# ---- regfile_rd_seq_flat ----
**regfile_rd_seq_flat: the metal 2 layer**

(4 px per um) Cells faint in the background.
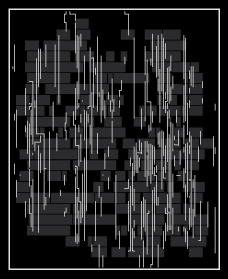
===== src/rtl/regfile_rd_seq_if.sv =====
// Output byte stream of the register-bank read sequencer (valid/ready).
// Optional macro REGFILE_RD_PARITY_EN adds the out_par sideband.
interface regfile_rd_seq_if;
    logic [7:0] out_data;
    logic       out_valid;
    logic       out_ready;
`ifdef REGFILE_RD_PARITY_EN
    logic       out_par;

    modport master (output out_data, output out_valid, output out_par, input out_ready);
    modport slave  (input out_data, input out_valid, input out_par, output out_ready);
`else
    modport master (output out_data, output out_valid, input out_ready);
    modport slave  (input out_data, input out_valid, output out_ready);
`endif
endinterface


===== src/rtl/regfile_rd_seq.sv =====
// Reads base_addr..base_addr+count-1 from the register bank into a 2-entry skid FIFO.
// Optional macro REGFILE_RD_PARITY_EN stores an even-parity bit per byte and drives out_par.
module regfile_rd_seq #(
    parameter int ADDR_W = 3
) (
    input  logic              clk,
    input  logic              rstbar,
    input  logic              start,
    input  logic              abort,
    input  logic [ADDR_W-1:0] base_addr,
    input  logic [ADDR_W:0]   count,
    output logic [ADDR_W-1:0] rf_raddr,
    output logic              rf_re,
    input  logic [7:0]        rf_rdata,
    regfile_rd_seq_if.master  out_if,
    output logic              busy,
    output logic              done
);

    typedef enum logic [1:0] {S_IDLE, S_READ, S_DRAIN, S_DONE} state_e;

    localparam logic [ADDR_W-1:0] ONE_ADDR = 1;
    localparam logic [ADDR_W:0]   ONE_CNT  = 1;

    state_e            state_q, state_d;
    logic [ADDR_W-1:0] raddr_q, raddr_d;
    logic [ADDR_W:0]   remaining_q, remaining_d;
    logic [1:0]        occ_q, occ_d;
    logic              head_q, head_d;
    logic [7:0]        mem_q [2];
`ifdef REGFILE_RD_PARITY_EN
    logic              par_q [2];
`endif

    logic pop;
    logic push;
    logic wr_idx;

    assign out_if.out_valid = (occ_q != 2'd0);
    assign out_if.out_data  = out_if.out_valid ? mem_q[head_q] : 8'h00;
`ifdef REGFILE_RD_PARITY_EN
    assign out_if.out_par   = out_if.out_valid ? par_q[head_q] : 1'b0;
`endif

    assign pop      = out_if.out_valid & out_if.out_ready;
    assign push     = rf_re;
    // Tail slot; with two entries held it aliases the head, which is being popped.
    assign wr_idx   = head_q ^ occ_q[0];
    assign rf_raddr = raddr_q;

    always_comb begin
        state_d     = state_q;
        raddr_d     = raddr_q;
        remaining_d = remaining_q;
        occ_d       = occ_q;
        head_d      = head_q;
        busy        = (state_q != S_IDLE);
        done        = (state_q == S_DONE);
        rf_re       = (state_q == S_READ) && (remaining_q != '0) && ((occ_q != 2'd2) || pop);

        if (push) begin
            raddr_d     = raddr_q + ONE_ADDR;
            remaining_d = remaining_q - ONE_CNT;
        end
        occ_d = occ_q + 2'(push) - 2'(pop);
        if (pop) begin
            head_d = ~head_q;
        end

        unique case (state_q)
            S_IDLE: begin
                if (start) begin
                    raddr_d     = base_addr;
                    remaining_d = count;
                    state_d     = (count != '0) ? S_READ : S_DONE;
                end
            end
            S_READ: begin
                if (push && (remaining_q == ONE_CNT)) begin
                    state_d = S_DRAIN;
                end
            end
            S_DRAIN: begin
                if (pop && (occ_q == 2'd1)) begin
                    state_d = S_DONE;
                end
            end
            S_DONE: state_d = S_IDLE;
            default: state_d = S_IDLE;
        endcase

        // Abort overrides everything except an idle start request.
        if (abort && (state_q != S_IDLE)) begin
            state_d     = S_IDLE;
            occ_d       = 2'd0;
            remaining_d = '0;
            head_d      = 1'b0;
        end
    end

    always_ff @(posedge clk or negedge rstbar) begin
        if (!rstbar) begin
            state_q     <= S_IDLE;
            raddr_q     <= '0;
            remaining_q <= '0;
            occ_q       <= 2'd0;
            head_q      <= 1'b0;
        end else begin
            state_q     <= state_d;
            raddr_q     <= raddr_d;
            remaining_q <= remaining_d;
            occ_q       <= occ_d;
            head_q      <= head_d;
        end
    end

    // NOTE: payload storage is deliberately left without reset; every output is masked by occupancy.
    always_ff @(posedge clk) begin
        if (push) begin
            mem_q[wr_idx] <= rf_rdata;
`ifdef REGFILE_RD_PARITY_EN
            par_q[wr_idx] <= ^rf_rdata;
`endif
        end
    end

endmodule

===== src/flat_wrapper.sv =====
// flat-port wrapper written by rule: the top's interface ports become plain ports
module regfile_rd_seq_flat 
#(
    parameter int ADDR_W = 3
)
  (clk, rstbar, start, abort, base_addr, count, rf_raddr, rf_re, rf_rdata, busy, done, out_if_out_data, out_if_out_valid, out_if_out_ready);
  regfile_rd_seq_if out_if_i ();
  input  logic clk;
  input  logic rstbar;
  input  logic start;
  input  logic abort;
  input  logic [ADDR_W-1:0] base_addr;
  input  logic [ADDR_W:0] count;
  output logic [ADDR_W-1:0] rf_raddr;
  output logic rf_re;
  input  logic [7:0] rf_rdata;
  output logic busy;
  output logic done;
  output wire logic [$bits(out_if_i.out_data)-1:0] out_if_out_data;
  output wire logic [$bits(out_if_i.out_valid)-1:0] out_if_out_valid;
  input wire logic [$bits(out_if_i.out_ready)-1:0] out_if_out_ready;
  assign out_if_out_data = out_if_i.out_data;
  assign out_if_out_valid = out_if_i.out_valid;
  assign out_if_i.out_ready = out_if_out_ready;
  regfile_rd_seq #(.ADDR_W(ADDR_W)) u_core (.clk(clk), .rstbar(rstbar), .start(start), .abort(abort), .base_addr(base_addr), .count(count), .rf_raddr(rf_raddr), .rf_re(rf_re), .rf_rdata(rf_rdata), .out_if(out_if_i), .busy(busy), .done(done));
endmodule

===== config.mk =====
export PLATFORM = sky130hd
export DESIGN_NAME = regfile_rd_seq_flat
export DESIGN_NICKNAME = d
export VERILOG_FILES = /design/src/rtl/regfile_rd_seq_if.sv /design/src/rtl/regfile_rd_seq.sv /design/src/flat_wrapper.sv
export SDC_FILE = /design/constraint.sdc
export NUM_CORES = 1
export LEC_CHECK = 0
export ABC_AREA = 0
export CAP_MARGIN = 10
export CORE_ASPECT_RATIO = 1.25
export CORE_UTILIZATION = 45
export CTS_CLUSTER_DIAMETER = 100
export DETAILED_ROUTE_END_ITERATION = 10
export GPL_TIMING_DRIVEN = 0
export PLACE_DENSITY = 0.8
export SKIP_LAST_GASP = 1
export SLEW_MARGIN = 10
export SYNTH_ARGS = -nofsm -noshare
export SYNTH_HDL_FRONTEND = slang
export SYNTH_SLANG_ARGS = --single-unit

===== constraint.sdc =====
create_clock -name clk -period 2.8 [get_ports clk]
set_clock_uncertainty 0.15 [all_clocks]
set_input_delay 0.56 -clock clk [delete_from_list [all_inputs] [get_ports clk]]
set_output_delay 0.56 -clock clk [all_outputs]
set_load 0.03 [all_outputs]

==> flow_summary.yaml <==
# flow metrics
placed_design:
  gp_congestion: 0.748
worst_setup_path:
  reg2reg_slack_ns: 0.29
  worstSetupPathDepth: 6
  cp.arrival_ns: 1.98
  criticalPathCategory: "register to output port"
  worstSetupEndpoint: "rf_re"
  required_ns: 2.09
global_route:
  use_met1_pct: 20.1
yosys:
  yosysMostFrequentCell: "nor2_1"
  ys_sh_aoi_pct: 6.82
  syn-cell-area_mm2: 0.00141
  postSynthSeqShare_pct: 55.3
  yosys-stat-cells: 122
cts:
  cts_num_sinks: 28
  cts_buffer_depth: 2
  postCtsSetupBuffers: 0
power:
  p_per_area_mw_per_mm2: 1180
  p_switching_uw: 951
  comb-power_mw: 1.31
detailed_routing:
  drt_iter0_drc: 17
  viasPerCell: 5.12
status:
  outcome: "finished clean"
timing:
  tightest_slew_ns: 0.700
About 'the metal 2 layer' of regfile_rd_seq_flat:
wire length on this layer: 1460 um
share of all routed wire: 53%
met2 usage: 34.9%
via count: 1019
overall routed net length: 2750 um


# ---- icache_refill ----
**icache_refill: M3 wires**

(3 px per um)
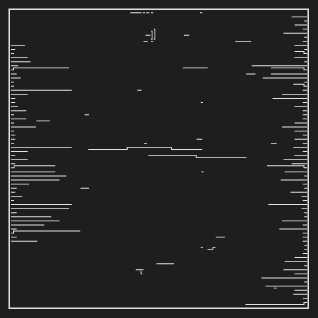
**icache_refill: routing congestion map**

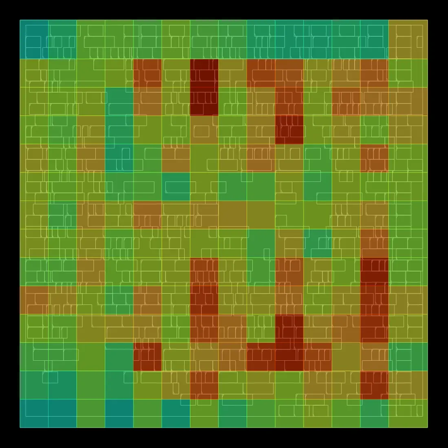
**icache_refill: the metal 2 layer**

(3 px per um) Cells faint in the background.
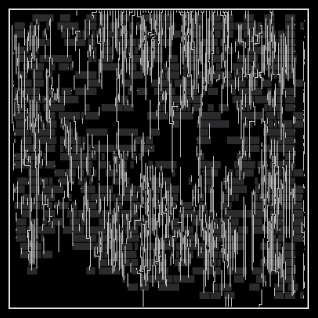
**config.mk**
```make
export PLATFORM = sky130hd
export DESIGN_NAME = icache_refill
export DESIGN_NICKNAME = d
export VERILOG_FILES = /design/src/rtl/icache_pkg.sv /design/src/rtl/icache_refill.sv
export SDC_FILE = /design/constraint.sdc
export NUM_CORES = 1
export LEC_CHECK = 0
export CAP_MARGIN = 10
export CORE_UTILIZATION = 41
export CTS_CLUSTER_DIAMETER = 150
export DETAILED_ROUTE_END_ITERATION = 10
export PLACE_DENSITY = 0.8
export SLEW_MARGIN = 5
export SYNTH_ARGS = -nofsm -noshare
export SYNTH_HDL_FRONTEND = slang
export SYNTH_SLANG_ARGS = --single-unit
```
**constraint.sdc**
```tcl
create_clock -name clk -period 3.2 [get_ports clk]
set_input_delay 0.8 -clock clk [delete_from_list [all_inputs] [get_ports clk]]
set_output_delay 0.8 -clock clk [all_outputs]
set_load 0.02 [all_outputs]
```
**src/rtl/icache_pkg.sv**
```systemverilog
// Shared icache geometry, derived widths, tag entry layout and the refill
// FSM encoding. The data RAM, tag RAM and refill engine all size their ports
// from these constants so the three can never disagree.
package icache_pkg;

    localparam int ICACHE_ADDR_W    = 32;   // byte-address width
    localparam int ICACHE_NUM_LINES = 256;  // sets per way
    localparam int ICACHE_LINE_W    = 64;   // line size in bytes
    localparam int ICACHE_NUM_WAYS  = 2;    // associativity
    localparam int MEM_DATA_W       = 32;   // memory word width in bits

    localparam int WORDS  = ICACHE_LINE_W * 8 / MEM_DATA_W;
    localparam int WIDX_W = $clog2(WORDS);
    localparam int SET_W  = $clog2(ICACHE_NUM_LINES);
    localparam int OFF_W  = $clog2(ICACHE_LINE_W);
    localparam int TAG_W  = ICACHE_ADDR_W - SET_W - OFF_W;
    localparam int WAY_W  = $clog2(ICACHE_NUM_WAYS);

    // Byte-offset bits below the word index inside a line.
    localparam int BOFF_W = OFF_W - WIDX_W;

    // Fill counters need one extra bit so they can hold WORDS itself.
    localparam int                CNT_W     = WIDX_W + 1;
    localparam logic [CNT_W-1:0]  CNT_WORDS = CNT_W'(WORDS);
    localparam logic [CNT_W-1:0]  CNT_ONE   = CNT_W'(1);

    // Tag RAM entry as stored: {valid, tag}.
    typedef struct packed {
        logic             valid;
        logic [TAG_W-1:0] tag;
    } tag_entry_t;

    // Refill engine states.
    typedef enum logic [1:0] {
        S_IDLE  = 2'd0,
        S_FILL  = 2'd1,
        S_DRAIN = 2'd2,
        S_TAG   = 2'd3
    } refill_state_t;

endpackage

```
**src/rtl/icache_refill.sv**
```systemverilog
// Instruction-cache line-fill engine. Accepts one miss, reads the line from
// memory critical word first, writes each returned word into the victim way
// of the data RAM, and finally writes the tag entry (valid only if no bus
// error was seen). The tag write is always the last write of a fill, so a
// lookup can never hit on a partially filled line.
module icache_refill
    import icache_pkg::*;
(
    input  logic                     clk,
    input  logic                     rst,

    input  logic                     miss_valid_i,
    input  logic [ICACHE_ADDR_W-1:0] miss_addr_i,
    input  logic [WAY_W-1:0]         miss_way_i,
    output logic                     miss_ready_o,

    output logic                     mem_req_valid_o,
    output logic [ICACHE_ADDR_W-1:0] mem_req_addr_o,
    input  logic                     mem_req_ready_i,
    input  logic                     mem_resp_valid_i,
    input  logic [MEM_DATA_W-1:0]    mem_resp_data_i,
    input  logic                     mem_resp_err_i,

    output logic                     data_we_o,
    output logic [WAY_W-1:0]         data_way_o,
    output logic [SET_W-1:0]         data_set_o,
    output logic [WIDX_W-1:0]        data_word_o,
    output logic [MEM_DATA_W-1:0]    data_wdata_o,

    output logic                     tag_we_o,
    output logic [WAY_W-1:0]         tag_way_o,
    output logic [SET_W-1:0]         tag_set_o,
    output logic [TAG_W:0]           tag_wdata_o,

    output logic                     fill_done_o,
    output logic                     fill_err_o
);

    refill_state_t r_state;
    refill_state_t w_state_next;

    // Line being filled, latched on acceptance.
    logic [TAG_W-1:0]      r_tag;
    logic [SET_W-1:0]      r_set;
    logic [WAY_W-1:0]      r_way;
    logic [WIDX_W-1:0]     r_crit;

    // Requests issued / responses consumed in this fill, and sticky error.
    logic [CNT_W-1:0]      r_req_cnt;
    logic [CNT_W-1:0]      r_resp_cnt;
    logic                  r_err;

    // Registered data RAM write port.
    logic                  r_data_we;
    logic [WIDX_W-1:0]     r_data_word;
    logic [MEM_DATA_W-1:0] r_data_wdata;

    logic                  w_accept;
    logic                  w_req_fire;
    logic                  w_consume;
    logic                  w_write;
    logic                  w_err_next;
    logic [CNT_W-1:0]      w_req_cnt_next;
    logic [CNT_W-1:0]      w_resp_cnt_next;
    logic [WIDX_W-1:0]     w_req_word;
    logic [WIDX_W-1:0]     w_resp_word;
    tag_entry_t            w_tag_entry;
    logic                  w_unused;

    // Byte offset within a word is irrelevant: every read is a full word.
    assign w_unused = ^miss_addr_i[BOFF_W-1:0];

    assign miss_ready_o    = (r_state == S_IDLE);
    assign mem_req_valid_o = (r_state == S_FILL) && (r_req_cnt < CNT_WORDS);

    assign w_accept   = miss_valid_i && miss_ready_o;
    assign w_req_fire = mem_req_valid_o && mem_req_ready_i;

    // Only responses to requests already issued are taken; anything else is
    // a protocol violation from memory and is dropped.
    assign w_consume  = mem_resp_valid_i && (r_resp_cnt < r_req_cnt) &&
                        ((r_state == S_FILL) || (r_state == S_DRAIN));

    // Once an error has been seen, no further words of this line are written.
    assign w_write    = w_consume && !mem_resp_err_i && !r_err;
    assign w_err_next = r_err || (w_consume && mem_resp_err_i);

    assign w_req_cnt_next  = w_req_fire ? (r_req_cnt  + CNT_ONE) : r_req_cnt;
    assign w_resp_cnt_next = w_consume  ? (r_resp_cnt + CNT_ONE) : r_resp_cnt;

    // Word indices wrap in WIDX_W bits, giving critical-word-first order.
    assign w_req_word  = r_crit + r_req_cnt[WIDX_W-1:0];
    assign w_resp_word = r_crit + r_resp_cnt[WIDX_W-1:0];

    assign mem_req_addr_o = {r_tag, r_set, w_req_word, {BOFF_W{1'b0}}};

    assign data_we_o    = r_data_we;
    assign data_way_o   = r_way;
    assign data_set_o   = r_set;
    assign data_word_o  = r_data_word;
    assign data_wdata_o = r_data_wdata;

    assign w_tag_entry  = '{valid: ~r_err, tag: r_tag};
    assign tag_we_o     = (r_state == S_TAG);
    assign tag_way_o    = r_way;
    assign tag_set_o    = r_set;
    assign tag_wdata_o  = tag_we_o ? w_tag_entry : '0;
    assign fill_done_o  = tag_we_o && !r_err;
    assign fill_err_o   = tag_we_o &&  r_err;

    // State register, line latch, fill counters and the registered data write.
    // NOTE: non-blocking assignments here so every flop samples pre-edge values.
    always_ff @(posedge clk) begin
        if (rst) begin
            r_state      <= S_IDLE;
            r_tag        <= '0;
            r_set        <= '0;
            r_way        <= '0;
            r_crit       <= '0;
            r_req_cnt    <= '0;
            r_resp_cnt   <= '0;
            r_err        <= 1'b0;
            r_data_we    <= 1'b0;
            r_data_word  <= '0;
            r_data_wdata <= '0;
        end else begin
            r_state <= w_state_next;
            if (w_accept) begin
                r_tag      <= miss_addr_i[ICACHE_ADDR_W-1 -: TAG_W];
                r_set      <= miss_addr_i[OFF_W +: SET_W];
                r_way      <= miss_way_i;
                r_crit     <= miss_addr_i[BOFF_W +: WIDX_W];
                r_req_cnt  <= '0;
                r_resp_cnt <= '0;
                r_err      <= 1'b0;
            end else begin
                r_req_cnt  <= w_req_cnt_next;
                r_resp_cnt <= w_resp_cnt_next;
                r_err      <= w_err_next;
            end
            r_data_we <= w_write;
            if (w_write) begin
                r_data_word  <= w_resp_word;
                r_data_wdata <= mem_resp_data_i;
            end
        end
    end

    // Next-state decode; exits look at post-edge counts so the tag write lands
    // in the same cycle as the last data write.
    // NOTE: default assigned first so no path through the case infers a latch.
    always_comb begin
        w_state_next = r_state;
        unique case (r_state)
            S_IDLE: begin
                if (w_accept) w_state_next = S_FILL;
            end
            S_FILL: begin
                if (w_resp_cnt_next == CNT_WORDS) w_state_next = S_TAG;
                else if (w_err_next)              w_state_next = S_DRAIN;
            end
            S_DRAIN: begin
                if (w_resp_cnt_next == r_req_cnt) w_state_next = S_TAG;
            end
            S_TAG: begin
                w_state_next = S_IDLE;
            end
            default: w_state_next = S_IDLE;
        endcase
    end

endmodule

```
==> flow_summary.yaml <==
# flow metrics
status:
  outcome: "finished clean"
placed_design:
  gp_congestion: 0.791
cts:
  postCtsSetupBuffers: 0
  cts_made_buffers: 9
  cts_num_sinks: 81
  clk_pin_slew_ns: 0.08
  clkLatencyLatePin_ns: 0.35
  cts_resized: 0
timing:
  finalSetupViolCount: 0
  setup_tns_ns: 0
  rsz0062_at_grt: "no"
  hold_violations: 0
  post-route-period-util_pct: 93.6
  min_period_ns: 2.99
  fin_worst_skew_ns: 0.00861
worst_setup_path:
  end_kind: "output port"
  cp.arrival_ns: 2.19
  cp-startpoint: "r_req_cnt[1]"
  slowest_stage: "clkdlybuf4s50_1"
  slowest_delay_ns: 0.64
floorplan:
  design.core.area_mm2: 0.00920
  nWellTaps: 111
hold_path:
  holdPathStages: 2
  holdPathEnd: "data_wdata_o[9]"
power:
  comb-power_uw: 992
  p_comb_share_pct: 34.1
  maxPowerGroup: "registers"
finish:
  lay_top_cells: "clkdlybuf4s50_1 (176), nand2_1 (138), dfxtp_1 (80)"
  flops: 81
  fillers: 800
  comb_cells: 339
  largestClassByArea: "multi-input combinational cells"
  combGateArea_mm2: 0.00194
  lay_top_count: "clkdlybuf4s50_1"
  nNetsFinal: 719
yosys:
  postSynthSeqShare_pct: 41.9
  ys_sh_aoi_pct: 17.0
  edf_count: 0
  yosysTopAreaCell: "dfxtp_1"
  yosys_most_used_dff: "dfxtp_1"
  ys_sh_xor_pct: 3.62
detailed_routing:
  antenna_left: 0
  viasPerCell: 4.96
  m1WireLength_um: 4460
  wl_met3_um: 787
global_route:
  overflow: 0
Notes on 'M3 wires' of icache_refill above:
share of all routed wire: 7.3%
wire length on this layer: 788 um
nets with wire on the layer: 139
main direction: horizontal
overall routed net length: 10800 um
via count: 3699

Notes on 'routing congestion map' of icache_refill above:
overall routing resource usage: 22.4%
Core Util, Final: 62.8%
met2 usage: 39.6%
wire length per cell: 14.5 um
met3 Resource Use GR: 5.97%

Notes on 'the metal 2 layer' of icache_refill above:
wire length on this layer: 5250 um
longest straight run: 38.1 um


# ---- stream_minmax ----
<file path="src/rtl/minmax_pkg.sv">
// Shared types and default widths for the stream_minmax frame statistics block.
package minmax_pkg;

    localparam int MINMAX_N_DEF     = 32;
    localparam int MINMAX_CNT_W_DEF = 16;

    typedef enum logic [1:0] {
        ST_IDLE  = 2'd0,
        ST_ACCUM = 2'd1,
        ST_DONE  = 2'd2
    } minmax_state_t;

endpackage

</file>
<file path="src/rtl/stream_minmax_slt.sv">
// Signed less-than comparator (lt = a < b, two's complement) built on a widened subtract.
module slt #(
    parameter int N = 32
) (
    input  logic [N-1:0] a,
    input  logic [N-1:0] b,
    output logic         lt
);

    logic [N:0] diff;

    // Sign-extending both operands by one bit means the difference never overflows,
    // so its top bit is the true sign of a - b.
    always_comb begin
        diff = {a[N-1], a} - {b[N-1], b};
        lt   = diff[N];
    end

endmodule

</file>
<file path="src/rtl/stream_minmax.sv">
// Frame min/max/count accumulator over a valid/ready sample stream.
// Define STREAM_MINMAX_INDEX_EN to add out_min_idx/out_max_idx (first-occurrence positions).
//
// state    | meaning
// ---------+-----------------------------------------------
// ST_IDLE  | no sample of the current frame taken yet
// ST_ACCUM | at least one sample taken, waiting for in_last
// ST_DONE  | result held on the outputs until out_ready
module stream_minmax
    import minmax_pkg::*;
#(
    parameter int N     = MINMAX_N_DEF,
    parameter int CNT_W = MINMAX_CNT_W_DEF
) (
    input  logic             clk,
    input  logic             rst_n,
    input  logic             clear,
    input  logic             in_valid,
    output logic             in_ready,
    input  logic [N-1:0]     in_data,
    input  logic             in_last,
    output logic             out_valid,
    input  logic             out_ready,
    output logic [N-1:0]     out_min,
    output logic [N-1:0]     out_max,
    output logic [CNT_W-1:0] out_count,
`ifdef STREAM_MINMAX_INDEX_EN
    output logic [CNT_W-1:0] out_min_idx,
    output logic [CNT_W-1:0] out_max_idx,
`endif
    output logic             out_sat
);

    localparam logic [CNT_W-1:0] CNT_ONE = {{(CNT_W-1){1'b0}}, 1'b1};
    localparam logic [CNT_W-1:0] CNT_MAX = {CNT_W{1'b1}};

    minmax_state_t    state_q, state_d;
    logic             in_ready_q, in_ready_d;
    logic             out_valid_q, out_valid_d;
    logic [N-1:0]     min_q, min_d;
    logic [N-1:0]     max_q, max_d;
    logic [CNT_W-1:0] count_q, count_d;
    logic             sat_q, sat_d;
`ifdef STREAM_MINMAX_INDEX_EN
    logic [CNT_W-1:0] min_idx_q, min_idx_d;
    logic [CNT_W-1:0] max_idx_q, max_idx_d;
`endif

    logic accept;
    logic out_fire;
    logic new_min;
    logic new_max;

    slt #(.N(N)) u_slt_min (
        .a  (in_data),
        .b  (min_q),
        .lt (new_min)
    );

    slt #(.N(N)) u_slt_max (
        .a  (max_q),
        .b  (in_data),
        .lt (new_max)
    );

    assign accept   = in_valid && in_ready_q;
    assign out_fire = out_valid_q && out_ready;

    always_comb begin
        state_d = state_q;
        min_d   = min_q;
        max_d   = max_q;
        count_d = count_q;
        sat_d   = sat_q;
`ifdef STREAM_MINMAX_INDEX_EN
        min_idx_d = min_idx_q;
        max_idx_d = max_idx_q;
`endif

        if (clear) begin
            state_d = ST_IDLE;
            min_d   = '0;
            max_d   = '0;
            count_d = '0;
            sat_d   = 1'b0;
`ifdef STREAM_MINMAX_INDEX_EN
            min_idx_d = '0;
            max_idx_d = '0;
`endif
        end else begin
            case (state_q)
                ST_IDLE: begin
                    if (accept) begin
                        min_d   = in_data;
                        max_d   = in_data;
                        count_d = CNT_ONE;
                        sat_d   = 1'b0;
`ifdef STREAM_MINMAX_INDEX_EN
                        min_idx_d = '0;
                        max_idx_d = '0;
`endif
                        state_d = in_last ? ST_DONE : ST_ACCUM;
                    end
                end
                ST_ACCUM: begin
                    if (accept) begin
                        // Strict compares keep the earlier sample on ties.
                        if (new_min) begin
                            min_d = in_data;
`ifdef STREAM_MINMAX_INDEX_EN
                            min_idx_d = count_q;
`endif
                        end
                        if (new_max) begin
                            max_d = in_data;
`ifdef STREAM_MINMAX_INDEX_EN
                            max_idx_d = count_q;
`endif
                        end
                        if (count_q == CNT_MAX) begin
                            sat_d = 1'b1;
                        end else begin
                            count_d = count_q + CNT_ONE;
                        end
                        if (in_last) begin
                            state_d = ST_DONE;
                        end
                    end
                end
                ST_DONE: begin
                    if (out_fire) begin
                        state_d = ST_IDLE;
                    end
                end
                default: begin
                    state_d = ST_IDLE;
                end
            endcase
        end

        in_ready_d  = (state_d != ST_DONE);
        out_valid_d = (state_d == ST_DONE);
    end

    always_ff @(posedge clk or negedge rst_n) begin
        if (!rst_n) begin
            state_q     <= ST_IDLE;
            in_ready_q  <= 1'b0;
            out_valid_q <= 1'b0;
            min_q       <= '0;
            max_q       <= '0;
            count_q     <= '0;
            sat_q       <= 1'b0;
`ifdef STREAM_MINMAX_INDEX_EN
            min_idx_q   <= '0;
            max_idx_q   <= '0;
`endif
        end else begin
            state_q     <= state_d;
            in_ready_q  <= in_ready_d;
            out_valid_q <= out_valid_d;
            min_q       <= min_d;
            max_q       <= max_d;
            count_q     <= count_d;
            sat_q       <= sat_d;
`ifdef STREAM_MINMAX_INDEX_EN
            min_idx_q   <= min_idx_d;
            max_idx_q   <= max_idx_d;
`endif
        end
    end

    assign in_ready  = in_ready_q;
    assign out_valid = out_valid_q;
    assign out_min   = min_q;
    assign out_max   = max_q;
    assign out_count = count_q;
    assign out_sat   = sat_q;
`ifdef STREAM_MINMAX_INDEX_EN
    assign out_min_idx = min_idx_q;
    assign out_max_idx = max_idx_q;
`endif

endmodule
</file>
<file path="config.mk">
export PLATFORM = sky130hd
export DESIGN_NAME = stream_minmax
export DESIGN_NICKNAME = d
export VERILOG_FILES = /design/src/rtl/minmax_pkg.sv /design/src/rtl/stream_minmax_slt.sv /design/src/rtl/stream_minmax.sv
export SDC_FILE = /design/constraint.sdc
export NUM_CORES = 1
export LEC_CHECK = 0
export ABC_AREA = 0
export CORE_MARGIN = 2
export CORE_UTILIZATION = 30
export CTS_CLUSTER_SIZE = 24
export DETAILED_ROUTE_END_ITERATION = 10
export PLACE_DENSITY_LB_ADDON = 0.05
export SLEW_MARGIN = 15
export SYNTH_ARGS = -nofsm -noshare
export SYNTH_HDL_FRONTEND = slang
export SYNTH_SLANG_ARGS = --single-unit
</file>
<file path="constraint.sdc">
create_clock -name clk -period 3.6 [get_ports clk]
set_input_delay 0.9 -clock clk [delete_from_list [all_inputs] [get_ports clk]]
set_output_delay 0.9 -clock clk [all_outputs]
set_load 0.05 [all_outputs]
</file>
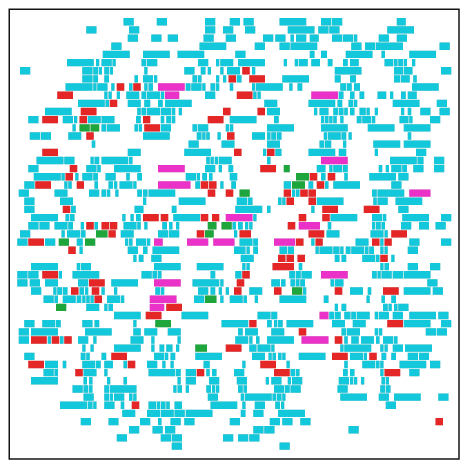
**Above:** stream_minmax (sizing map).
(3 px per um)
| colour | size | cells |
|---|---|---|
| magenta | _6 and larger | 19 |
| green | _2 cells | 17 |
| cyan | _0 and _1 cells | 762 |
| red | _3 and _4 cells | 100 |
min setup slack post-route: 0.145 ns
synth-to-layout area growth: 35.9%
final instance area: 0.00862 mm^2
nonclk buf count: 191

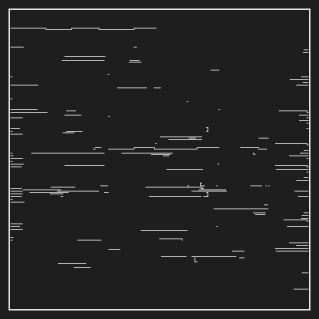
**Above:** stream_minmax (M3 wires).
(2 px per um)
nets with wire on the layer: 105
longest straight run: 36.3 um
main direction: horizontal
overall routed net length: 21800 um
met3 Resource Use GR: 2.65%
via count: 6091

==> flow_summary.yaml <==
# flow metrics
floorplan:
  design.core.area_mm2: 0.0209
  num_rows: 53
worst_setup_path:
  cp.arrival_ns: 3.68
  slowest_stage: "clkdlybuf4s50_1"
  worstSetupEndpoint: "out_max[31]"
  path_delay_family: "buffers and inverters"
cts:
  cts_tree: "yes"
  cts_max_level: 3
  postCtsSetupBuffers: 0
  cts_root_buf: "clkbuf_16"
  ctsHoldBuffers: 0
  clk_pin_slew_ns: 0.07
yosys:
  yosys_warnings: 0
  ys_ff: 85
  synth.distinct_cells: 50
  synth.top_cell.area_share_pct: 33.5
  async_flop_share_pct: 100
  fa_ha_area_share_pct: 12.4
  ys_sh_xor_pct: 1.79
  edf_count: 0
  yosys.area_share.simple_pct: 15.8
global_route:
  overflow: 0
  grt_pass1_vias: 6376
  antenna_found_initial: 0
detailed_routing:
  first_pass_iters: 8
  antenna_left: 0
finish:
  antenna_cells: 0
  regArea_mm2: 0.00213
  n_all_inverters: 70
  clk_share_pct: 3.57
  fin_util_pct: 41.3
  comb_cells: 537
  flops: 85
status:
  outcome: "finished clean"
power:
  fin_total_pwr_mw: 4.25
  irDropWorstVdd_uv: 289
  p_seq_share_pct: 30.1
timing:
  setup_tns_ns: 0
  min_period_ns: 3.46
hold_path:
  holdPathEnd: "out_sat"

# ---- ntt_sdf_sequencer ----
**ntt_sdf_sequencer: sizing map**

(6 px per um)
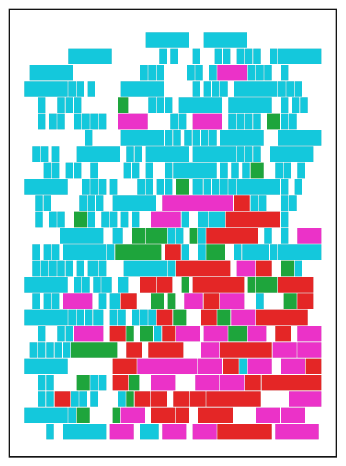
$ cat config.mk
export PLATFORM = sky130hd
export DESIGN_NAME = ntt_sdf_sequencer
export DESIGN_NICKNAME = d
export VERILOG_FILES = /design/src/rtl/ntt_sdf_pkg.sv /design/src/rtl/sdf_valid_tracker.sv /design/src/rtl/ntt_sdf_sequencer.sv
export SDC_FILE = /design/constraint.sdc
export NUM_CORES = 1
export LEC_CHECK = 0
export ABC_AREA = 1
export CAP_MARGIN = 20
export CORE_ASPECT_RATIO = 1.4
export CORE_MARGIN = 2
export CORE_UTILIZATION = 50
export DETAILED_ROUTE_END_ITERATION = 8
export PLACE_DENSITY_LB_ADDON = 0.15
export SETUP_SLACK_MARGIN = 0.1
export SLEW_MARGIN = 20
export SYNTH_ARGS = -nofsm -noshare
export SYNTH_HDL_FRONTEND = slang
export SYNTH_HIERARCHICAL = 1
export SYNTH_SLANG_ARGS = --single-unit
$ cat constraint.sdc
create_clock -name clk -period 1.2 [get_ports clk]
set_input_delay 0.3 -clock clk [delete_from_list [all_inputs] [get_ports clk]]
set_output_delay 0.3 -clock clk [all_outputs]
set_load 0.02 [all_outputs]
$ cat src/rtl/ntt_sdf_pkg.sv
// Shared constants and types for the 16-point radix-2 SDF NTT control path.
package ntt_sdf_pkg;

  localparam int N         = 16;
  localparam int LOG2N     = 4;
  localparam int STAGES    = 4;
  localparam int TRK_DEPTH = N - 1;

  localparam int D_K   [STAGES] = '{8, 4, 2, 1};
  localparam int OFF_K [STAGES] = '{0, 8, 12, 14};

  typedef logic [LOG2N-1:0] cnt_t;

  typedef enum logic [1:0] {
    S_IDLE  = 2'd0,
    S_RUN   = 2'd1,
    S_DRAIN = 2'd2
  } state_e;

  // Sample position as seen by a stage that starts OFF samples after stage 1.
  function automatic cnt_t local_cnt(input cnt_t cnt, input int off);
    return cnt - cnt_t'(off);
  endfunction

endpackage

$ cat src/rtl/sdf_valid_tracker.sv
// Shift register that follows a per-sample flag through the SDF pipeline.
module sdf_valid_tracker
  import ntt_sdf_pkg::*;
#(
  parameter int DEPTH = TRK_DEPTH
) (
  input  logic             clk,
  input  logic             rst,
  input  logic             shift_en_i,
  input  logic             bit_i,
  output logic [DEPTH-1:0] q_o
);

  logic [DEPTH-1:0] trk_q, trk_d;

  always_comb begin
    trk_d = trk_q;
    if (shift_en_i) trk_d = {trk_q[DEPTH-2:0], bit_i};
  end

  always_ff @(posedge clk) begin
    if (rst) trk_q <= '0;
    else     trk_q <= trk_d;
  end

  assign q_o = trk_q;

endmodule

$ cat src/rtl/ntt_sdf_sequencer.sv
// Control sequencer for a four-stage 16-point SDF NTT: advance gating,
// per-stage butterfly/twiddle selects and output valid/last tracking.
module ntt_sdf_sequencer
  import ntt_sdf_pkg::*;
(
  input  logic       clk,
  input  logic       rst,
  input  logic       enable,
  input  logic       in_valid,
  output logic       in_ready,
  output logic       pipe_en,
  output logic [3:0] bf_mode,
  output logic       tw_sel_s2,
  output logic [1:0] tw_sel_s3,
  output logic [2:0] tw_sel_s4,
  output logic       out_valid,
  output logic       out_last,
  output logic       done_tick,
  output logic       busy
);

  state_e state_q, state_d;
  cnt_t   cnt_q, cnt_d;
  logic   accept, adv, last_in;
  logic [TRK_DEPTH-1:0] vld_q, last_q;
  cnt_t   lc [STAGES];

  always_ff @(posedge clk) begin
    if (rst) begin
      state_q <= S_IDLE;
      cnt_q   <= '0;
    end else begin
      state_q <= state_d;
      cnt_q   <= cnt_d;
    end
  end

  // A drain ends once the sample leaving on this advance is the last one in flight.
  always_comb begin
    state_d = state_q;
    if (enable) begin
      unique case (state_q)
        S_IDLE:  if (accept) state_d = S_RUN;
        S_RUN:   if (!in_valid && cnt_q == '0) state_d = S_DRAIN;
        S_DRAIN: begin
          if (accept)                           state_d = S_RUN;
          else if (vld_q[TRK_DEPTH-2:0] == '0)  state_d = S_IDLE;
        end
        default: state_d = S_IDLE;
      endcase
    end
  end

  always_comb begin
    in_ready = enable & ~rst;
    accept   = in_valid & in_ready;
    adv      = in_ready & (in_valid | (state_q == S_DRAIN));
    busy     = (state_q != S_IDLE);
    cnt_d    = adv ? cnt_q + cnt_t'(1) : cnt_q;
    last_in  = accept & (cnt_q == cnt_t'(N - 1));
  end

  assign pipe_en = adv;

  sdf_valid_tracker #(.DEPTH(TRK_DEPTH)) u_vld_trk (
    .clk        (clk),
    .rst        (rst),
    .shift_en_i (adv),
    .bit_i      (accept),
    .q_o        (vld_q)
  );

  sdf_valid_tracker #(.DEPTH(TRK_DEPTH)) u_last_trk (
    .clk        (clk),
    .rst        (rst),
    .shift_en_i (adv),
    .bit_i      (last_in),
    .q_o        (last_q)
  );

  assign out_valid = vld_q[TRK_DEPTH-1] & adv;
  assign out_last  = last_q[TRK_DEPTH-1] & adv;
  assign done_tick = out_valid & out_last;

  // Stage k sits in its butterfly phase when bit log2(D_k) of its local count is set.
  for (genvar k = 0; k < STAGES; k++) begin : g_stage
    localparam int LD = $clog2(D_K[k]);
    assign lc[k]      = local_cnt(cnt_q, OFF_K[k]);
    assign bf_mode[k] = lc[k][LD];
  end

  assign tw_sel_s2 = lc[1][3];
  assign tw_sel_s3 = lc[2][3:2];
  assign tw_sel_s4 = lc[3][3:1];

  logic unused_bits;
  assign unused_bits = ^{lc[0][2:0], lc[2][0], last_q[TRK_DEPTH-2:0]};

endmodule

==> flow_summary.yaml <==
# flow metrics
floorplan:
  die_y_um: 74.4
  num_rows: 25
global_route:
  grt_pass1_vias: 1549
  busiest_layer: "met2"
  use_met2_pct: 39.2
  use_met1_pct: 23.8
timing:
  layout_setup_ws_ns: -0.313
  hold_violations: 0
  slew_headroom_pct: 82.6
  drv_slew: 0
  finalSetupViolCount: 50
  tightest_slew_ns: 0.260
detailed_routing:
  top_layer_used: "met4"
  viasPerCell: 4.56
  drc: 0
  wire_per_inst_um: 10.9
  wl_met3_um: 85
  antenna_left: 0
yosys:
  yosys.area_share.simple_pct: 36.5
  mux_share_pct: 0
  fa_ha_area_share_pct: 3.54
  topCellsByArea: "dfxtp_1 (41%), nand2_1 (16%), nor2_1 (15%)"
  ys_ff: 36
  yosysTopAreaCell: "dfxtp_1"
  yosys_warnings: 6
  yosys_area_mm2: 0.00177
finish:
  antenna_cells: 0
  fin_util_pct: 73.7
  comb_cells: 178
  clk_share_pct: 3.87
  drive_above_1_share_pct: 31.4
  nNetsFinal: 326
  regArea_um2: 738
  post_layout_nonfiller_instances: 358
  lay_top_cells: "nand2_1 (73), nor2_1 (68), inv_1 (36)"
  clock_buffers: 6
  seq_share_pct: 29.6
status:
  outcome: "finished, violations left"
  violations: "setup timing"
worst_setup_path:
  timing.rr.start: "state_q[0]"
  worstSetupEndpoint: "done_tick"
  path_delay_family: "flip-flops"
  cp.arrival_ns: 1.21
  worstSetupPathDepth: 6
  reg2regPathDepth: 8
  worstPathMaxFanout: 4
  required_ns: 0.90
cts:
  cts_root_buf: "clkbuf_8"
  cts_max_level: 2
  clk_pin_slew_ns: 0.08
  postCtsSetupBuffers: 5
  clkLatencyLatePin_ns: 0.29
flow_run:
  warning_count: 31
power:
  comb-power_uw: 643
  seq_cell_power_mw: 1.32
About 'sizing map' of ntt_sdf_sequencer:
| colour | size | cells |
|---|---|---|
| cyan | _0 and _1 cells | 218 |
| red | _3 and _4 cells | 38 |
| magenta | _6 and larger | 34 |
| green | _2 cells | 28 |
synth-to-layout area growth: 40.9%
nonclk buf count: 48


# ---- dmem_arbiter ----
### src/rtl/dmem_arbiter.sv
// dmem_arbiter: shares one data memory between the CPU MEM stage (port 0)
// and the loader/debug port (port 1). Port 0 has fixed priority. A
// starvation counter forces a port-1 grant after STARVE_LIMIT consecutive
// denials. Read data returns in a register one cycle after the grant.
module dmem_arbiter #(
  parameter int STARVE_LIMIT = 4,
  parameter int ADDR_W       = 32
) (
  input  logic              clk,
  input  logic              rst_n,
  input  logic              m0_req,
  input  logic              m0_we,
  input  logic [ADDR_W-1:0] m0_addr,
  input  logic [31:0]       m0_wdata,
  output logic              m0_gnt,
  output logic              m0_rvalid,
  output logic [31:0]       m0_rdata,
  input  logic              m1_req,
  input  logic              m1_we,
  input  logic [ADDR_W-1:0] m1_addr,
  input  logic [31:0]       m1_wdata,
  output logic              m1_gnt,
  output logic              m1_rvalid,
  output logic [31:0]       m1_rdata,
  output logic              mem_we,
  output logic [ADDR_W-1:0] mem_addr,
  output logic [31:0]       mem_wdata,
  input  logic [31:0]       mem_rdata,
  output logic              m1_starved
);

  // Counter value at which one more denial arms the forced grant.
  localparam logic [3:0] LIMIT_M1 = 4'(STARVE_LIMIT - 1);

  logic [3:0]  starve_cnt_reg, starve_cnt_next;
  logic        m1_starved_reg, m1_starved_next;
  logic [1:0]  gnt_vec, we_vec, rvalid_vec;
  logic [31:0] rdata_vec [2];

  // Single-winner grant: pending starvation beats port 0, port 0 beats port 1.
  always_comb begin
    m0_gnt = 1'b0;
    m1_gnt = 1'b0;
    if (rst_n) begin
      if (m1_starved_reg && m1_req) begin
        m1_gnt = 1'b1;
      end else if (m0_req) begin
        m0_gnt = 1'b1;
      end else if (m1_req) begin
        m1_gnt = 1'b1;
      end
    end
  end

  // Memory-side mux; idle cycles present port 0 so the bus never floats.
  always_comb begin
    mem_addr  = m1_gnt ? m1_addr  : m0_addr;
    mem_wdata = m1_gnt ? m1_wdata : m0_wdata;
    mem_we    = (m0_gnt & m0_we) | (m1_gnt & m1_we);
  end

  // Count consecutive port-1 denials; any grant or withdrawal starts over.
  always_comb begin
    starve_cnt_next = starve_cnt_reg;
    m1_starved_next = m1_starved_reg;
    if (m1_req && !m1_gnt) begin
      if (starve_cnt_reg != 4'hF) begin
        starve_cnt_next = starve_cnt_reg + 4'd1;
      end
      if (starve_cnt_reg >= LIMIT_M1) begin
        m1_starved_next = 1'b1;
      end
    end else begin
      starve_cnt_next = 4'd0;
      m1_starved_next = 1'b0;
    end
  end

  // Starvation state register.
  always_ff @(posedge clk) begin
    if (!rst_n) begin
      starve_cnt_reg <= 4'd0;
      m1_starved_reg <= 1'b0;
    end else begin
      starve_cnt_reg <= starve_cnt_next;
      m1_starved_reg <= m1_starved_next;
    end
  end

  assign gnt_vec = {m1_gnt, m0_gnt};
  assign we_vec  = {m1_we, m0_we};

  // One identical read-response register pair per port.
  for (genvar gi = 0; gi < 2; gi++) begin : g_resp
    logic        rvalid_reg;
    logic [31:0] rdata_reg;
    logic        rd_hit;

    assign rd_hit = gnt_vec[gi] & ~we_vec[gi];

    // Capture memory data on a granted read; rdata holds across writes/idle.
    always_ff @(posedge clk) begin
      if (!rst_n) begin
        rvalid_reg <= 1'b0;
        rdata_reg  <= 32'd0;
      end else begin
        rvalid_reg <= rd_hit;
        if (rd_hit) begin
          rdata_reg <= mem_rdata;
        end
      end
    end

    assign rvalid_vec[gi] = rvalid_reg;
    assign rdata_vec[gi]  = rdata_reg;
  end

  assign m0_rvalid  = rvalid_vec[0];
  assign m0_rdata   = rdata_vec[0];
  assign m1_rvalid  = rvalid_vec[1];
  assign m1_rdata   = rdata_vec[1];
  assign m1_starved = m1_starved_reg;

endmodule

### config.mk
export PLATFORM = sky130hd
export DESIGN_NAME = dmem_arbiter
export DESIGN_NICKNAME = d
export VERILOG_FILES = /design/src/rtl/dmem_arbiter.sv
export SDC_FILE = /design/constraint.sdc
export NUM_CORES = 1
export LEC_CHECK = 0
export CORE_AREA = 2 2 116 118
export CTS_CLUSTER_SIZE = 8
export DETAILED_ROUTE_END_ITERATION = 7
export DIE_AREA = 0 0 118 120
export PLACE_DENSITY = 0.72
export SETUP_SLACK_MARGIN = 0.05
export SKIP_LAST_GASP = 1
export SYNTH_ARGS = -nofsm -noshare
export SYNTH_HDL_FRONTEND = slang
export SYNTH_SLANG_ARGS = --single-unit
### constraint.sdc
create_clock -name clk -period 2.4 [get_ports clk]
set_input_delay 0.6 -clock clk [delete_from_list [all_inputs] [get_ports clk]]
set_output_delay 0.6 -clock clk [all_outputs]
set_load 0.02 [all_outputs]
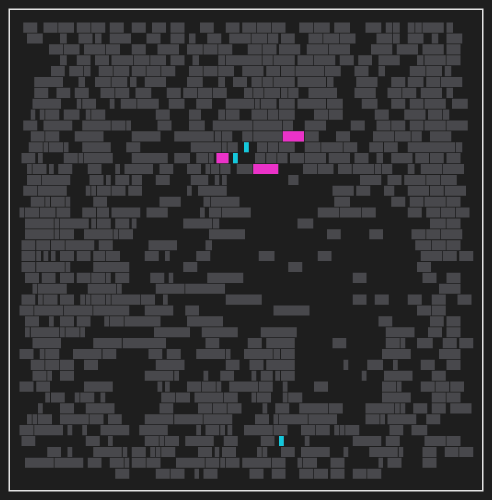
**Above:** dmem_arbiter (selected gate families).
(4 px per um)
| colour | family | cells |
|---|---|---|
| cyan | inverters | 3 |
| magenta | AND-OR and OR-AND gates | 3 |
most numerous logic cell after layout: clkdlybuf4s50_1
multi-input combinational area share: 28.0%

==> flow_summary.yaml <==
# flow metrics
power:
  irDropWorstVdd_uv: 472
  p_per_area_mw_per_mm2: 480
  p_leak_nw: 3.38
  fin_total_pwr_mw: 3.60
  switching_share_pct: 27.2
  comb-power_mw: 1.01
status:
  violations: "setup timing"
  outcome: "finished, violations left"
floorplan:
  design.core.area_mm2: 0.0130
  fp_util_pct: 28.4
  num_rows: 42
detailed_routing:
  drc: 0
  vias: 3855
  top_layer_used: "met5"
  dr_wl_met2_um: 8980
finish:
  comb_cells: 248
  clk_share_pct: 4.05
  regArea_mm2: 0.00142
  fillers: 1163
  seq_share_pct: 19.0
  finalInstanceArea_mm2: 0.00748
  lay_top_cells: "clkdlybuf4s50_1 (229), nand2_1 (98), dfxtp_1 (70)"
  clock_buffers: 9
  largestClassByArea: "buffers"
timing:
  post-route-period-util_pct: 101
  min_period_ns: 2.43
  fin_worst_skew_ns: 0.00586
  layout_setup_ws_ns: -0.0258
  finalSetupViolCount: 6
global_route:
  use_met1_pct: 27.0
  antenna_found_initial: 5
  busiest_layer: "met2"
  grt_pass1_wl_um: 26100
yosys:
  yosysMostFrequentCell: "nand2_1"
  ys_ff: 71
  synth_cells: 347
  fa_ha_area_share_pct: 0.340
  topCellsByArea: "dfxtp_1 (39%), mux2_4 (20%), mux2i_1 (18%)"
  mux_share_pct: 42.2
  synth.top_cell.area_share_pct: 38.6
  ys_sh_aoi_pct: 1.73
  synth.distinct_cells: 23
cts:
  postCtsSetupBuffers: 12
  cts_buffer_depth: 2
  clkLatencyLatePin_ns: 0.32
  cts_tree: "yes"
worst_setup_path:
  reg2regPathDepth: 4
  slowest_delay_ns: 0.33
  worstSetupPathDepth: 8
  worstPathCellList: "buf_8 > nand2_4 > buf_6 > a21o_4 > buf_6 > buf_16 > mux2_4 > buf_6"
  path_delay_family: "buffers and inverters"
  r2r_end: "m0_rdata[10]"
flow_run:
  warning_count: 27
  max-cap-violations: 0
placed_design:
  dpl_worst_slack_ns: -0.642
  dp_cells: 812
  gp_congestion: 1.13
hold_path:
  hold_start: "m0_rdata[18]"

# ---- program_loader_flat ----
**program_loader_flat: sizing map**

(8 px per um)
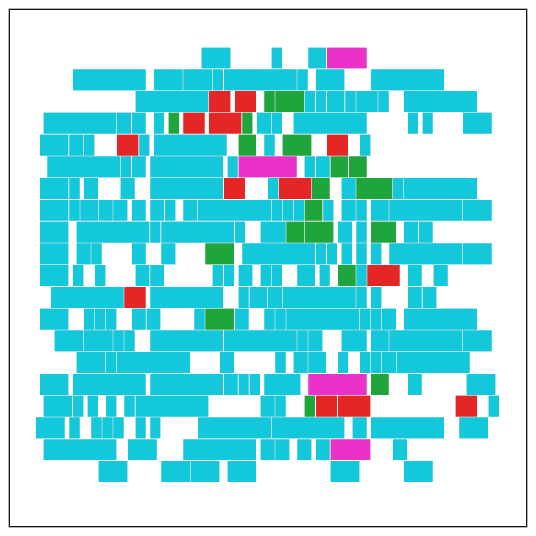
**program_loader_flat: M3 wires**

(4 px per um)
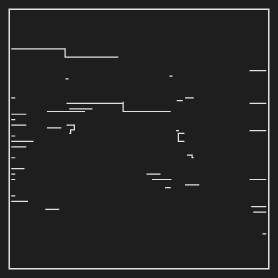
**program_loader_flat: routing congestion map**

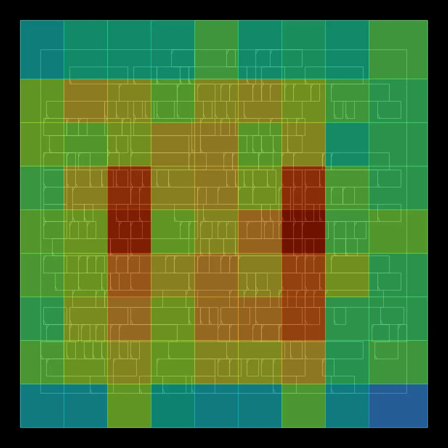
==> config.mk <==
export PLATFORM = sky130hd
export DESIGN_NAME = program_loader_flat
export DESIGN_NICKNAME = d
export VERILOG_FILES = /design/src/rtl/program_loader_if.sv /design/src/rtl/program_loader.sv /design/src/flat_wrapper.sv
export SDC_FILE = /design/constraint.sdc
export NUM_CORES = 1
export LEC_CHECK = 0
export ABC_AREA = 1
export CORE_MARGIN = 3
export CORE_UTILIZATION = 51
export CTS_CLUSTER_SIZE = 30
export DETAILED_ROUTE_END_ITERATION = 12
export PLACE_DENSITY = 0.78
export REMOVE_ABC_BUFFERS = 1
export SLEW_MARGIN = 25
export SYNTH_ARGS = -nofsm -noshare
export SYNTH_HDL_FRONTEND = slang
export SYNTH_SLANG_ARGS = --single-unit
==> constraint.sdc <==
create_clock -name clk -period 2.1 [get_ports clk]
set_input_delay 0.63 -clock clk [delete_from_list [all_inputs] [get_ports clk]]
set_output_delay 0.63 -clock clk [all_outputs]
set_load 0.02 [all_outputs]
==> src/rtl/program_loader_if.sv <==
// Byte-stream + memory-write bundle between the pad-side input logic, the
// loader and program_memory's byte write port.
// Latency: none (wires only). Backpressure: byte_ready from the loader gates byte_valid.
//
// Signals
//   byte_valid / byte_in / byte_ready : valid-ready byte stream into the loader
//   wrEn / writeAdd / writeData       : memory byte write port out of the loader
// Modports
//   master : stream producer / memory side (drives the stream, observes writes)
//   slave  : the loader (accepts the stream, drives the write port)
interface program_loader_if #(
    parameter int DATA_WIDTH = 8,
    parameter int ADD_WIDTH  = 7
);
    logic                  byte_valid;
    logic [DATA_WIDTH-1:0] byte_in;
    logic                  byte_ready;
    logic                  wrEn;
    logic [ADD_WIDTH-1:0]  writeAdd;
    logic [DATA_WIDTH-1:0] writeData;

    modport master (
        output byte_valid,
        output byte_in,
        input  byte_ready,
        input  wrEn,
        input  writeAdd,
        input  writeData
    );

    modport slave (
        input  byte_valid,
        input  byte_in,
        output byte_ready,
        output wrEn,
        output writeAdd,
        output writeData
    );
endinterface

==> src/rtl/program_loader.sv <==
// Loads a framed byte stream (header, payload, optional checksum) into program memory.
// Latency: a payload byte accepted at edge k is on wrEn/writeAdd/writeData right after edge k.
// Backpressure: byte_ready is high only in HDR/DATA/CSUM; the producer holds the byte until accepted.
//
// Ports
//   clk, rst_n   : clock, asynchronous active-low reset
//   load_start   : 1-cycle pulse, starts a new frame (honoured in IDLE/DONE only)
//   bus (slave)  : byte_valid/byte_in/byte_ready stream, wrEn/writeAdd/writeData memory port
//   cpu_hold     : CPU stall while loading (and after a checksum error)
//   load_done    : frame complete, level until next load_start
//   load_err     : checksum mismatch, level until next load_start
// Build option
//   LOADER_CHECKSUM_EN : adds the CSUM state and running-XOR check; without it
//                        DATA goes straight to DONE and load_err is constant 0.
module program_loader #(
    parameter int DATA_WIDTH = 8,
    parameter int ADD_WIDTH  = 7
) (
    input  logic             clk,
    input  logic             rst_n,
    input  logic             load_start,
    program_loader_if.slave  bus,
    output logic             cpu_hold,
    output logic             load_done,
    output logic             load_err
);

    // Counter is one bit wider than the address so a full-memory frame
    // (B = 2**ADD_WIDTH) can be represented as the byte total.
    localparam int          CNT_W = ADD_WIDTH + 1;
    // Largest instruction count that fits in memory (4 bytes per instruction).
    localparam int unsigned MAX_N = (2 ** ADD_WIDTH) / 4;

`ifdef LOADER_CHECKSUM_EN
    typedef enum logic [2:0] {
        S_IDLE = 3'd0,
        S_HDR  = 3'd1,
        S_DATA = 3'd2,
        S_CSUM = 3'd3,
        S_DONE = 3'd4
    } state_t;
`else
    typedef enum logic [2:0] {
        S_IDLE = 3'd0,
        S_HDR  = 3'd1,
        S_DATA = 3'd2,
        S_DONE = 3'd4
    } state_t;
`endif

    // ------------------------------------------------------------------
    // State and registered outputs
    // ------------------------------------------------------------------
    state_t                state_q,      state_d;
    logic [CNT_W-1:0]      cnt_q,        cnt_d;
    logic [CNT_W-1:0]      total_q,      total_d;
    logic                  byte_ready_q, byte_ready_d;
    logic                  wr_en_q,      wr_en_d;
    logic [ADD_WIDTH-1:0]  wr_add_q,     wr_add_d;
    logic [DATA_WIDTH-1:0] wr_data_q,    wr_data_d;
    logic                  hold_q,       hold_d;
    logic                  done_q,       done_d;
`ifdef LOADER_CHECKSUM_EN
    logic                  err_q,        err_d;
    logic [DATA_WIDTH-1:0] xor_q,        xor_d;
`endif

    // ------------------------------------------------------------------
    // Combinational helpers
    // ------------------------------------------------------------------
    logic             accept;
    logic [CNT_W-1:0] cnt_inc;
    int unsigned      hdr_val;
    int unsigned      hdr_n;

    always_comb begin
        // A byte moves only when we advertised ready this cycle.
        accept  = bus.byte_valid & byte_ready_q;
        cnt_inc = cnt_q + CNT_W'(1);

        // Header 0 means "fill the whole memory"; anything larger than the
        // memory is clamped so the address can never wrap inside a frame.
        hdr_val = 32'(bus.byte_in);
        if ((hdr_val == 0) || (hdr_val > MAX_N)) begin
            hdr_n = MAX_N;
        end else begin
            hdr_n = hdr_val;
        end
    end

    // ------------------------------------------------------------------
    // Next-state / next-output logic
    // ------------------------------------------------------------------
    always_comb begin
        state_d   = state_q;
        cnt_d     = cnt_q;
        total_d   = total_q;
        wr_en_d   = 1'b0;            // strobe: one cycle per accepted payload byte
        wr_add_d  = wr_add_q;
        wr_data_d = wr_data_q;
        done_d    = done_q;
`ifdef LOADER_CHECKSUM_EN
        err_d     = err_q;
        xor_d     = xor_q;
`endif

        case (state_q)
            S_IDLE, S_DONE: begin
                // byte_ready is low here, so a concurrent byte_valid is
                // simply not consumed while the start is taken.
                if (load_start) begin
                    state_d  = S_HDR;
                    cnt_d    = '0;
                    wr_add_d = '0;
                    done_d   = 1'b0;
`ifdef LOADER_CHECKSUM_EN
                    err_d    = 1'b0;
`endif
                end
            end

            S_HDR: begin
                if (accept) begin
                    total_d = CNT_W'(hdr_n << 2);
                    state_d = S_DATA;
`ifdef LOADER_CHECKSUM_EN
                    // The header byte is part of the checksum.
                    xor_d   = bus.byte_in;
`endif
                end
            end

            S_DATA: begin
                if (accept) begin
                    wr_en_d   = 1'b1;
                    wr_add_d  = cnt_q[ADD_WIDTH-1:0];
                    wr_data_d = bus.byte_in;
                    cnt_d     = cnt_inc;
`ifdef LOADER_CHECKSUM_EN
                    xor_d     = xor_q ^ bus.byte_in;
`endif
                    // Last payload byte: leave DATA on the same edge it is written.
                    if (cnt_inc == total_q) begin
`ifdef LOADER_CHECKSUM_EN
                        state_d = S_CSUM;
`else
                        state_d = S_DONE;
                        done_d  = 1'b1;
`endif
                    end
                end
            end

`ifdef LOADER_CHECKSUM_EN
            S_CSUM: begin
                if (accept) begin
                    state_d = S_DONE;
                    done_d  = 1'b1;
                    err_d   = (bus.byte_in != xor_q);
                end
            end
`endif

            default: begin
                state_d = S_IDLE;
            end
        endcase

        // Outputs are registered, so they are derived from the next state.
        byte_ready_d = (state_d == S_HDR) || (state_d == S_DATA)
`ifdef LOADER_CHECKSUM_EN
                    || (state_d == S_CSUM)
`endif
                    ;

        case (state_d)
            S_IDLE:  hold_d = 1'b0;
`ifdef LOADER_CHECKSUM_EN
            // A failed checksum keeps the CPU parked on a bad image.
            S_DONE:  hold_d = err_d;
`else
            S_DONE:  hold_d = 1'b0;
`endif
            default: hold_d = 1'b1;
        endcase
    end

    // ------------------------------------------------------------------
    // Registers
    // ------------------------------------------------------------------
    always_ff @(posedge clk or negedge rst_n) begin
        if (!rst_n) begin
            state_q      <= S_IDLE;
            cnt_q        <= '0;
            total_q      <= '0;
            byte_ready_q <= 1'b0;
            wr_en_q      <= 1'b0;
            wr_add_q     <= '0;
            wr_data_q    <= '0;
            hold_q       <= 1'b0;
            done_q       <= 1'b0;
`ifdef LOADER_CHECKSUM_EN
            err_q        <= 1'b0;
            xor_q        <= '0;
`endif
        end else begin
            state_q      <= state_d;
            cnt_q        <= cnt_d;
            total_q      <= total_d;
            byte_ready_q <= byte_ready_d;
            wr_en_q      <= wr_en_d;
            wr_add_q     <= wr_add_d;
            wr_data_q    <= wr_data_d;
            hold_q       <= hold_d;
            done_q       <= done_d;
`ifdef LOADER_CHECKSUM_EN
            err_q        <= err_d;
            xor_q        <= xor_d;
`endif
        end
    end

    // ------------------------------------------------------------------
    // Output mapping
    // ------------------------------------------------------------------
    assign bus.byte_ready = byte_ready_q;
    assign bus.wrEn       = wr_en_q;
    assign bus.writeAdd   = wr_add_q;
    assign bus.writeData  = wr_data_q;
    assign cpu_hold       = hold_q;
    assign load_done      = done_q;
`ifdef LOADER_CHECKSUM_EN
    assign load_err       = err_q;
`else
    assign load_err       = 1'b0;
`endif

endmodule

==> src/flat_wrapper.sv <==
// flat-port wrapper written by rule: the top's interface ports become plain ports
module program_loader_flat 
#(
    parameter int DATA_WIDTH = 8,
    parameter int ADD_WIDTH  = 7
)
  (clk, rst_n, load_start, cpu_hold, load_done, load_err, bus_byte_valid, bus_byte_in, bus_byte_ready, bus_wrEn, bus_writeAdd, bus_writeData);
  program_loader_if #(.DATA_WIDTH(DATA_WIDTH), .ADD_WIDTH(ADD_WIDTH)) bus_i ();
  input  logic clk;
  input  logic rst_n;
  input  logic load_start;
  output logic cpu_hold;
  output logic load_done;
  output logic load_err;
  input wire logic [$bits(bus_i.byte_valid)-1:0] bus_byte_valid;
  input wire logic [$bits(bus_i.byte_in)-1:0] bus_byte_in;
  output wire logic [$bits(bus_i.byte_ready)-1:0] bus_byte_ready;
  output wire logic [$bits(bus_i.wrEn)-1:0] bus_wrEn;
  output wire logic [$bits(bus_i.writeAdd)-1:0] bus_writeAdd;
  output wire logic [$bits(bus_i.writeData)-1:0] bus_writeData;
  assign bus_i.byte_valid = bus_byte_valid;
  assign bus_i.byte_in = bus_byte_in;
  assign bus_byte_ready = bus_i.byte_ready;
  assign bus_wrEn = bus_i.wrEn;
  assign bus_writeAdd = bus_i.writeAdd;
  assign bus_writeData = bus_i.writeData;
  program_loader #(.DATA_WIDTH(DATA_WIDTH), .ADD_WIDTH(ADD_WIDTH)) u_core (.clk(clk), .rst_n(rst_n), .load_start(load_start), .bus(bus_i), .cpu_hold(cpu_hold), .load_done(load_done), .load_err(load_err));
endmodule
==> flow_summary.yaml <==
# flow metrics
cts:
  clk_pin_slew_ns: 0.11
  cts_resized: 0
  postCtsSetupBuffers: 0
timing:
  fin_worst_skew_ns: 0.00876
  max_freq_mhz: 514
  layout_setup_ws_ns: 0.155
yosys:
  fa_ha_area_share_pct: 0.717
detailed_routing:
  antenna_left: 0
power:
  fin_total_pwr_mw: 2.23
  p_per_area_mw_per_mm2: 1020
  p_int_mw: 1.41
finish:
  sh_comb_area_pct: 33.1
global_route:
  grt_max_degree: 37
status:
  outcome: "finished clean"
worst_setup_path:
  worstSetupEndpoint: "bus_writeData[7]"
## Picture notes: 'sizing map' of program_loader_flat
| colour | size | cells |
|---|---|---|
| red | _3 and _4 cells | 13 |
| green | _2 cells | 19 |
| cyan | _0 and _1 cells | 202 |
| magenta | _6 and larger | 4 |
nonclk buf count: 35
final instance area: 0.00218 mm^2

## Picture notes: 'M3 wires' of program_loader_flat
share of all routed wire: 4.6%
main direction: horizontal
overall routed net length: 3410 um
via count: 1428
met3 Resource Use GR: 3.12%

## Picture notes: 'routing congestion map' of program_loader_flat
overall routing resource usage: 18.1%
met1 Resource Use GR: 24.5%
met2 usage: 29.3%
wire length per cell: 12.1 um
Core Util, Final: 69.2%


# ---- demux_32 ----
**demux_32: selected gate families**

(4 px per um)
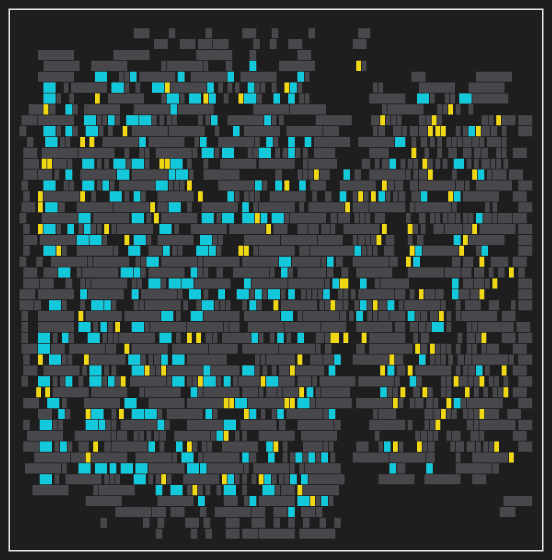
**demux_32: sizing map**

(4 px per um)
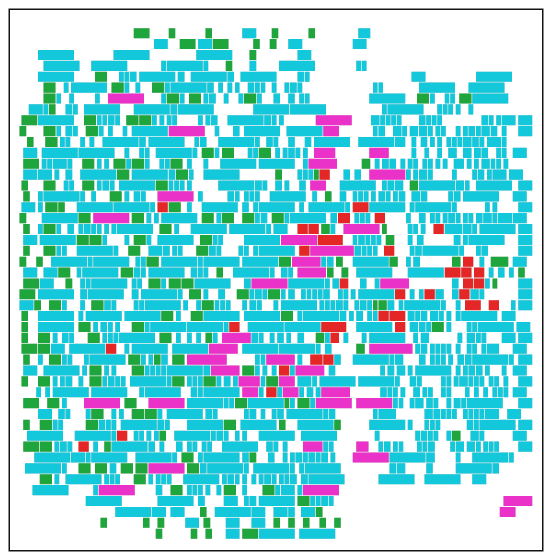
**demux_32: routing congestion map**

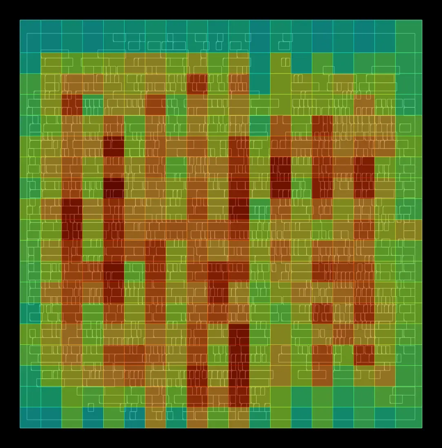
File: config.mk
export PLATFORM = sky130hd
export DESIGN_NAME = demux_32
export DESIGN_NICKNAME = d
export VERILOG_FILES = /design/src/rtl/demux_32.sv
export SDC_FILE = /design/constraint.sdc
export NUM_CORES = 1
export LEC_CHECK = 0
export ABC_AREA = 1
export CAP_MARGIN = 25
export CORE_AREA = 2 2 131 133
export CTS_CLUSTER_SIZE = 8
export DETAILED_ROUTE_END_ITERATION = 16
export DIE_AREA = 0 0 133 135
export MAX_ROUTING_LAYER = met4
export PLACE_DENSITY = 0.84
export SLEW_MARGIN = 20
export SYNTH_ARGS = -nofsm -noshare
export SYNTH_HDL_FRONTEND = slang
export SYNTH_HIERARCHICAL = 1
export SYNTH_SLANG_ARGS = --single-unit
File: constraint.sdc
create_clock -name clk -period 2.15 [get_ports clk]
set_input_delay 0.43 -clock clk [delete_from_list [all_inputs] [get_ports clk]]
set_output_delay 0.43 -clock clk [all_outputs]
set_load 0.02 [all_outputs]
File: src/rtl/demux_32.sv
// rtl/demux_32.sv - 32-bit 1:2 stream demux with a 2-entry FIFO and a push counter per channel

module demux_32_fifo2 (
    input  logic        clk,
    input  logic        rst_n,
    input  logic        clr,
    input  logic        push,
    input  logic        pop,
    input  logic [31:0] wdata,
    output logic        valid,
    output logic        full,
    output logic [31:0] rdata
);
    logic [31:0] mem [2];
    logic        wr_ptr;
    logic        rd_ptr;
    logic [1:0]  count;
    logic        push_ok;
    logic        pop_ok;

    assign valid   = (count != 2'd0);
    assign full    = (count == 2'd2);
    assign push_ok = push & ~full;
    assign pop_ok  = pop & valid;
    // Empty FIFO presents zero so stale entries never leak onto the bus.
    assign rdata   = valid ? mem[rd_ptr] : 32'h0;

    always_ff @(posedge clk or negedge rst_n) begin
        if (!rst_n) begin
            mem[0] <= 32'h0;
            mem[1] <= 32'h0;
            wr_ptr <= 1'b0;
            rd_ptr <= 1'b0;
            count  <= 2'd0;
        end else if (clr) begin
            wr_ptr <= 1'b0;
            rd_ptr <= 1'b0;
            count  <= 2'd0;
        end else begin
            if (push_ok) begin
                mem[wr_ptr] <= wdata;
                wr_ptr      <= ~wr_ptr;
            end
            if (pop_ok) begin
                rd_ptr <= ~rd_ptr;
            end
            case ({push_ok, pop_ok})
                2'b10:   count <= count + 2'd1;
                2'b01:   count <= count - 2'd1;
                default: count <= count;
            endcase
        end
    end
endmodule

module demux_32 (
    input  logic        clk,
    input  logic        rst_n,
    input  logic        flush,
    input  logic        in_valid,
    output logic        in_ready,
    input  logic [31:0] in_data,
    input  logic        sel,
    output logic        out_a_valid,
    input  logic        out_a_ready,
    output logic [31:0] out_a_data,
    output logic        out_b_valid,
    input  logic        out_b_ready,
    output logic [31:0] out_b_data,
    output logic [15:0] cnt_a,
    output logic [15:0] cnt_b
);
    logic a_full;
    logic b_full;
    logic push;
    logic push_a;
    logic push_b;
    logic pop_a;
    logic pop_b;

    // Ready depends only on the selected channel, so a full B never blocks traffic to A.
    assign in_ready = rst_n & ~flush & ~(sel ? b_full : a_full);
    assign push     = in_valid & in_ready;
    assign push_a   = push & ~sel;
    assign push_b   = push & sel;
    assign pop_a    = out_a_valid & out_a_ready & ~flush;
    assign pop_b    = out_b_valid & out_b_ready & ~flush;

    demux_32_fifo2 u_fifo_a (
        .clk   (clk),
        .rst_n (rst_n),
        .clr   (flush),
        .push  (push_a),
        .pop   (pop_a),
        .wdata (in_data),
        .valid (out_a_valid),
        .full  (a_full),
        .rdata (out_a_data)
    );

    demux_32_fifo2 u_fifo_b (
        .clk   (clk),
        .rst_n (rst_n),
        .clr   (flush),
        .push  (push_b),
        .pop   (pop_b),
        .wdata (in_data),
        .valid (out_b_valid),
        .full  (b_full),
        .rdata (out_b_data)
    );

    always_ff @(posedge clk or negedge rst_n) begin
        if (!rst_n) begin
            cnt_a <= 16'h0;
            cnt_b <= 16'h0;
        end else if (flush) begin
            cnt_a <= 16'h0;
            cnt_b <= 16'h0;
        end else begin
            if (push_a) cnt_a <= cnt_a + 16'd1;
            if (push_b) cnt_b <= cnt_b + 16'd1;
        end
    end
endmodule

==> flow_summary.yaml <==
# flow metrics
status:
  outcome: "finished clean"
yosys:
  ys_ff: 168
  top_cells_by_count: "nand2_1 (385), dfrtp_1 (168), inv_1 (121)"
  fa_ha_area_share_pct: 0.286
  yosys_most_used_dff: "dfrtp_1"
  postSynthSeqShare_pct: 48.1
placed_design:
  post-dp-hpwl_um: 15200
  dpl_worst_slack_ns: -0.169
  gp_congestion: 0.863
flow_run:
  max-cap-violations: 0
detailed_routing:
  finalWirelength_um: 22500
  dr_wl_met2_um: 11200
  antenna_left: 0
finish:
  buf_share_pct: 15.0
  lay_top_cells: "nand2_1 (385), dfrtp_1 (168), inv_1 (119)"
  fillers: 1333
  largestClassByArea: "sequential cells"
  comb_cells: 741
  nNetsFinal: 1274
  regArea_mm2: 0.00420
  nNonClkBuffers: 179
  drive_above_1_share_pct: 21.1
  flops: 168
  largestRegisters: "u_fifo_a/mem (64), u_fifo_b/mem (64)"
power:
  irDropWorstVdd_uv: 628
  comb-power_mw: 2.55
  p_int_mw: 6.42
  fin_total_pwr_mw: 9.52
worst_setup_path:
  slowest_delay_ns: 0.43
  reg2regPathDepth: 12
  timing.rr.start: "u_fifo_a/count[1]"
  worstPathCellList: "nor2_4 > buf_4 > buf_16 > a21oi_1 > buf_2"
  path_delay_family: "buffers and inverters"
timing:
  slew_headroom_pct: 37.9
  min_period_ns: 2.10
  max_freq_mhz: 477
  hold_violations: 0
cts:
  cts_buffer_depth: 2
  cts_root_buf: "clkbuf_16"
  cts_tree: "yes"
  cts_resized: 155
floorplan:
  fp_util_pct: 53.3
global_route:
  grt_max_degree: 169
  met3_usage_pct: 5.33
  grt_pass1_wl_um: 36900
Notes on 'selected gate families' of demux_32 above:
| colour | family | cells |
|---|---|---|
| yellow | inverters | 126 |
| cyan | inverting AOI/OAI gates | 229 |
Final Non-Filler Cells: 1465
multi-input combinational area share: 34.0%
most numerous logic cell after layout: nand2_1

Notes on 'sizing map' of demux_32 above:
| colour | size | cells |
|---|---|---|
| red | _3 and _4 cells | 36 |
| magenta | _6 and larger | 42 |
| green | _2 cells | 185 |
| cyan | _0 and _1 cells | 982 |
synth-to-layout area growth: 24.2%
final instance area: 0.0109 mm^2
min setup slack post-route: 0.0520 ns

Notes on 'routing congestion map' of demux_32 above:
overall routing resource usage: 26.9%
Core Util, Final: 66.2%
met1 Resource Use GR: 33.2%
met2 usage: 44.2%
busiest layer in global routing: met2


# ---- crossbar_la_sequencer_flat ----
**crossbar_la_sequencer_flat: M3 wires**

(3 px per um)
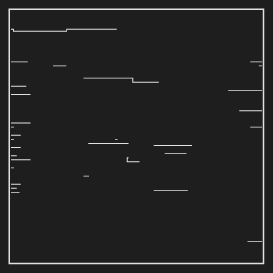
**crossbar_la_sequencer_flat: the metal 2 layer**

(3 px per um) Cells faint in the background.
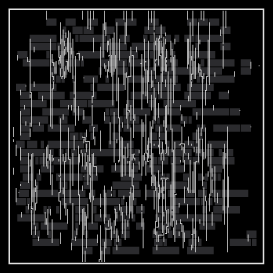
**crossbar_la_sequencer_flat: sizing map**

(6 px per um)
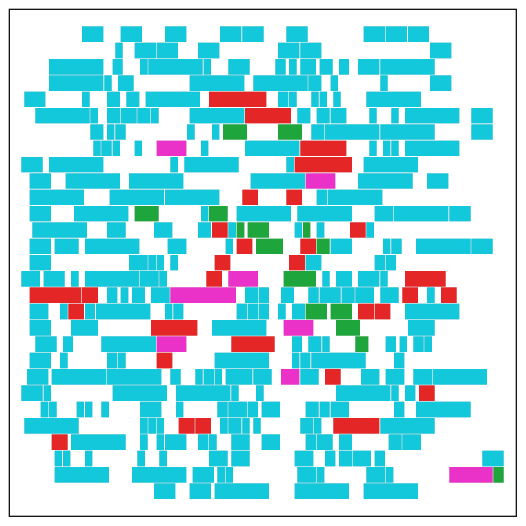
==> config.mk <==
export PLATFORM = sky130hd
export DESIGN_NAME = crossbar_la_sequencer_flat
export DESIGN_NICKNAME = d
export VERILOG_FILES = /design/src/rtl/crossbar_la_sequencer_if.sv /design/src/rtl/crossbar_la_sequencer.sv /design/src/flat_wrapper.sv
export SDC_FILE = /design/constraint.sdc
export NUM_CORES = 1
export LEC_CHECK = 0
export CAP_MARGIN = 15
export CORE_MARGIN = 1.5
export CORE_UTILIZATION = 40
export CTS_CLUSTER_SIZE = 30
export DETAILED_ROUTE_END_ITERATION = 7
export GPL_ROUTABILITY_DRIVEN = 1
export HOLD_SLACK_MARGIN = 0.12
export PLACE_DENSITY_LB_ADDON = 0.08
export SLEW_MARGIN = 40
export SYNTH_ARGS = -nofsm -noshare
export SYNTH_HDL_FRONTEND = slang
export SYNTH_SLANG_ARGS = --single-unit
==> constraint.sdc <==
create_clock -name wb_clk_i -period 2 [get_ports wb_clk_i]
set_input_delay 0.4 -clock wb_clk_i [delete_from_list [all_inputs] [get_ports wb_clk_i]]
set_output_delay 0.4 -clock wb_clk_i [all_outputs]
set_load 0.005 [all_outputs]
==> src/rtl/crossbar_la_sequencer_if.sv <==
// LA command/handshake and crossbar drive signals of crossbar_la_sequencer.
// slave = sequencer side, master = firmware/LA and crossbar side.
interface crossbar_la_sequencer_if #(
    parameter int ROWS = 8,
    parameter int COLS = 8,
    parameter int PW_W = 8
);
    localparam int ROW_W = $clog2(ROWS);
    localparam int COL_W = $clog2(COLS);

    logic             cmd_toggle;
    logic [1:0]       cmd_op;
    logic [ROW_W-1:0] cmd_row;
    logic [COL_W-1:0] cmd_col;
    logic [PW_W-1:0]  cmd_pw;
    logic             sa_in;
    logic [ROWS-1:0]  row_sel;
    logic [COLS-1:0]  col_sel;
    logic             wl_pulse;
    logic             set_mode;
    logic             rd_en;
    logic             rd_data;
    logic             busy;
    logic             done_toggle;
    logic             err;
    logic             ovr;

    modport slave (
        input  cmd_toggle, cmd_op, cmd_row, cmd_col, cmd_pw, sa_in,
        output row_sel, col_sel, wl_pulse, set_mode, rd_en, rd_data,
               busy, done_toggle, err, ovr
    );

    modport master (
        output cmd_toggle, cmd_op, cmd_row, cmd_col, cmd_pw, sa_in,
        input  row_sel, col_sel, wl_pulse, set_mode, rd_en, rd_data,
               busy, done_toggle, err, ovr
    );
endinterface

==> src/rtl/crossbar_la_sequencer.sv <==
// ReRAM crossbar command sequencer driven by an LA toggle handshake.
// Optional write-verify read-back enabled by defining CROSSBAR_SEQ_VERIFY_EN.
module crossbar_la_sequencer #(
    parameter int ROWS      = 8,
    parameter int COLS      = 8,
    parameter int PW_W      = 8,
    parameter int RD_SETTLE = 4
) (
    input  logic                  wb_clk_i,
    input  logic                  resetb,
    crossbar_la_sequencer_if.slave bus
);
    localparam int ROW_W = $clog2(ROWS);
    localparam int COL_W = $clog2(COLS);
    localparam int RS_W  = $clog2(RD_SETTLE + 1);
    localparam int CNT_W = (PW_W > RS_W) ? PW_W : RS_W;

    localparam logic [CNT_W-1:0] CNT_ONE     = CNT_W'(1);
    localparam logic [CNT_W-1:0] CNT_ZERO    = CNT_W'(0);
    localparam logic [CNT_W-1:0] SETTLE_LAST = CNT_W'(RD_SETTLE - 1);
    localparam logic [ROWS-1:0]  ROW_ONE     = ROWS'(1);
    localparam logic [COLS-1:0]  COL_ONE     = COLS'(1);
    localparam logic [31:0]      ROWS_U      = 32'(ROWS);
    localparam logic [31:0]      COLS_U      = 32'(COLS);

    localparam logic [1:0] OP_NOP   = 2'd0;
    localparam logic [1:0] OP_SET   = 2'd1;
    localparam logic [1:0] OP_RESET = 2'd2;
    localparam logic [1:0] OP_READ  = 2'd3;

    typedef enum logic [2:0] {
        ST_IDLE   = 3'd0,
        ST_SETUP  = 3'd1,
        ST_PULSE  = 3'd2,
        ST_HOLD   = 3'd3,
        ST_SENSE  = 3'd4,
        ST_VERIFY = 3'd5,
        ST_DONE   = 3'd6
    } state_t;

    state_t           state_r, state_nxt_s;
    logic             sync1_r, sync2_r, sync_prev_r, ref_r, ref_nxt_s;
    logic [1:0]       op_r, op_nxt_s;
    logic [ROW_W-1:0] row_r, row_nxt_s;
    logic [COL_W-1:0] col_r, col_nxt_s;
    logic [PW_W-1:0]  pw_r, pw_nxt_s;
    logic [CNT_W-1:0] cnt_r, cnt_nxt_s;
    logic             accept_s, bad_cmd_s, sample_s, verify_s;
    logic             pending_s, addr_ok_s, is_write_s, sel_on_s;

    logic [ROWS-1:0]  row_sel_r;
    logic [COLS-1:0]  col_sel_r;
    logic             wl_pulse_r, set_mode_r, rd_en_r, rd_data_r;
    logic             busy_r, done_toggle_r, err_r, ovr_r;

    assign pending_s  = sync2_r ^ ref_r;
    assign addr_ok_s  = (32'(bus.cmd_row) < ROWS_U) && (32'(bus.cmd_col) < COLS_U);
    assign is_write_s = (bus.cmd_op == OP_SET) || (bus.cmd_op == OP_RESET);
    assign sel_on_s   = (state_nxt_s == ST_SETUP) || (state_nxt_s == ST_PULSE) ||
                        (state_nxt_s == ST_HOLD)  || (state_nxt_s == ST_SENSE) ||
                        (state_nxt_s == ST_VERIFY);

    // Next-state, command capture and counter control.
    always_comb begin
        state_nxt_s = state_r;
        ref_nxt_s   = ref_r;
        op_nxt_s    = op_r;
        row_nxt_s   = row_r;
        col_nxt_s   = col_r;
        pw_nxt_s    = pw_r;
        cnt_nxt_s   = cnt_r;
        accept_s    = 1'b0;
        bad_cmd_s   = 1'b0;
        sample_s    = 1'b0;
        verify_s    = 1'b0;
        case (state_r)
            ST_IDLE: begin
                if (pending_s) begin
                    accept_s  = 1'b1;
                    ref_nxt_s = sync2_r;
                    op_nxt_s  = bus.cmd_op;
                    row_nxt_s = bus.cmd_row;
                    col_nxt_s = bus.cmd_col;
                    pw_nxt_s  = bus.cmd_pw;
                    if (bus.cmd_op == OP_NOP) begin
                        state_nxt_s = ST_DONE;
                    end else if (!addr_ok_s || (is_write_s && (bus.cmd_pw == PW_W'(0)))) begin
                        state_nxt_s = ST_DONE;
                        bad_cmd_s   = 1'b1;
                    end else begin
                        state_nxt_s = ST_SETUP;
                    end
                end else begin
                    state_nxt_s = ST_IDLE;
                end
            end
            ST_SETUP: begin
                if (op_r == OP_READ) begin
                    state_nxt_s = ST_SENSE;
                    cnt_nxt_s   = SETTLE_LAST;
                end else begin
                    state_nxt_s = ST_PULSE;
                    cnt_nxt_s   = CNT_W'(pw_r) - CNT_ONE;
                end
            end
            ST_PULSE: begin
                if (cnt_r == CNT_ZERO) begin
                    state_nxt_s = ST_HOLD;
                end else begin
                    cnt_nxt_s = cnt_r - CNT_ONE;
                end
            end
            ST_HOLD: begin
`ifdef CROSSBAR_SEQ_VERIFY_EN
                state_nxt_s = ST_VERIFY;
                cnt_nxt_s   = SETTLE_LAST;
`else
                state_nxt_s = ST_DONE;
`endif
            end
            ST_SENSE: begin
                if (cnt_r == CNT_ZERO) begin
                    state_nxt_s = ST_DONE;
                    sample_s    = 1'b1;
                end else begin
                    cnt_nxt_s = cnt_r - CNT_ONE;
                end
            end
            ST_VERIFY: begin
                if (cnt_r == CNT_ZERO) begin
                    state_nxt_s = ST_DONE;
                    sample_s    = 1'b1;
                    verify_s    = 1'b1;
                end else begin
                    cnt_nxt_s = cnt_r - CNT_ONE;
                end
            end
            ST_DONE: begin
                state_nxt_s = ST_IDLE;
            end
            default: begin
                state_nxt_s = ST_IDLE;
            end
        endcase
    end

    // Two-flop toggle synchronizer plus previous value for overrun detection.
    always_ff @(posedge wb_clk_i or negedge resetb) begin
        if (!resetb) begin
            sync1_r     <= 1'b0;
            sync2_r     <= 1'b0;
            sync_prev_r <= 1'b0;
        end else begin
            sync1_r     <= bus.cmd_toggle;
            sync2_r     <= sync1_r;
            sync_prev_r <= sync2_r;
        end
    end

    // FSM state, reference bit and captured command.
    always_ff @(posedge wb_clk_i or negedge resetb) begin
        if (!resetb) begin
            state_r <= ST_IDLE;
            ref_r   <= 1'b0;
            op_r    <= OP_NOP;
            row_r   <= '0;
            col_r   <= '0;
            pw_r    <= '0;
            cnt_r   <= '0;
        end else begin
            state_r <= state_nxt_s;
            ref_r   <= ref_nxt_s;
            op_r    <= op_nxt_s;
            row_r   <= row_nxt_s;
            col_r   <= col_nxt_s;
            pw_r    <= pw_nxt_s;
            cnt_r   <= cnt_nxt_s;
        end
    end

    // Crossbar drive outputs registered from the state being entered, so selects lead and trail the pulse.
    always_ff @(posedge wb_clk_i or negedge resetb) begin
        if (!resetb) begin
            row_sel_r  <= '0;
            col_sel_r  <= '0;
            wl_pulse_r <= 1'b0;
            set_mode_r <= 1'b0;
            rd_en_r    <= 1'b0;
        end else begin
            row_sel_r  <= sel_on_s ? (ROW_ONE << row_nxt_s) : '0;
            col_sel_r  <= sel_on_s ? (COL_ONE << col_nxt_s) : '0;
            wl_pulse_r <= (state_nxt_s == ST_PULSE);
            set_mode_r <= sel_on_s && (state_nxt_s != ST_SENSE) && (op_nxt_s == OP_SET);
            rd_en_r    <= (state_nxt_s == ST_SENSE) || (state_nxt_s == ST_VERIFY);
        end
    end

    // Status: busy, completion toggle, read data, sticky err/ovr.
    always_ff @(posedge wb_clk_i or negedge resetb) begin
        if (!resetb) begin
            busy_r        <= 1'b0;
            done_toggle_r <= 1'b0;
            rd_data_r     <= 1'b0;
            err_r         <= 1'b0;
            ovr_r         <= 1'b0;
        end else begin
            if (accept_s) begin
                busy_r <= 1'b1;
                err_r  <= bad_cmd_s;
                ovr_r  <= 1'b0;
            end else begin
                if (state_r == ST_DONE) begin
                    busy_r        <= 1'b0;
                    done_toggle_r <= ~done_toggle_r;
                end
                if (verify_s && (bus.sa_in != (op_r == OP_SET))) begin
                    err_r <= 1'b1;
                end
                if (busy_r && (sync2_r != sync_prev_r)) begin
                    ovr_r <= 1'b1;
                end
            end
            if (sample_s) begin
                rd_data_r <= bus.sa_in;
            end
        end
    end

    assign bus.row_sel     = row_sel_r;
    assign bus.col_sel     = col_sel_r;
    assign bus.wl_pulse    = wl_pulse_r;
    assign bus.set_mode    = set_mode_r;
    assign bus.rd_en       = rd_en_r;
    assign bus.rd_data     = rd_data_r;
    assign bus.busy        = busy_r;
    assign bus.done_toggle = done_toggle_r;
    assign bus.err         = err_r;
    assign bus.ovr         = ovr_r;
endmodule

==> src/flat_wrapper.sv <==
// flat-port wrapper written by rule: the top's interface ports become plain ports
module crossbar_la_sequencer_flat 
#(
    parameter int ROWS      = 8,
    parameter int COLS      = 8,
    parameter int PW_W      = 8,
    parameter int RD_SETTLE = 4
)
  (wb_clk_i, resetb, bus_cmd_toggle, bus_cmd_op, bus_cmd_row, bus_cmd_col, bus_cmd_pw, bus_sa_in, bus_row_sel, bus_col_sel, bus_wl_pulse, bus_set_mode, bus_rd_en, bus_rd_data, bus_busy, bus_done_toggle, bus_err, bus_ovr);
  crossbar_la_sequencer_if #(.ROWS(ROWS), .COLS(COLS), .PW_W(PW_W)) bus_i ();
  input  logic wb_clk_i;
  input  logic resetb;
  input wire logic [$bits(bus_i.cmd_toggle)-1:0] bus_cmd_toggle;
  input wire logic [$bits(bus_i.cmd_op)-1:0] bus_cmd_op;
  input wire logic [$bits(bus_i.cmd_row)-1:0] bus_cmd_row;
  input wire logic [$bits(bus_i.cmd_col)-1:0] bus_cmd_col;
  input wire logic [$bits(bus_i.cmd_pw)-1:0] bus_cmd_pw;
  input wire logic [$bits(bus_i.sa_in)-1:0] bus_sa_in;
  output wire logic [$bits(bus_i.row_sel)-1:0] bus_row_sel;
  output wire logic [$bits(bus_i.col_sel)-1:0] bus_col_sel;
  output wire logic [$bits(bus_i.wl_pulse)-1:0] bus_wl_pulse;
  output wire logic [$bits(bus_i.set_mode)-1:0] bus_set_mode;
  output wire logic [$bits(bus_i.rd_en)-1:0] bus_rd_en;
  output wire logic [$bits(bus_i.rd_data)-1:0] bus_rd_data;
  output wire logic [$bits(bus_i.busy)-1:0] bus_busy;
  output wire logic [$bits(bus_i.done_toggle)-1:0] bus_done_toggle;
  output wire logic [$bits(bus_i.err)-1:0] bus_err;
  output wire logic [$bits(bus_i.ovr)-1:0] bus_ovr;
  assign bus_i.cmd_toggle = bus_cmd_toggle;
  assign bus_i.cmd_op = bus_cmd_op;
  assign bus_i.cmd_row = bus_cmd_row;
  assign bus_i.cmd_col = bus_cmd_col;
  assign bus_i.cmd_pw = bus_cmd_pw;
  assign bus_i.sa_in = bus_sa_in;
  assign bus_row_sel = bus_i.row_sel;
  assign bus_col_sel = bus_i.col_sel;
  assign bus_wl_pulse = bus_i.wl_pulse;
  assign bus_set_mode = bus_i.set_mode;
  assign bus_rd_en = bus_i.rd_en;
  assign bus_rd_data = bus_i.rd_data;
  assign bus_busy = bus_i.busy;
  assign bus_done_toggle = bus_i.done_toggle;
  assign bus_err = bus_i.err;
  assign bus_ovr = bus_i.ovr;
  crossbar_la_sequencer #(.ROWS(ROWS), .COLS(COLS), .PW_W(PW_W), .RD_SETTLE(RD_SETTLE)) u_core (.wb_clk_i(wb_clk_i), .resetb(resetb), .bus(bus_i));
endmodule
==> flow_summary.yaml <==
# flow metrics
global_route:
  use_met1_pct: 26.3
  grt_pass1_wl_um: 9920
  grt_use_total_pct: 17.8
worst_setup_path:
  timing.rr.start: "u_core.cnt_r[1]"
  r2r_end: "u_core.cnt_r[4]"
  path_delay_family: "AND-OR/OR-AND gates"
  cp.arrival_ns: 2.10
  cp-startpoint: "bus_cmd_pw[6]"
  end_kind: "register"
  worstPathCellList: "clkdlybuf4s50_1 > nor4b_4 > a31oi_4 > o221a_4 > o2111ai_4 > nor2_1"
  critPathLaunchType: "input port"
hold_path:
  hold_start: "u_core.sync1_r"
  holdPathStages: 0
yosys:
  synth_nets: 292
  ys_ff: 55
  fa_ha_area_share_pct: 1.80
  mux_share_pct: 2.08
  ys_sh_aoi_pct: 15.7
  yosys_most_used_dff: "dfrtp_1"
  postSynthSeqShare_pct: 52.1
  ys_sh_xor_pct: 3.32
  yosysTopAreaCell: "dfrtp_1"
  top_cells_by_count: "dfrtp_1 (55), nand2_1 (45), nor2_1 (25)"
  synth.top_cell.area_share_pct: 52.1
power:
  p_comb_share_pct: 52.6
  fin_total_pwr_mw: 5.73
  p_clk_share_pct: 13.0
  switching_share_pct: 40.4
finish:
  post_layout_nonfiller_instances: 411
  clk_share_pct: 3.16
  sh_comb_area_pct: 36.1
  nNetsFinal: 356
  antenna_cells: 0
  lay_top_cells: "dfrtp_1 (55), nand2_1 (45), clkdlybuf4s50_1 (40)"
  buf_share_pct: 17.3
  fillers: 588
  fin_util_pct: 55.4
  flops: 55
status:
  outcome: "finished clean"
placed_design:
  gp_congestion: 0.829
timing:
  fin_hold_ws_ns: 0.357
  tightest_slew_ns: 0.533
  drv_slew: 0
detailed_routing:
  wl_met3_um: 193
  drt_iter0_drc: 104
  top_layer_used: "met4"
  drc: 0
  m1WireLength_um: 3050
floorplan:
  design.core.area_mm2: 0.00635
  fp.dieArea_mm2: 0.00710
  fp.dieW_um: 84.3
cts:
  cts_root_buf: "clkbuf_8"
  cts_made_buffers: 5
  clkLatencyLatePin_ns: 0.31
Notes on 'M3 wires' of crossbar_la_sequencer_flat above:
longest straight run: 17.7 um
nets with wire on the layer: 26
wire length on this layer: 194 um
overall routed net length: 5970 um
met3 Resource Use GR: 4.23%
via count: 2103

Notes on 'the metal 2 layer' of crossbar_la_sequencer_flat above:
share of all routed wire: 44%
nets with wire on the layer: 288
wire length on this layer: 2650 um
main direction: vertical
longest straight run: 41.8 um
met2 usage: 26.4%

Notes on 'sizing map' of crossbar_la_sequencer_flat above:
| colour | size | cells |
|---|---|---|
| red | _3 and _4 cells | 30 |
| magenta | _6 and larger | 8 |
| green | _2 cells | 15 |
| cyan | _0 and _1 cells | 281 |
min setup slack post-route: 0.0974 ns
final instance area: 0.00352 mm^2
nonclk buf count: 66
synth-to-layout area growth: 33.3%


# ---- ripple_monitor ----
**ripple_monitor: routing congestion map**

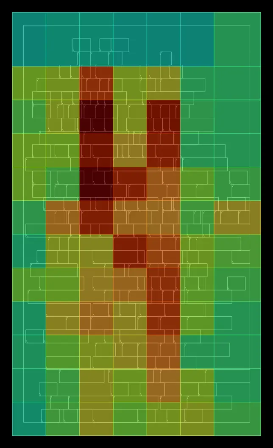
`src/rtl/ripple_monitor_pkg.sv`:
```
// ripple_monitor_pkg: shared event kinds, tracker states and sizing constants
package ripple_monitor_pkg;
  typedef enum logic [1:0] {STEP = 2'b00, WRAP = 2'b01, ERR = 2'b10, RESYNC = 2'b11} evt_kind_t;
  typedef enum logic {SEED, TRACK} state_t;
  localparam int FIFO_DEPTH = 4;
  localparam int RUN_W = 4;
endpackage

```
`src/rtl/ripple_stable_filter.sv`:
```
// ripple_stable_filter: two-flop synchroniser plus run-length filter that pulses accept once per stable value
module ripple_stable_filter import ripple_monitor_pkg::*; #(
  parameter int WIDTH = 4,
  parameter int STABLE = 2
) (
  input  logic             clk,
  input  logic             rst,
  input  logic [WIDTH-1:0] q_in,
  output logic [WIDTH-1:0] cand,
  output logic             accept
);
  logic [WIDTH-1:0] s1, s2;
  logic [RUN_W-1:0] run;
  // synchronise, restart the run on any change, saturate so accept fires only once
  always_ff @(posedge clk or negedge rst) begin
    if (!rst) begin
      s1 <= '0;
      s2 <= '0;
      cand <= '0;
      run <= '0;
    end else begin
      s1 <= q_in;
      s2 <= s1;
      if (s2 != cand) begin
        cand <= s2;
        run <= RUN_W'(1);
      end else if (run != RUN_W'(STABLE)) run <= run + RUN_W'(1);
    end
  end
  assign accept = (s2 == cand) && (run == RUN_W'(STABLE - 1));
endmodule

```
`src/rtl/ripple_monitor.sv`:
```
// ripple_monitor: classifies filtered ripple-counter values into events; RIPPLE_MONITOR_FIFO_EN selects a 4-entry event FIFO
module ripple_monitor import ripple_monitor_pkg::*; #(
  parameter int WIDTH = 4,
  parameter int STABLE = 2,
  parameter int WRAP_W = 8
) (
  input  logic              clk,
  input  logic              rst,
  input  logic [WIDTH-1:0]  q_in,
  input  logic              clr,
  output logic [WIDTH-1:0]  count_out,
  output logic [WRAP_W-1:0] wrap_cnt,
  output logic              step_err,
  output logic              ovf,
  output logic              evt_valid,
  input  logic              evt_ready,
  output logic [1:0]        evt_kind,
  output logic [WIDTH-1:0]  evt_value
);
  state_t state, state_nx;
  evt_kind_t kind;
  logic [WIDTH-1:0] cand;
  logic accept, evt, push, pop;
  ripple_stable_filter #(.WIDTH(WIDTH), .STABLE(STABLE)) u_filt (
    .clk(clk), .rst(rst), .q_in(q_in), .cand(cand), .accept(accept)
  );
  // next state and classification of a newly accepted value against the last one
  always_comb begin
    state_nx = (state == SEED && accept) ? TRACK : state;
    evt = (state == TRACK) && accept && (cand != count_out);
    kind = (count_out == '0 && cand == '1) ? WRAP :
           (cand == count_out - WIDTH'(1)) ? STEP :
           (cand == '0) ? RESYNC : ERR;
  end
  // tracker state register
  always_ff @(posedge clk or negedge rst) begin
    if (!rst) state <= SEED;
    else state <= state_nx;
  end
  // accepted value, wrap counter and sticky flags; events take priority over clr
  always_ff @(posedge clk or negedge rst) begin
    if (!rst) begin
      count_out <= '0;
      wrap_cnt <= '0;
      step_err <= 1'b0;
      ovf <= 1'b0;
    end else begin
      if (accept) count_out <= cand;
      if (evt && kind == WRAP) wrap_cnt <= wrap_cnt + WRAP_W'(~&wrap_cnt);
      else if (clr) wrap_cnt <= '0;
      if (evt && kind == ERR) step_err <= 1'b1;
      else if (clr) step_err <= 1'b0;
      if (evt && !push) ovf <= 1'b1;
      else if (clr) ovf <= 1'b0;
    end
  end
`ifdef RIPPLE_MONITOR_FIFO_EN
  logic [WIDTH+1:0] mem [FIFO_DEPTH];
  logic [1:0] wp, rp;
  logic [2:0] occ;
  assign evt_valid = occ != 3'd0;
  assign pop = evt_valid && evt_ready;
  assign push = evt && (occ != 3'(FIFO_DEPTH) || pop);
  assign {evt_kind, evt_value} = evt_valid ? mem[rp] : '0;
  // FIFO storage
  always_ff @(posedge clk) begin
    if (push) mem[wp] <= {kind, cand};
  end
  // FIFO pointers and occupancy
  always_ff @(posedge clk or negedge rst) begin
    if (!rst) begin
      wp <= '0;
      rp <= '0;
      occ <= '0;
    end else begin
      if (push) wp <= wp + 2'd1;
      if (pop) rp <= rp + 2'd1;
      occ <= occ + 3'(push) - 3'(pop);
    end
  end
`else
  logic [WIDTH+1:0] hold_q;
  assign pop = evt_valid && evt_ready;
  assign push = evt && (!evt_valid || evt_ready);
  assign {evt_kind, evt_value} = hold_q;
  // single holding register, stable until the consumer takes it
  always_ff @(posedge clk or negedge rst) begin
    if (!rst) begin
      evt_valid <= 1'b0;
      hold_q <= '0;
    end else if (push) begin
      evt_valid <= 1'b1;
      hold_q <= {kind, cand};
    end else if (pop) evt_valid <= 1'b0;
  end
`endif
endmodule

```
`config.mk`:
```
export PLATFORM = sky130hd
export DESIGN_NAME = ripple_monitor
export DESIGN_NICKNAME = d
export VERILOG_FILES = /design/src/rtl/ripple_monitor_pkg.sv /design/src/rtl/ripple_stable_filter.sv /design/src/rtl/ripple_monitor.sv
export SDC_FILE = /design/constraint.sdc
export NUM_CORES = 1
export LEC_CHECK = 0
export CORE_AREA = 2 2 49 85
export CTS_BUF_LIST = sky130_fd_sc_hd__clkbuf_4 sky130_fd_sc_hd__clkbuf_8
export DETAILED_ROUTE_END_ITERATION = 10
export DIE_AREA = 0 0 51 87
export PLACE_DENSITY = 0.81
export SLEW_MARGIN = 20
export SYNTH_ARGS = -nofsm -noshare
export SYNTH_HDL_FRONTEND = slang
export SYNTH_SLANG_ARGS = --single-unit
```
`constraint.sdc`:
```
create_clock -name clk -period 1.9 [get_ports clk]
set_input_delay 0.38 -clock clk [delete_from_list [all_inputs] [get_ports clk]]
set_output_delay 0.38 -clock clk [all_outputs]
set_load 0.005 [all_outputs]
```
==> flow_summary.yaml <==
# flow metrics
worst_setup_path:
  slowest_delay_ns: 0.38
  worstPathMaxFanout: 4
  path_buffers: 0
  worstSetupEndpoint: "wrap_cnt[4]"
  worstSetupPathDepth: 8
yosys:
  edf_count: 0
  yosys_area_mm2: 0.00181
  mux_share_pct: 7.62
  yosysMostFrequentCell: "dfrtp_1"
cts:
  postCtsSetupBuffers: 0
  cts_num_sinks: 38
  cts_made_buffers: 5
  cts_buffer_depth: 2
detailed_routing:
  vias: 1363
  wl_met3_um: 160
finish:
  largest-register: "wrap_cnt"
  post_layout_nonfiller_instances: 247
  nNonClkBuffers: 44
  drive_above_1_share_pct: 22.6
  clock_buffers: 6
placed_design:
  post-dp-hpwl_um: 2810
power:
  p_int_mw: 1.67
  p_seq_share_pct: 45.2
status:
  outcome: "finished clean"
floorplan:
  design.core.area_mm2: 0.00379
timing:
  slew_headroom_pct: 67.2
  tightest_slew_ns: 0.492
flow_run:
  warning_count: 30
About 'routing congestion map' of ripple_monitor:
Core Util, Final: 62.3%
met3 Resource Use GR: 4.81%
met2 usage: 34.8%


# ---- fifo_push_arbiter ----
===== src/rtl/fifo_push_arbiter.sv =====
// Round-robin push arbiter in front of a sync FIFO, with bounded burst locking per owner.
// Optional per-requester push and stall counters are enabled with FIFO_ARB_PERF_EN.
module fifo_push_arbiter #(
  parameter int NumReq    = 3,
  parameter int DataWidth = 8,
  parameter int MaxBurst  = 2
) (
  input  logic                          clk,
  input  logic                          rst,
  input  logic [NumReq-1:0]             req_i,
  input  logic [NumReq*DataWidth-1:0]   data_i,
  output logic [NumReq-1:0]             gnt_o,
  output logic                          fifo_we_o,
  output logic [DataWidth-1:0]          fifo_wdata_o,
  input  logic                          fifo_full_i
`ifdef FIFO_ARB_PERF_EN
  ,
  output logic [NumReq*16-1:0]          perf_push_cnt_o,
  output logic [15:0]                   perf_stall_cnt_o
`endif
);

  localparam int PtrW = (NumReq > 1) ? $clog2(NumReq) : 1;
  localparam int CntW = $clog2(MaxBurst + 1);
  localparam logic [PtrW-1:0] LastIdx     = PtrW'(NumReq - 1);
  localparam logic [CntW-1:0] MaxBurstCnt = CntW'(MaxBurst);

  typedef enum logic {
    IDLE   = 1'b0,
    LOCKED = 1'b1
  } state_e;

  state_e              state_r;
  logic [PtrW-1:0]     rr_ptr_r;
  logic [PtrW-1:0]     owner_r;
  logic [CntW-1:0]     burst_cnt_r;

  logic                win_vld_s;
  logic [PtrW-1:0]     win_idx_s;
  logic                accept_s;
  logic [CntW-1:0]     next_cnt_s;

  // Modulo-NumReq pointer increment; the pointer never reaches NumReq.
  function automatic logic [PtrW-1:0] ptr_inc(input logic [PtrW-1:0] p);
    if (p == LastIdx) begin
      return {PtrW{1'b0}};
    end else begin
      return p + PtrW'(1);
    end
  endfunction

  // Winner selection: a live lock wins outright, otherwise scan from rr_ptr.
  always_comb begin
    logic [PtrW-1:0] scan_s;
    win_vld_s = 1'b0;
    win_idx_s = {PtrW{1'b0}};
    scan_s    = rr_ptr_r;
    if ((state_r == LOCKED) && req_i[owner_r]) begin
      win_vld_s = 1'b1;
      win_idx_s = owner_r;
    end else begin
      for (int i = 0; i < NumReq; i++) begin
        if (!win_vld_s && req_i[scan_s]) begin
          win_vld_s = 1'b1;
          win_idx_s = scan_s;
        end else begin
          win_vld_s = win_vld_s;
        end
        scan_s = ptr_inc(scan_s);
      end
    end
  end

  assign accept_s  = rst && win_vld_s && !fifo_full_i;
  assign fifo_we_o = accept_s;

  // Burst count restarts whenever the accepted winner is not the current lock holder.
  always_comb begin
    next_cnt_s = CntW'(1);
    if ((state_r == LOCKED) && (win_idx_s == owner_r)) begin
      next_cnt_s = burst_cnt_r + CntW'(1);
    end else begin
      next_cnt_s = CntW'(1);
    end
  end

  // Zero-latency grant and write data toward the FIFO.
  always_comb begin
    gnt_o        = {NumReq{1'b0}};
    fifo_wdata_o = {DataWidth{1'b0}};
    if (accept_s) begin
      gnt_o[win_idx_s] = 1'b1;
      fifo_wdata_o     = data_i[int'(win_idx_s)*DataWidth +: DataWidth];
    end else begin
      gnt_o        = {NumReq{1'b0}};
      fifo_wdata_o = {DataWidth{1'b0}};
    end
  end

  // Lock/round-robin state; a full FIFO freezes everything.
  always_ff @(posedge clk) begin
    if (!rst) begin
      state_r     <= IDLE;
      rr_ptr_r    <= {PtrW{1'b0}};
      owner_r     <= {PtrW{1'b0}};
      burst_cnt_r <= {CntW{1'b0}};
    end else if (accept_s) begin
      if (next_cnt_s < MaxBurstCnt) begin
        state_r     <= LOCKED;
        owner_r     <= win_idx_s;
        burst_cnt_r <= next_cnt_s;
      end else begin
        state_r     <= IDLE;
        burst_cnt_r <= {CntW{1'b0}};
        rr_ptr_r    <= ptr_inc(win_idx_s);
      end
    end else if (!fifo_full_i && (state_r == LOCKED) && !req_i[owner_r]) begin
      state_r     <= IDLE;
      burst_cnt_r <= {CntW{1'b0}};
      rr_ptr_r    <= ptr_inc(owner_r);
    end else begin
      state_r     <= state_r;
      burst_cnt_r <= burst_cnt_r;
      rr_ptr_r    <= rr_ptr_r;
    end
  end

`ifdef FIFO_ARB_PERF_EN
  logic [15:0] push_cnt_r [NumReq];
  logic [15:0] stall_cnt_r;

  // Free-running wrap-around counters for pushes per requester and full stalls.
  always_ff @(posedge clk) begin
    if (!rst) begin
      for (int k = 0; k < NumReq; k++) begin
        push_cnt_r[k] <= 16'd0;
      end
      stall_cnt_r <= 16'd0;
    end else begin
      for (int k = 0; k < NumReq; k++) begin
        if (gnt_o[k]) begin
          push_cnt_r[k] <= push_cnt_r[k] + 16'd1;
        end else begin
          push_cnt_r[k] <= push_cnt_r[k];
        end
      end
      if ((|req_i) && fifo_full_i) begin
        stall_cnt_r <= stall_cnt_r + 16'd1;
      end else begin
        stall_cnt_r <= stall_cnt_r;
      end
    end
  end

  // Pack the per-requester counters onto the flat output.
  always_comb begin
    perf_push_cnt_o = {(NumReq*16){1'b0}};
    for (int k = 0; k < NumReq; k++) begin
      perf_push_cnt_o[k*16 +: 16] = push_cnt_r[k];
    end
  end

  assign perf_stall_cnt_o = stall_cnt_r;
`endif

endmodule

===== config.mk =====
export PLATFORM = sky130hd
export DESIGN_NAME = fifo_push_arbiter
export DESIGN_NICKNAME = d
export VERILOG_FILES = /design/src/rtl/fifo_push_arbiter.sv
export SDC_FILE = /design/constraint.sdc
export NUM_CORES = 1
export LEC_CHECK = 0
export ABC_AREA = 1
export CAP_MARGIN = 20
export CORE_MARGIN = 1.5
export CORE_UTILIZATION = 42
export DETAILED_ROUTE_END_ITERATION = 8
export GPL_TIMING_DRIVEN = 1
export PLACE_DENSITY_LB_ADDON = 0.25
export SKIP_CTS_REPAIR_TIMING = 1
export SLEW_MARGIN = 40
export SYNTH_ARGS = -nofsm -noshare
export SYNTH_HDL_FRONTEND = slang
export SYNTH_SLANG_ARGS = --single-unit
export TNS_END_PERCENT = 1

===== constraint.sdc =====
create_clock -name clk -period 4.2 [get_ports clk]
set_input_delay 0.84 -clock clk [delete_from_list [all_inputs] [get_ports clk]]
set_output_delay 0.84 -clock clk [all_outputs]
set_load 0.05 [all_outputs]

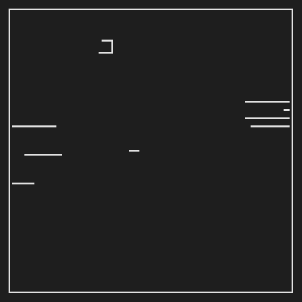
**Above:** fifo_push_arbiter (M3 wires).
(6 px per um)
nets with wire on the layer: 9
wire length on this layer: 44.8 um
main direction: horizontal
share of all routed wire: 1.9%
via count: 1066
met3 Resource Use GR: 2.31%
overall routed net length: 2390 um

==> flow_summary.yaml <==
# flow metrics
cts:
  clk_pin_slew_ns: 0.04
  cts_max_level: 1
  cts_made_buffers: 3
  cts_root_buf: "clkbuf_4"
power:
  p_int_uw: 172
  p_per_area_mw_per_mm2: 225
  comb-power_uw: 186
  fin_total_pwr_uw: 301
  p_clk_uw: 50.5
  p_leak_nw: 0.673
yosys:
  fa_ha_area_share_pct: 0
  ys_ff: 6
  synth.top_cell.area_share_pct: 28.7
  syn-cell-area_um2: 811
  topCellsByArea: "nand2_1 (29%), nand3_1 (15%), dfxtp_1 (15%)"
  ys_sh_xor_pct: 0
  synth.distinct_cells: 19
  ys_sh_aoi_pct: 8.49
  yosys_most_used_dff: "dfxtp_1"
detailed_routing:
  wire_per_inst_um: 10.8
  wl_met3_um: 44
  drc: 0
  top_layer_used: "met3"
  viasPerCell: 4.82
  drt_iter0_drc: 19
finish:
  clk_share_pct: 1.68
  buf_share_pct: 35.9
  post_layout_nonfiller_instances: 221
  antenna_cells: 0
  finalInstanceArea_mm2: 0.00134
  regArea_um2: 120
  largestClassByArea: "multi-input combinational cells"
placed_design:
  dp_cells: 218
  port_buffers: 41
  place_area_mm2: 0.00132
worst_setup_path:
  path_buffers: 6
  path_delay_family: "buffers and inverters"
  critPathLaunchType: "input port"
  worstPathCellList: "clkdlybuf4s50_1 > inv_1 > nand2_1 > nand3_1 > nand2_1 > nand2_1 > clkinv_1 > o21ai_4 > inv_2 > nand2_1 > inv_2 > nand2_1 > nand3_1 > buf_12"
  reg2reg_slack_ns: 2.33
  timing.rr.start: "rr_ptr_r[1]"
timing:
  post-route-period-util_pct: 89.9
  max_freq_mhz: 265
  hold_violations: 0
  drv_slew: 0
  slew_headroom_pct: 79.2
floorplan:
  nWellTaps: 25
  num_rows: 15
  die_y_um: 46.9
global_route:
  use_met1_pct: 29.0
  antenna_found_initial: 0
  grt_max_degree: 16
status:
  outcome: "finished clean"
hold_path:
  hp-class: "register to register"

# ---- agu_stream ----
**agu_stream: M3 wires**

(1.5 px per um)
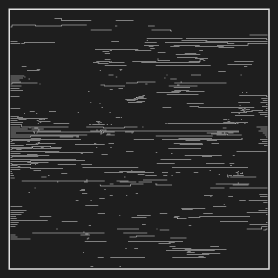
## src/rtl/agu_pkg.sv

```systemverilog
// agu_pkg: shared widths, FSM encoding and helpers for the strided AGU.
// Optional alignment check in agu_stream is enabled by AGU_ALIGN_CHECK_EN.
package agu_pkg;

  localparam int DATA_W_DEF = 32;
  localparam int IMM_W_DEF  = 16;
  localparam int CNT_W_DEF  = 8;
  localparam int LANES_DEF  = 4;
  localparam int MAX_W      = 64;

  typedef enum logic {
    IDLE = 1'b0,
    RUN  = 1'b1
  } state_t;

  // Widen the low w bits of v; callers cast the result to their width.
  function automatic logic [MAX_W-1:0] ext(
    input logic [MAX_W-1:0] v,
    input int               w,
    input logic             zext
  );
    logic [MAX_W-1:0] r;
    r = '0;
    for (int i = 0; i < MAX_W; i++)
      r[i] = (i < w) ? v[i] : (~zext & v[w-1]);
    return r;
  endfunction

  function automatic logic [MAX_W-1:0] lane_mask(
    input logic [31:0] rem,
    input int          lanes
  );
    logic [MAX_W-1:0] m;
    m = '0;
    for (int k = 0; k < MAX_W; k++)
      m[k] = (k < lanes) && (32'(k) < rem);
    return m;
  endfunction

endpackage

```

## src/rtl/agu_lane_gen.sv

```systemverilog
// agu_lane_gen: per-lane strided addresses for one beat.
// Inactive lanes are forced to zero.
module agu_lane_gen
  import agu_pkg::*;
#(
  parameter int DATA_W = DATA_W_DEF,
  parameter int LANES  = LANES_DEF
) (
  input  logic [DATA_W-1:0]       cur,
  input  logic [DATA_W-1:0]       stride,
  input  logic [LANES-1:0]        mask,
  output logic [LANES*DATA_W-1:0] addr
);

  for (genvar k = 0; k < LANES; k++) begin : g_lane
    assign addr[k*DATA_W +: DATA_W] =
      mask[k] ? cur + DATA_W'(k) * stride : '0;
  end

endmodule

```

## src/rtl/agu_stream.sv

```systemverilog
// agu_stream: pipelined strided address stream, LANES addresses per beat.
// Define AGU_ALIGN_CHECK_EN to add ALIGN_LOG2 and the misalign_o flag.
module agu_stream
  import agu_pkg::*;
#(
  parameter int DATA_W = DATA_W_DEF,
  parameter int IMM_W  = IMM_W_DEF,
  parameter int CNT_W  = CNT_W_DEF,
  parameter int LANES  = LANES_DEF
`ifdef AGU_ALIGN_CHECK_EN
  , parameter int ALIGN_LOG2 = 2
`endif
) (
  input  logic                    clk_i,
  input  logic                    rst_n_i,
  input  logic                    req_valid_i,
  output logic                    req_ready_o,
  input  logic [DATA_W-1:0]       base_i,
  input  logic [IMM_W-1:0]        immd_i,
  input  logic                    zext_i,
  input  logic [IMM_W-1:0]        stride_i,
  input  logic [CNT_W-1:0]        count_i,
  output logic                    addr_valid_o,
  input  logic                    addr_ready_i,
  output logic [LANES*DATA_W-1:0] addr_o,
  output logic [LANES-1:0]        lane_mask_o,
  output logic                    last_o,
  output logic                    busy_o
`ifdef AGU_ALIGN_CHECK_EN
  , output logic                  misalign_o
`endif
);

  state_t state, state_nx;

  logic [DATA_W-1:0] cur_q, stride_q;
  logic [CNT_W-1:0]  rem_q;

  logic [DATA_W-1:0] cur_s, stride_s, step_s;
  logic [CNT_W-1:0]  rem_s;
  logic [LANES-1:0]  mask_s;
  logic              last_s;
  logic [LANES*DATA_W-1:0] lane_addr;

  logic accept, advance, load;

  assign req_ready_o = (state == IDLE);
  assign busy_o      = (state == RUN);

  // RUN always presents a valid beat, so ready alone completes it.
  assign accept  = (state == IDLE) && req_valid_i;
  assign advance = (state == RUN) && addr_ready_i;
  assign load    = (accept && count_i != '0) || (advance && !last_o);

  // Accept computes the first beat straight from the request inputs.
  always_comb begin
    cur_s    = cur_q;
    stride_s = stride_q;
    rem_s    = rem_q;
    if (state == IDLE) begin
      cur_s    = base_i
               + DATA_W'(ext(MAX_W'(immd_i), IMM_W, zext_i));
      stride_s = DATA_W'(ext(MAX_W'(stride_i), IMM_W, 1'b0));
      rem_s    = count_i;
    end
  end

  assign mask_s = LANES'(lane_mask(32'(rem_s), LANES));
  assign last_s = 32'(rem_s) <= 32'(LANES);
  assign step_s = DATA_W'(LANES) * stride_s;

  agu_lane_gen #(
    .DATA_W (DATA_W),
    .LANES  (LANES)
  ) u_lane_gen (
    .cur    (cur_s),
    .stride (stride_s),
    .mask   (mask_s),
    .addr   (lane_addr)
  );

  always_comb begin
    state_nx = state;
    unique case (state)
      IDLE: if (req_valid_i && count_i != '0) state_nx = RUN;
      RUN:  if (addr_ready_i && last_o)       state_nx = IDLE;
      default: state_nx = IDLE;
    endcase
  end

  always_ff @(posedge clk_i) begin
    if (!rst_n_i) begin
      state        <= IDLE;
      cur_q        <= '0;
      stride_q     <= '0;
      rem_q        <= '0;
      addr_valid_o <= 1'b0;
      addr_o       <= '0;
      lane_mask_o  <= '0;
      last_o       <= 1'b0;
    end else begin
      state <= state_nx;
      if (load) begin
        cur_q        <= cur_s + step_s;
        stride_q     <= stride_s;
        rem_q        <= last_s ? '0 : rem_s - CNT_W'(LANES);
        addr_valid_o <= 1'b1;
        addr_o       <= lane_addr;
        lane_mask_o  <= mask_s;
        last_o       <= last_s;
      end else if (advance) begin
        addr_valid_o <= 1'b0;
        addr_o       <= '0;
        lane_mask_o  <= '0;
        last_o       <= 1'b0;
      end
    end
  end

`ifdef AGU_ALIGN_CHECK_EN
  logic mis_s;

  always_comb begin
    mis_s = 1'b0;
    for (int k = 0; k < LANES; k++)
      if (mask_s[k] && lane_addr[k*DATA_W +: ALIGN_LOG2] != '0)
        mis_s = 1'b1;
  end

  always_ff @(posedge clk_i) begin
    if (!rst_n_i)     misalign_o <= 1'b0;
    else if (load)    misalign_o <= mis_s;
    else if (advance) misalign_o <= 1'b0;
  end
`endif

endmodule

```

## config.mk

```make
export PLATFORM = sky130hd
export DESIGN_NAME = agu_stream
export DESIGN_NICKNAME = d
export VERILOG_FILES = /design/src/rtl/agu_pkg.sv /design/src/rtl/agu_lane_gen.sv /design/src/rtl/agu_stream.sv
export SDC_FILE = /design/constraint.sdc
export NUM_CORES = 1
export LEC_CHECK = 0
export CAP_MARGIN = 20
export CORE_UTILIZATION = 59
export CTS_BUF_LIST = sky130_fd_sc_hd__clkbuf_4 sky130_fd_sc_hd__clkbuf_8
export CTS_CLUSTER_SIZE = 30
export DETAILED_ROUTE_END_ITERATION = 10
export DONT_BUFFER_PORTS = 1
export PLACE_DENSITY = 0.79
export RECOVER_POWER = 25
export SLEW_MARGIN = 20
export SYNTH_ARGS = -nofsm -noshare
export SYNTH_HDL_FRONTEND = slang
export SYNTH_HIERARCHICAL = 1
export SYNTH_SLANG_ARGS = --single-unit
export TNS_END_PERCENT = 50
```

## constraint.sdc

```tcl
create_clock -name clk_i -period 5.7 [get_ports clk_i]
set_clock_uncertainty 0.1 [all_clocks]
set_input_delay 0.57 -clock clk_i [delete_from_list [all_inputs] [get_ports clk_i]]
set_output_delay 0.57 -clock clk_i [all_outputs]
set_load 0.05 [all_outputs]
```

==> flow_summary.yaml <==
# flow metrics
cts:
  clkLatencyLatePin_ns: 0.57
  cts_buffer_depth: 3
  cts_tree: "yes"
floorplan:
  fp.dieW_um: 172
  nWellTaps: 378
  design.core.area_mm2: 0.0282
  fp.dieArea_mm2: 0.0296
status:
  outcome: "finished clean"
yosys:
  yosys.area_share.simple_pct: 22.0
  postSynthSeqShare_pct: 24.3
  synth_cells: 2224
  yosys-stat-cells: 2224
  yosysTopAreaCell: "dfxtp_1"
  yosys_most_used_dff: "dfxtp_1"
  ys_ff: 207
timing:
  slew_headroom_pct: 28.1
  max_freq_mhz: 190
  layout_setup_ws_ns: 0.447
  min_period_ns: 5.25
  post-route-period-util_pct: 92.2
worst_setup_path:
  path_buffers: 0
  worstSetupPathDepth: 21
  cp.arrival_ns: 5.64
  critPathMostFrequentCell: "a21oi_1"
  worstPathCellList: "ha_1 > and2_1 > and3_1 > a32oi_1 > nand3_1 > a21oi_1 > o21bai_1 > a21oi_1 > xor2_1 > o21ai_0 > fa_1 > ha_1 > a21o_1 > a31oi_1 > a31oi_1 > o21a_1 > nor3b_1 > or3_1 > a21oi_1 > a22oi_1 > nor2_1"
  end_kind: "register"
finish:
  syn2layout_area_growth_pct: 8.82
  fin_util_pct: 66.0
  comb_cells: 1842
  combGateArea_mm2: 0.0123
  clock_buffers: 57
  n_all_inverters: 51
  finalInstanceArea_mm2: 0.0186
detailed_routing:
  top_layer_used: "met5"
  wire_per_inst_um: 19.6
  viasPerCell: 6.33
  antenna_left: 0
  first_pass_iters: 6
  drc: 0
placed_design:
  dp_cells: 2563
  place_area_mm2: 0.0177
global_route:
  grt_use_total_pct: 34.1
  use_met1_pct: 41.2
  grt_pass1_wl_um: 80400
hold_path:
  hp-class: "input port to register"
power:
  p_comb_share_pct: 50.2
## Picture notes: 'M3 wires' of agu_stream
longest straight run: 91.3 um
main direction: horizontal
nets with wire on the layer: 293
share of all routed wire: 7.6%
met3 Resource Use GR: 7.00%
overall routed net length: 51700 um


# ---- boot_image_sender ----
[config.mk]
export PLATFORM = sky130hd
export DESIGN_NAME = boot_image_sender
export DESIGN_NICKNAME = d
export VERILOG_FILES = /design/src/rtl/boot_pkg.sv /design/src/rtl/uart_tx_serializer.sv /design/src/rtl/boot_image_sender.sv
export SDC_FILE = /design/constraint.sdc
export NUM_CORES = 1
export LEC_CHECK = 0
export CAP_MARGIN = 20
export CORE_MARGIN = 2
export CORE_UTILIZATION = 55
export CTS_BUF_LIST = sky130_fd_sc_hd__clkbuf_4 sky130_fd_sc_hd__clkbuf_8
export DETAILED_ROUTE_END_ITERATION = 6
export GPL_TIMING_DRIVEN = 1
export PLACE_DENSITY_LB_ADDON = 0.3
export REMOVE_ABC_BUFFERS = 1
export SLEW_MARGIN = 10
export SYNTH_ARGS = -nofsm -noshare
export SYNTH_HDL_FRONTEND = slang
export SYNTH_SLANG_ARGS = --single-unit
export TNS_END_PERCENT = 20
[constraint.sdc]
create_clock -name clock -period 2.7 [get_ports clock]
set_input_delay 0.54 -clock clock [delete_from_list [all_inputs] [get_ports clock]]
set_output_delay 0.54 -clock clock [all_outputs]
set_load 0.02 [all_outputs]
[src/rtl/boot_pkg.sv]
// rtl/boot_pkg.sv - shared constants, state type and bit-timing helper for the boot image sender
package boot_pkg;

  localparam logic [7:0] SYNC_BYTE0 = 8'hA5;
  localparam logic [7:0] SYNC_BYTE1 = 8'h5A;

  typedef enum logic [2:0] {
    ST_IDLE     = 3'd0,
    ST_HEADER   = 3'd1,
    ST_DATA     = 3'd2,
    ST_CHECKSUM = 3'd3,
    ST_FINISH   = 3'd4
  } state_t;

  // Rounded-to-nearest number of clocks per UART bit.
  function automatic int clks_per_bit(input int clk_freq, input int baud);
    return (clk_freq + baud / 2) / baud;
  endfunction

endpackage

[src/rtl/uart_tx_serializer.sv]
// rtl/uart_tx_serializer.sv - 8N1 transmitter that accepts the next byte in the last stop-bit cycle
module uart_tx_serializer #(
  parameter int CLKS_PER_BIT = 434
) (
  input  logic       clock,
  input  logic       reset,
  input  logic       load,
  input  logic [7:0] byte_in,
  output logic       ready,
  output logic       tx
);

  localparam int CW = $clog2(CLKS_PER_BIT + 1);
  localparam logic [CW-1:0] LAST_TICK = CW'(CLKS_PER_BIT - 1);

  logic          r_active;
  logic          r_tx;
  logic [CW-1:0] r_baud;
  logic [3:0]    r_bit;
  logic [8:0]    r_shift;

  logic w_bit_end;
  logic w_stop_end;

  assign w_bit_end  = (r_baud == LAST_TICK);
  assign w_stop_end = r_active && w_bit_end && (r_bit == 4'd9);
  // Ready during the final stop cycle so back-to-back bytes have no idle gap.
  assign ready      = !r_active || w_stop_end;
  assign tx         = r_tx;

  always_ff @(posedge clock or negedge reset) begin
    if (!reset) begin
      r_active <= 1'b0;
      r_tx     <= 1'b1;
      r_baud   <= '0;
      r_bit    <= 4'd0;
      r_shift  <= 9'h1FF;
    end else if (load && ready) begin
      r_active <= 1'b1;
      r_tx     <= 1'b0;
      r_baud   <= '0;
      r_bit    <= 4'd0;
      r_shift  <= {1'b1, byte_in};
    end else if (r_active) begin
      if (w_bit_end) begin
        r_baud <= '0;
        if (r_bit == 4'd9) begin
          r_active <= 1'b0;
          r_tx     <= 1'b1;
        end else begin
          r_tx    <= r_shift[0];
          r_shift <= {1'b1, r_shift[8:1]};
          r_bit   <= r_bit + 4'd1;
        end
      end else begin
        r_baud <= r_baud + 1'b1;
      end
    end
  end

endmodule

[src/rtl/boot_image_sender.sv]
// rtl/boot_image_sender.sv - streams a sync/length header, ROM image bytes and checksum over UART
module boot_image_sender
  import boot_pkg::*;
#(
  parameter int CLK_FREQ = 50000000,
  parameter int BAUD     = 115200,
  parameter int ADDR_W   = 12
) (
  input  logic              clock,
  input  logic              reset,
  input  logic              start,
  input  logic [15:0]       image_len,
  output logic [ADDR_W-1:0] rom_addr,
  input  logic [7:0]        rom_data,
  output logic              busy,
  output logic              done,
  output logic              uart_tx
);

  localparam int CLKS_PER_BIT = clks_per_bit(CLK_FREQ, BAUD);

  state_t            r_state;
  logic [15:0]       r_len;
  logic [15:0]       r_cnt;
  logic [1:0]        r_hdr;
  logic [7:0]        r_sum;
  logic [ADDR_W-1:0] r_addr;
  logic              r_sent;
  logic              r_busy;
  logic              r_done;
  logic              r_armed;

  logic       w_accept;
  logic       w_ready;
  logic       w_load;
  logic [7:0] w_byte;
  logic       w_last_data;

  assign w_accept    = start && r_armed && (r_state == ST_IDLE);
  assign w_last_data = (r_cnt == r_len - 16'd1);

  assign rom_addr = r_addr;
  assign busy     = r_busy;
  assign done     = r_done;

  // The sync byte is loaded on the accepting edge so the line starts the cycle busy rises.
  always_comb begin
    w_load = 1'b0;
    w_byte = SYNC_BYTE0;
    case (r_state)
      ST_IDLE: begin
        w_load = w_accept;
        w_byte = SYNC_BYTE0;
      end
      ST_HEADER: begin
        w_load = w_ready;
        case (r_hdr)
          2'd1:    w_byte = SYNC_BYTE1;
          2'd2:    w_byte = r_len[7:0];
          default: w_byte = r_len[15:8];
        endcase
      end
      ST_DATA: begin
        w_load = w_ready;
        w_byte = rom_data;
      end
      ST_CHECKSUM: begin
        w_load = w_ready && !r_sent;
        w_byte = r_sum;
      end
      default: begin
        w_load = 1'b0;
        w_byte = SYNC_BYTE0;
      end
    endcase
  end

  always_ff @(posedge clock or negedge reset) begin
    if (!reset) begin
      r_state <= ST_IDLE;
      r_len   <= 16'd0;
      r_cnt   <= 16'd0;
      r_hdr   <= 2'd0;
      r_sum   <= 8'd0;
      r_addr  <= '0;
      r_sent  <= 1'b0;
      r_busy  <= 1'b0;
      r_done  <= 1'b0;
      r_armed <= 1'b0;
    end else begin
      r_armed <= 1'b1;
      r_done  <= 1'b0;
      case (r_state)
        ST_IDLE: begin
          if (w_accept) begin
            r_len   <= image_len;
            r_cnt   <= 16'd0;
            r_hdr   <= 2'd1;
            r_sum   <= 8'd0;
            r_addr  <= '0;
            r_sent  <= 1'b0;
            r_busy  <= 1'b1;
            r_state <= ST_HEADER;
          end
        end
        ST_HEADER: begin
          if (w_ready) begin
            if (r_hdr == 2'd3) begin
              r_state <= (r_len == 16'd0) ? ST_CHECKSUM : ST_DATA;
            end else begin
              r_hdr <= r_hdr + 2'd1;
            end
          end
        end
        ST_DATA: begin
          // Address moves as soon as a byte is taken, so the next one is stable through the stop bit.
          if (w_ready) begin
            r_sum <= r_sum + rom_data;
            r_cnt <= r_cnt + 16'd1;
            if (w_last_data) begin
              r_state <= ST_CHECKSUM;
            end else begin
              r_addr <= r_addr + 1'b1;
            end
          end
        end
        ST_CHECKSUM: begin
          if (w_ready) begin
            if (r_sent) begin
              r_state <= ST_FINISH;
              r_busy  <= 1'b0;
              r_done  <= 1'b1;
            end else begin
              r_sent <= 1'b1;
            end
          end
        end
        ST_FINISH: begin
          r_addr  <= '0;
          r_state <= ST_IDLE;
        end
        default: begin
          r_state <= ST_IDLE;
        end
      endcase
    end
  end

  uart_tx_serializer #(
    .CLKS_PER_BIT(CLKS_PER_BIT)
  ) u_serializer (
    .clock  (clock),
    .reset  (reset),
    .load   (w_load),
    .byte_in(w_byte),
    .ready  (w_ready),
    .tx     (uart_tx)
  );

endmodule

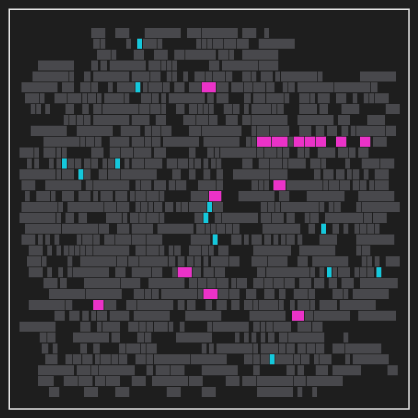
**Above:** boot_image_sender (selected gate families).
(4 px per um)
| colour | family | cells |
|---|---|---|
| cyan | inverters | 12 |
| magenta | AND-OR and OR-AND gates | 14 |
most numerous logic cell after layout: nand2_1
multi-input combinational area share: 46.3%
Final Non-Filler Cells: 756

==> flow_summary.yaml <==
# flow metrics
floorplan:
  fp_util_pct: 57.0
  nWellTaps: 108
  design.core.area_mm2: 0.00881
power:
  maxPowerGroup: "registers"
  p_int_mw: 1.82
  p_seq_share_pct: 53.9
finish:
  fillers: 681
  flops: 84
  drive_above_1_share_pct: 13.4
  buf_share_pct: 12.0
  antenna_cells: 0
  finalInstanceArea_mm2: 0.00603
  nNetsFinal: 689
  nNonClkBuffers: 80
worst_setup_path:
  critPathLaunchType: "register"
  reg2reg_slack_ns: 0.05
  slowest_delay_ns: 0.55
  slowest_stage: "or4_4"
  r2r_end: "rom_addr[7]"
  cp-startpoint: "r_len[11]"
  worstSetupEndpoint: "rom_addr[7]"
  path_delay_family: "simple AND/OR/NAND/NOR gates"
  required_ns: 2.99
  worstSetupPathDepth: 9
  cp.arrival_ns: 2.94
  criticalPathCategory: "register to register"
  path_buffers: 1
detailed_routing:
  antenna_left: 0
  drt_iter0_drc: 299
  m1WireLength_um: 5480
  viasPerCell: 5.93
  wl_met3_um: 466
  first_pass_iters: 6
  vias: 4481
timing:
  finalSetupViolCount: 0
  rsz0062_at_grt: "yes"
  fin_worst_skew_ns: 0.0132
  slew_headroom_pct: 37.0
  max_freq_mhz: 377
  min_period_ns: 2.65
  drv_slew: 0
yosys:
  syn-cell-area_mm2: 0.00502
  ys_sh_xor_pct: 7.67
  yosys_area_mm2: 0.00502
  synth_cells: 580
  fa_ha_area_share_pct: 4.88
  synth.top_cell.area_share_pct: 37.4
  yosysMostFrequentCell: "nand2_1"
  yosys_warnings: 0
  synth.distinct_cells: 65
  topCellsByArea: "dfrtp_1 (37%), nand2_1 (7.2%), dfstp_2 (4.7%)"
  avgSynthCellArea_um2: 8.66
  yosysTopAreaCell: "dfrtp_1"
  yosys.area_share.simple_pct: 25.8
  top_cells_by_count: "nand2_1 (97), dfrtp_1 (75), nor2_1 (59)"
  edf_count: 0
status:
  outcome: "finished clean"
global_route:
  grt_pass1_vias: 4197
  antenna_found_initial: 0
  met3_usage_pct: 3.16
cts:
  postCtsSetupBuffers: 0
  clk_pin_slew_ns: 0.09
  cts_buffer_depth: 2
  cts_tree: "yes"
  cts_root_buf: "clkbuf_8"
placed_design:
  place_area_mm2: 0.00574
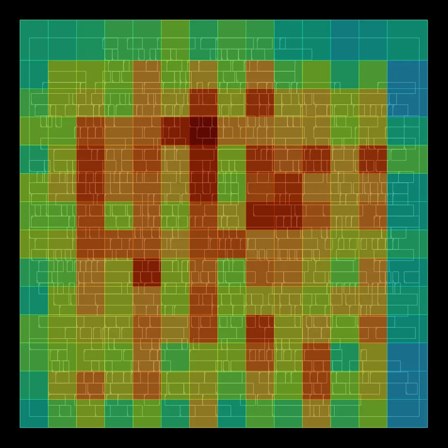
**Above:** boot_image_sender (routing congestion map).
met1 Resource Use GR: 35.5%
overall routing resource usage: 25.4%
Core Util, Final: 68.5%
busiest layer in global routing: met2



==> gallery <==
Selected gate families.
picture 1
(3 px per um)
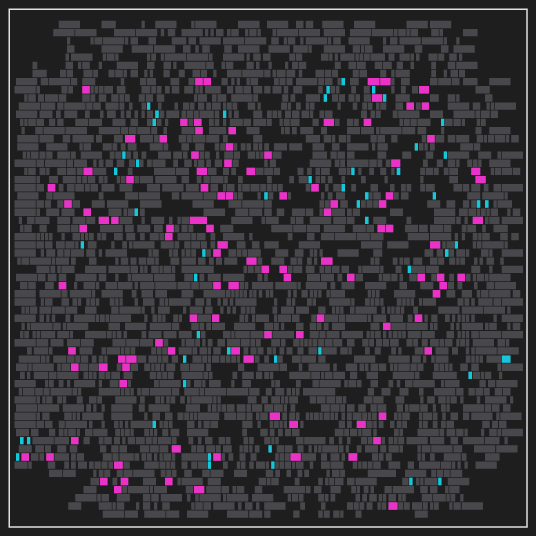
picture 2
(8 px per um)
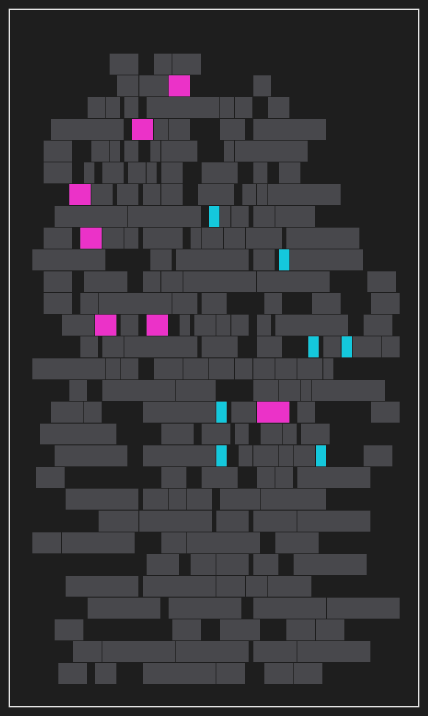
picture 3
(3 px per um)
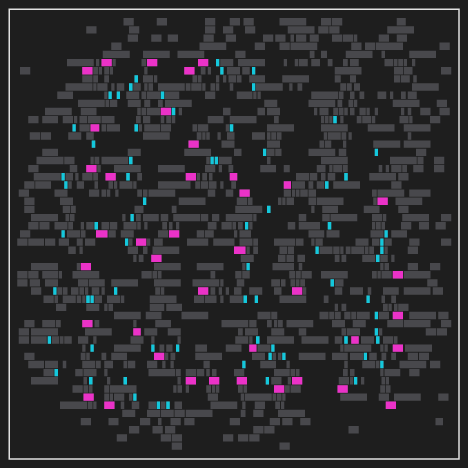
picture 4
(4 px per um)
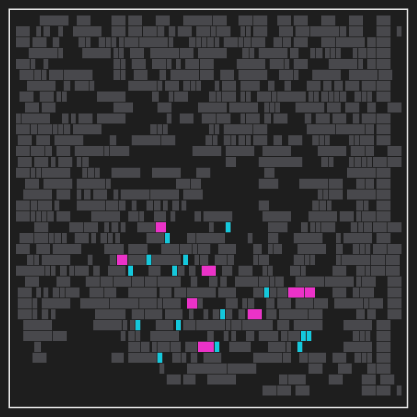
picture 5
(8 px per um)
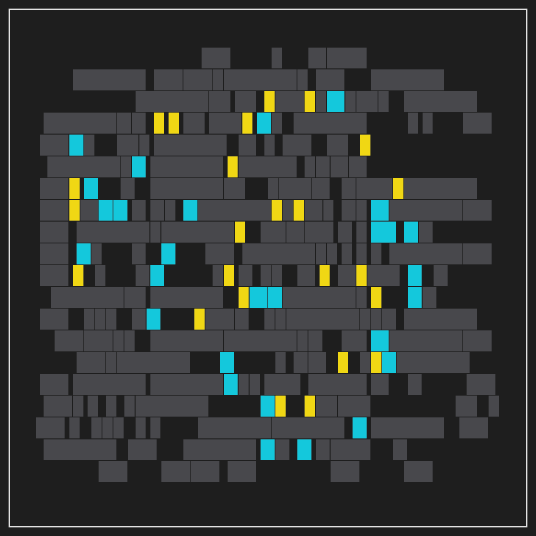
picture 6
(6 px per um)
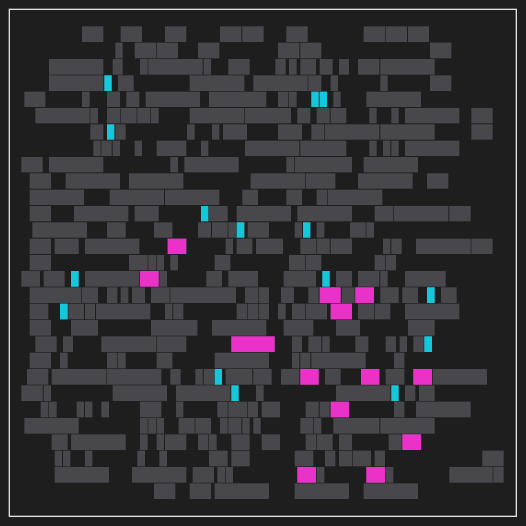
crossbar_la_sequencer_flat -> picture 6
icache_refill -> picture 4
stream_minmax -> picture 3
agu_stream -> picture 1
program_loader_flat -> picture 5
ripple_monitor -> picture 2

Key to picture 4:
| colour | family | cells |
|---|---|---|
| magenta | AND-OR and OR-AND gates | 8 |
| cyan | inverters | 15 |


==> screenshots <==
Selected gate families.
Plate I
(8 px per um)
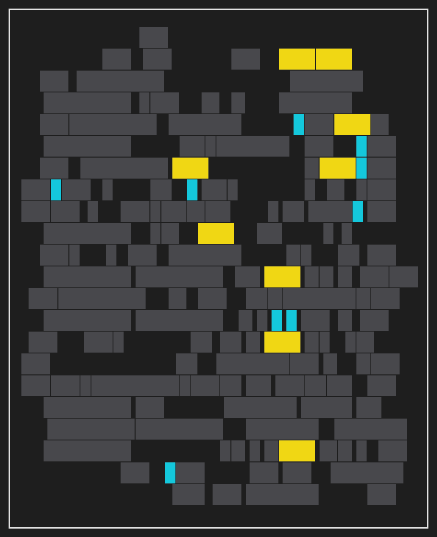
Plate II
(10 px per um)
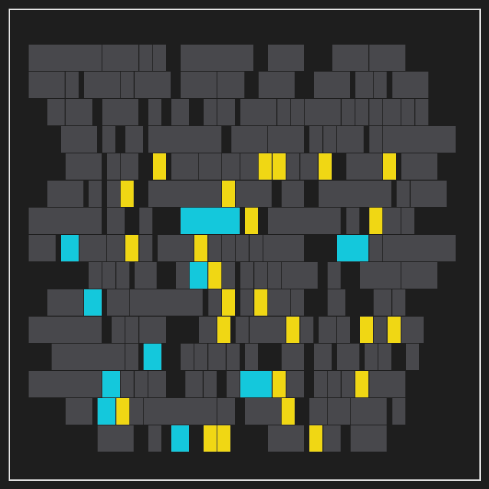
Plate III
(6 px per um)
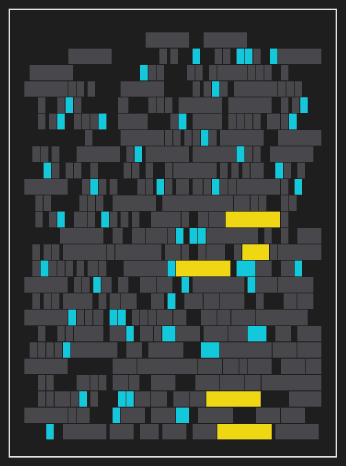
Plate II comes from fifo_push_arbiter.
Plate III comes from ntt_sdf_sequencer.
Plate I comes from regfile_rd_seq_flat.

No activity file was given, so power comes from the tool's default toggle rates.
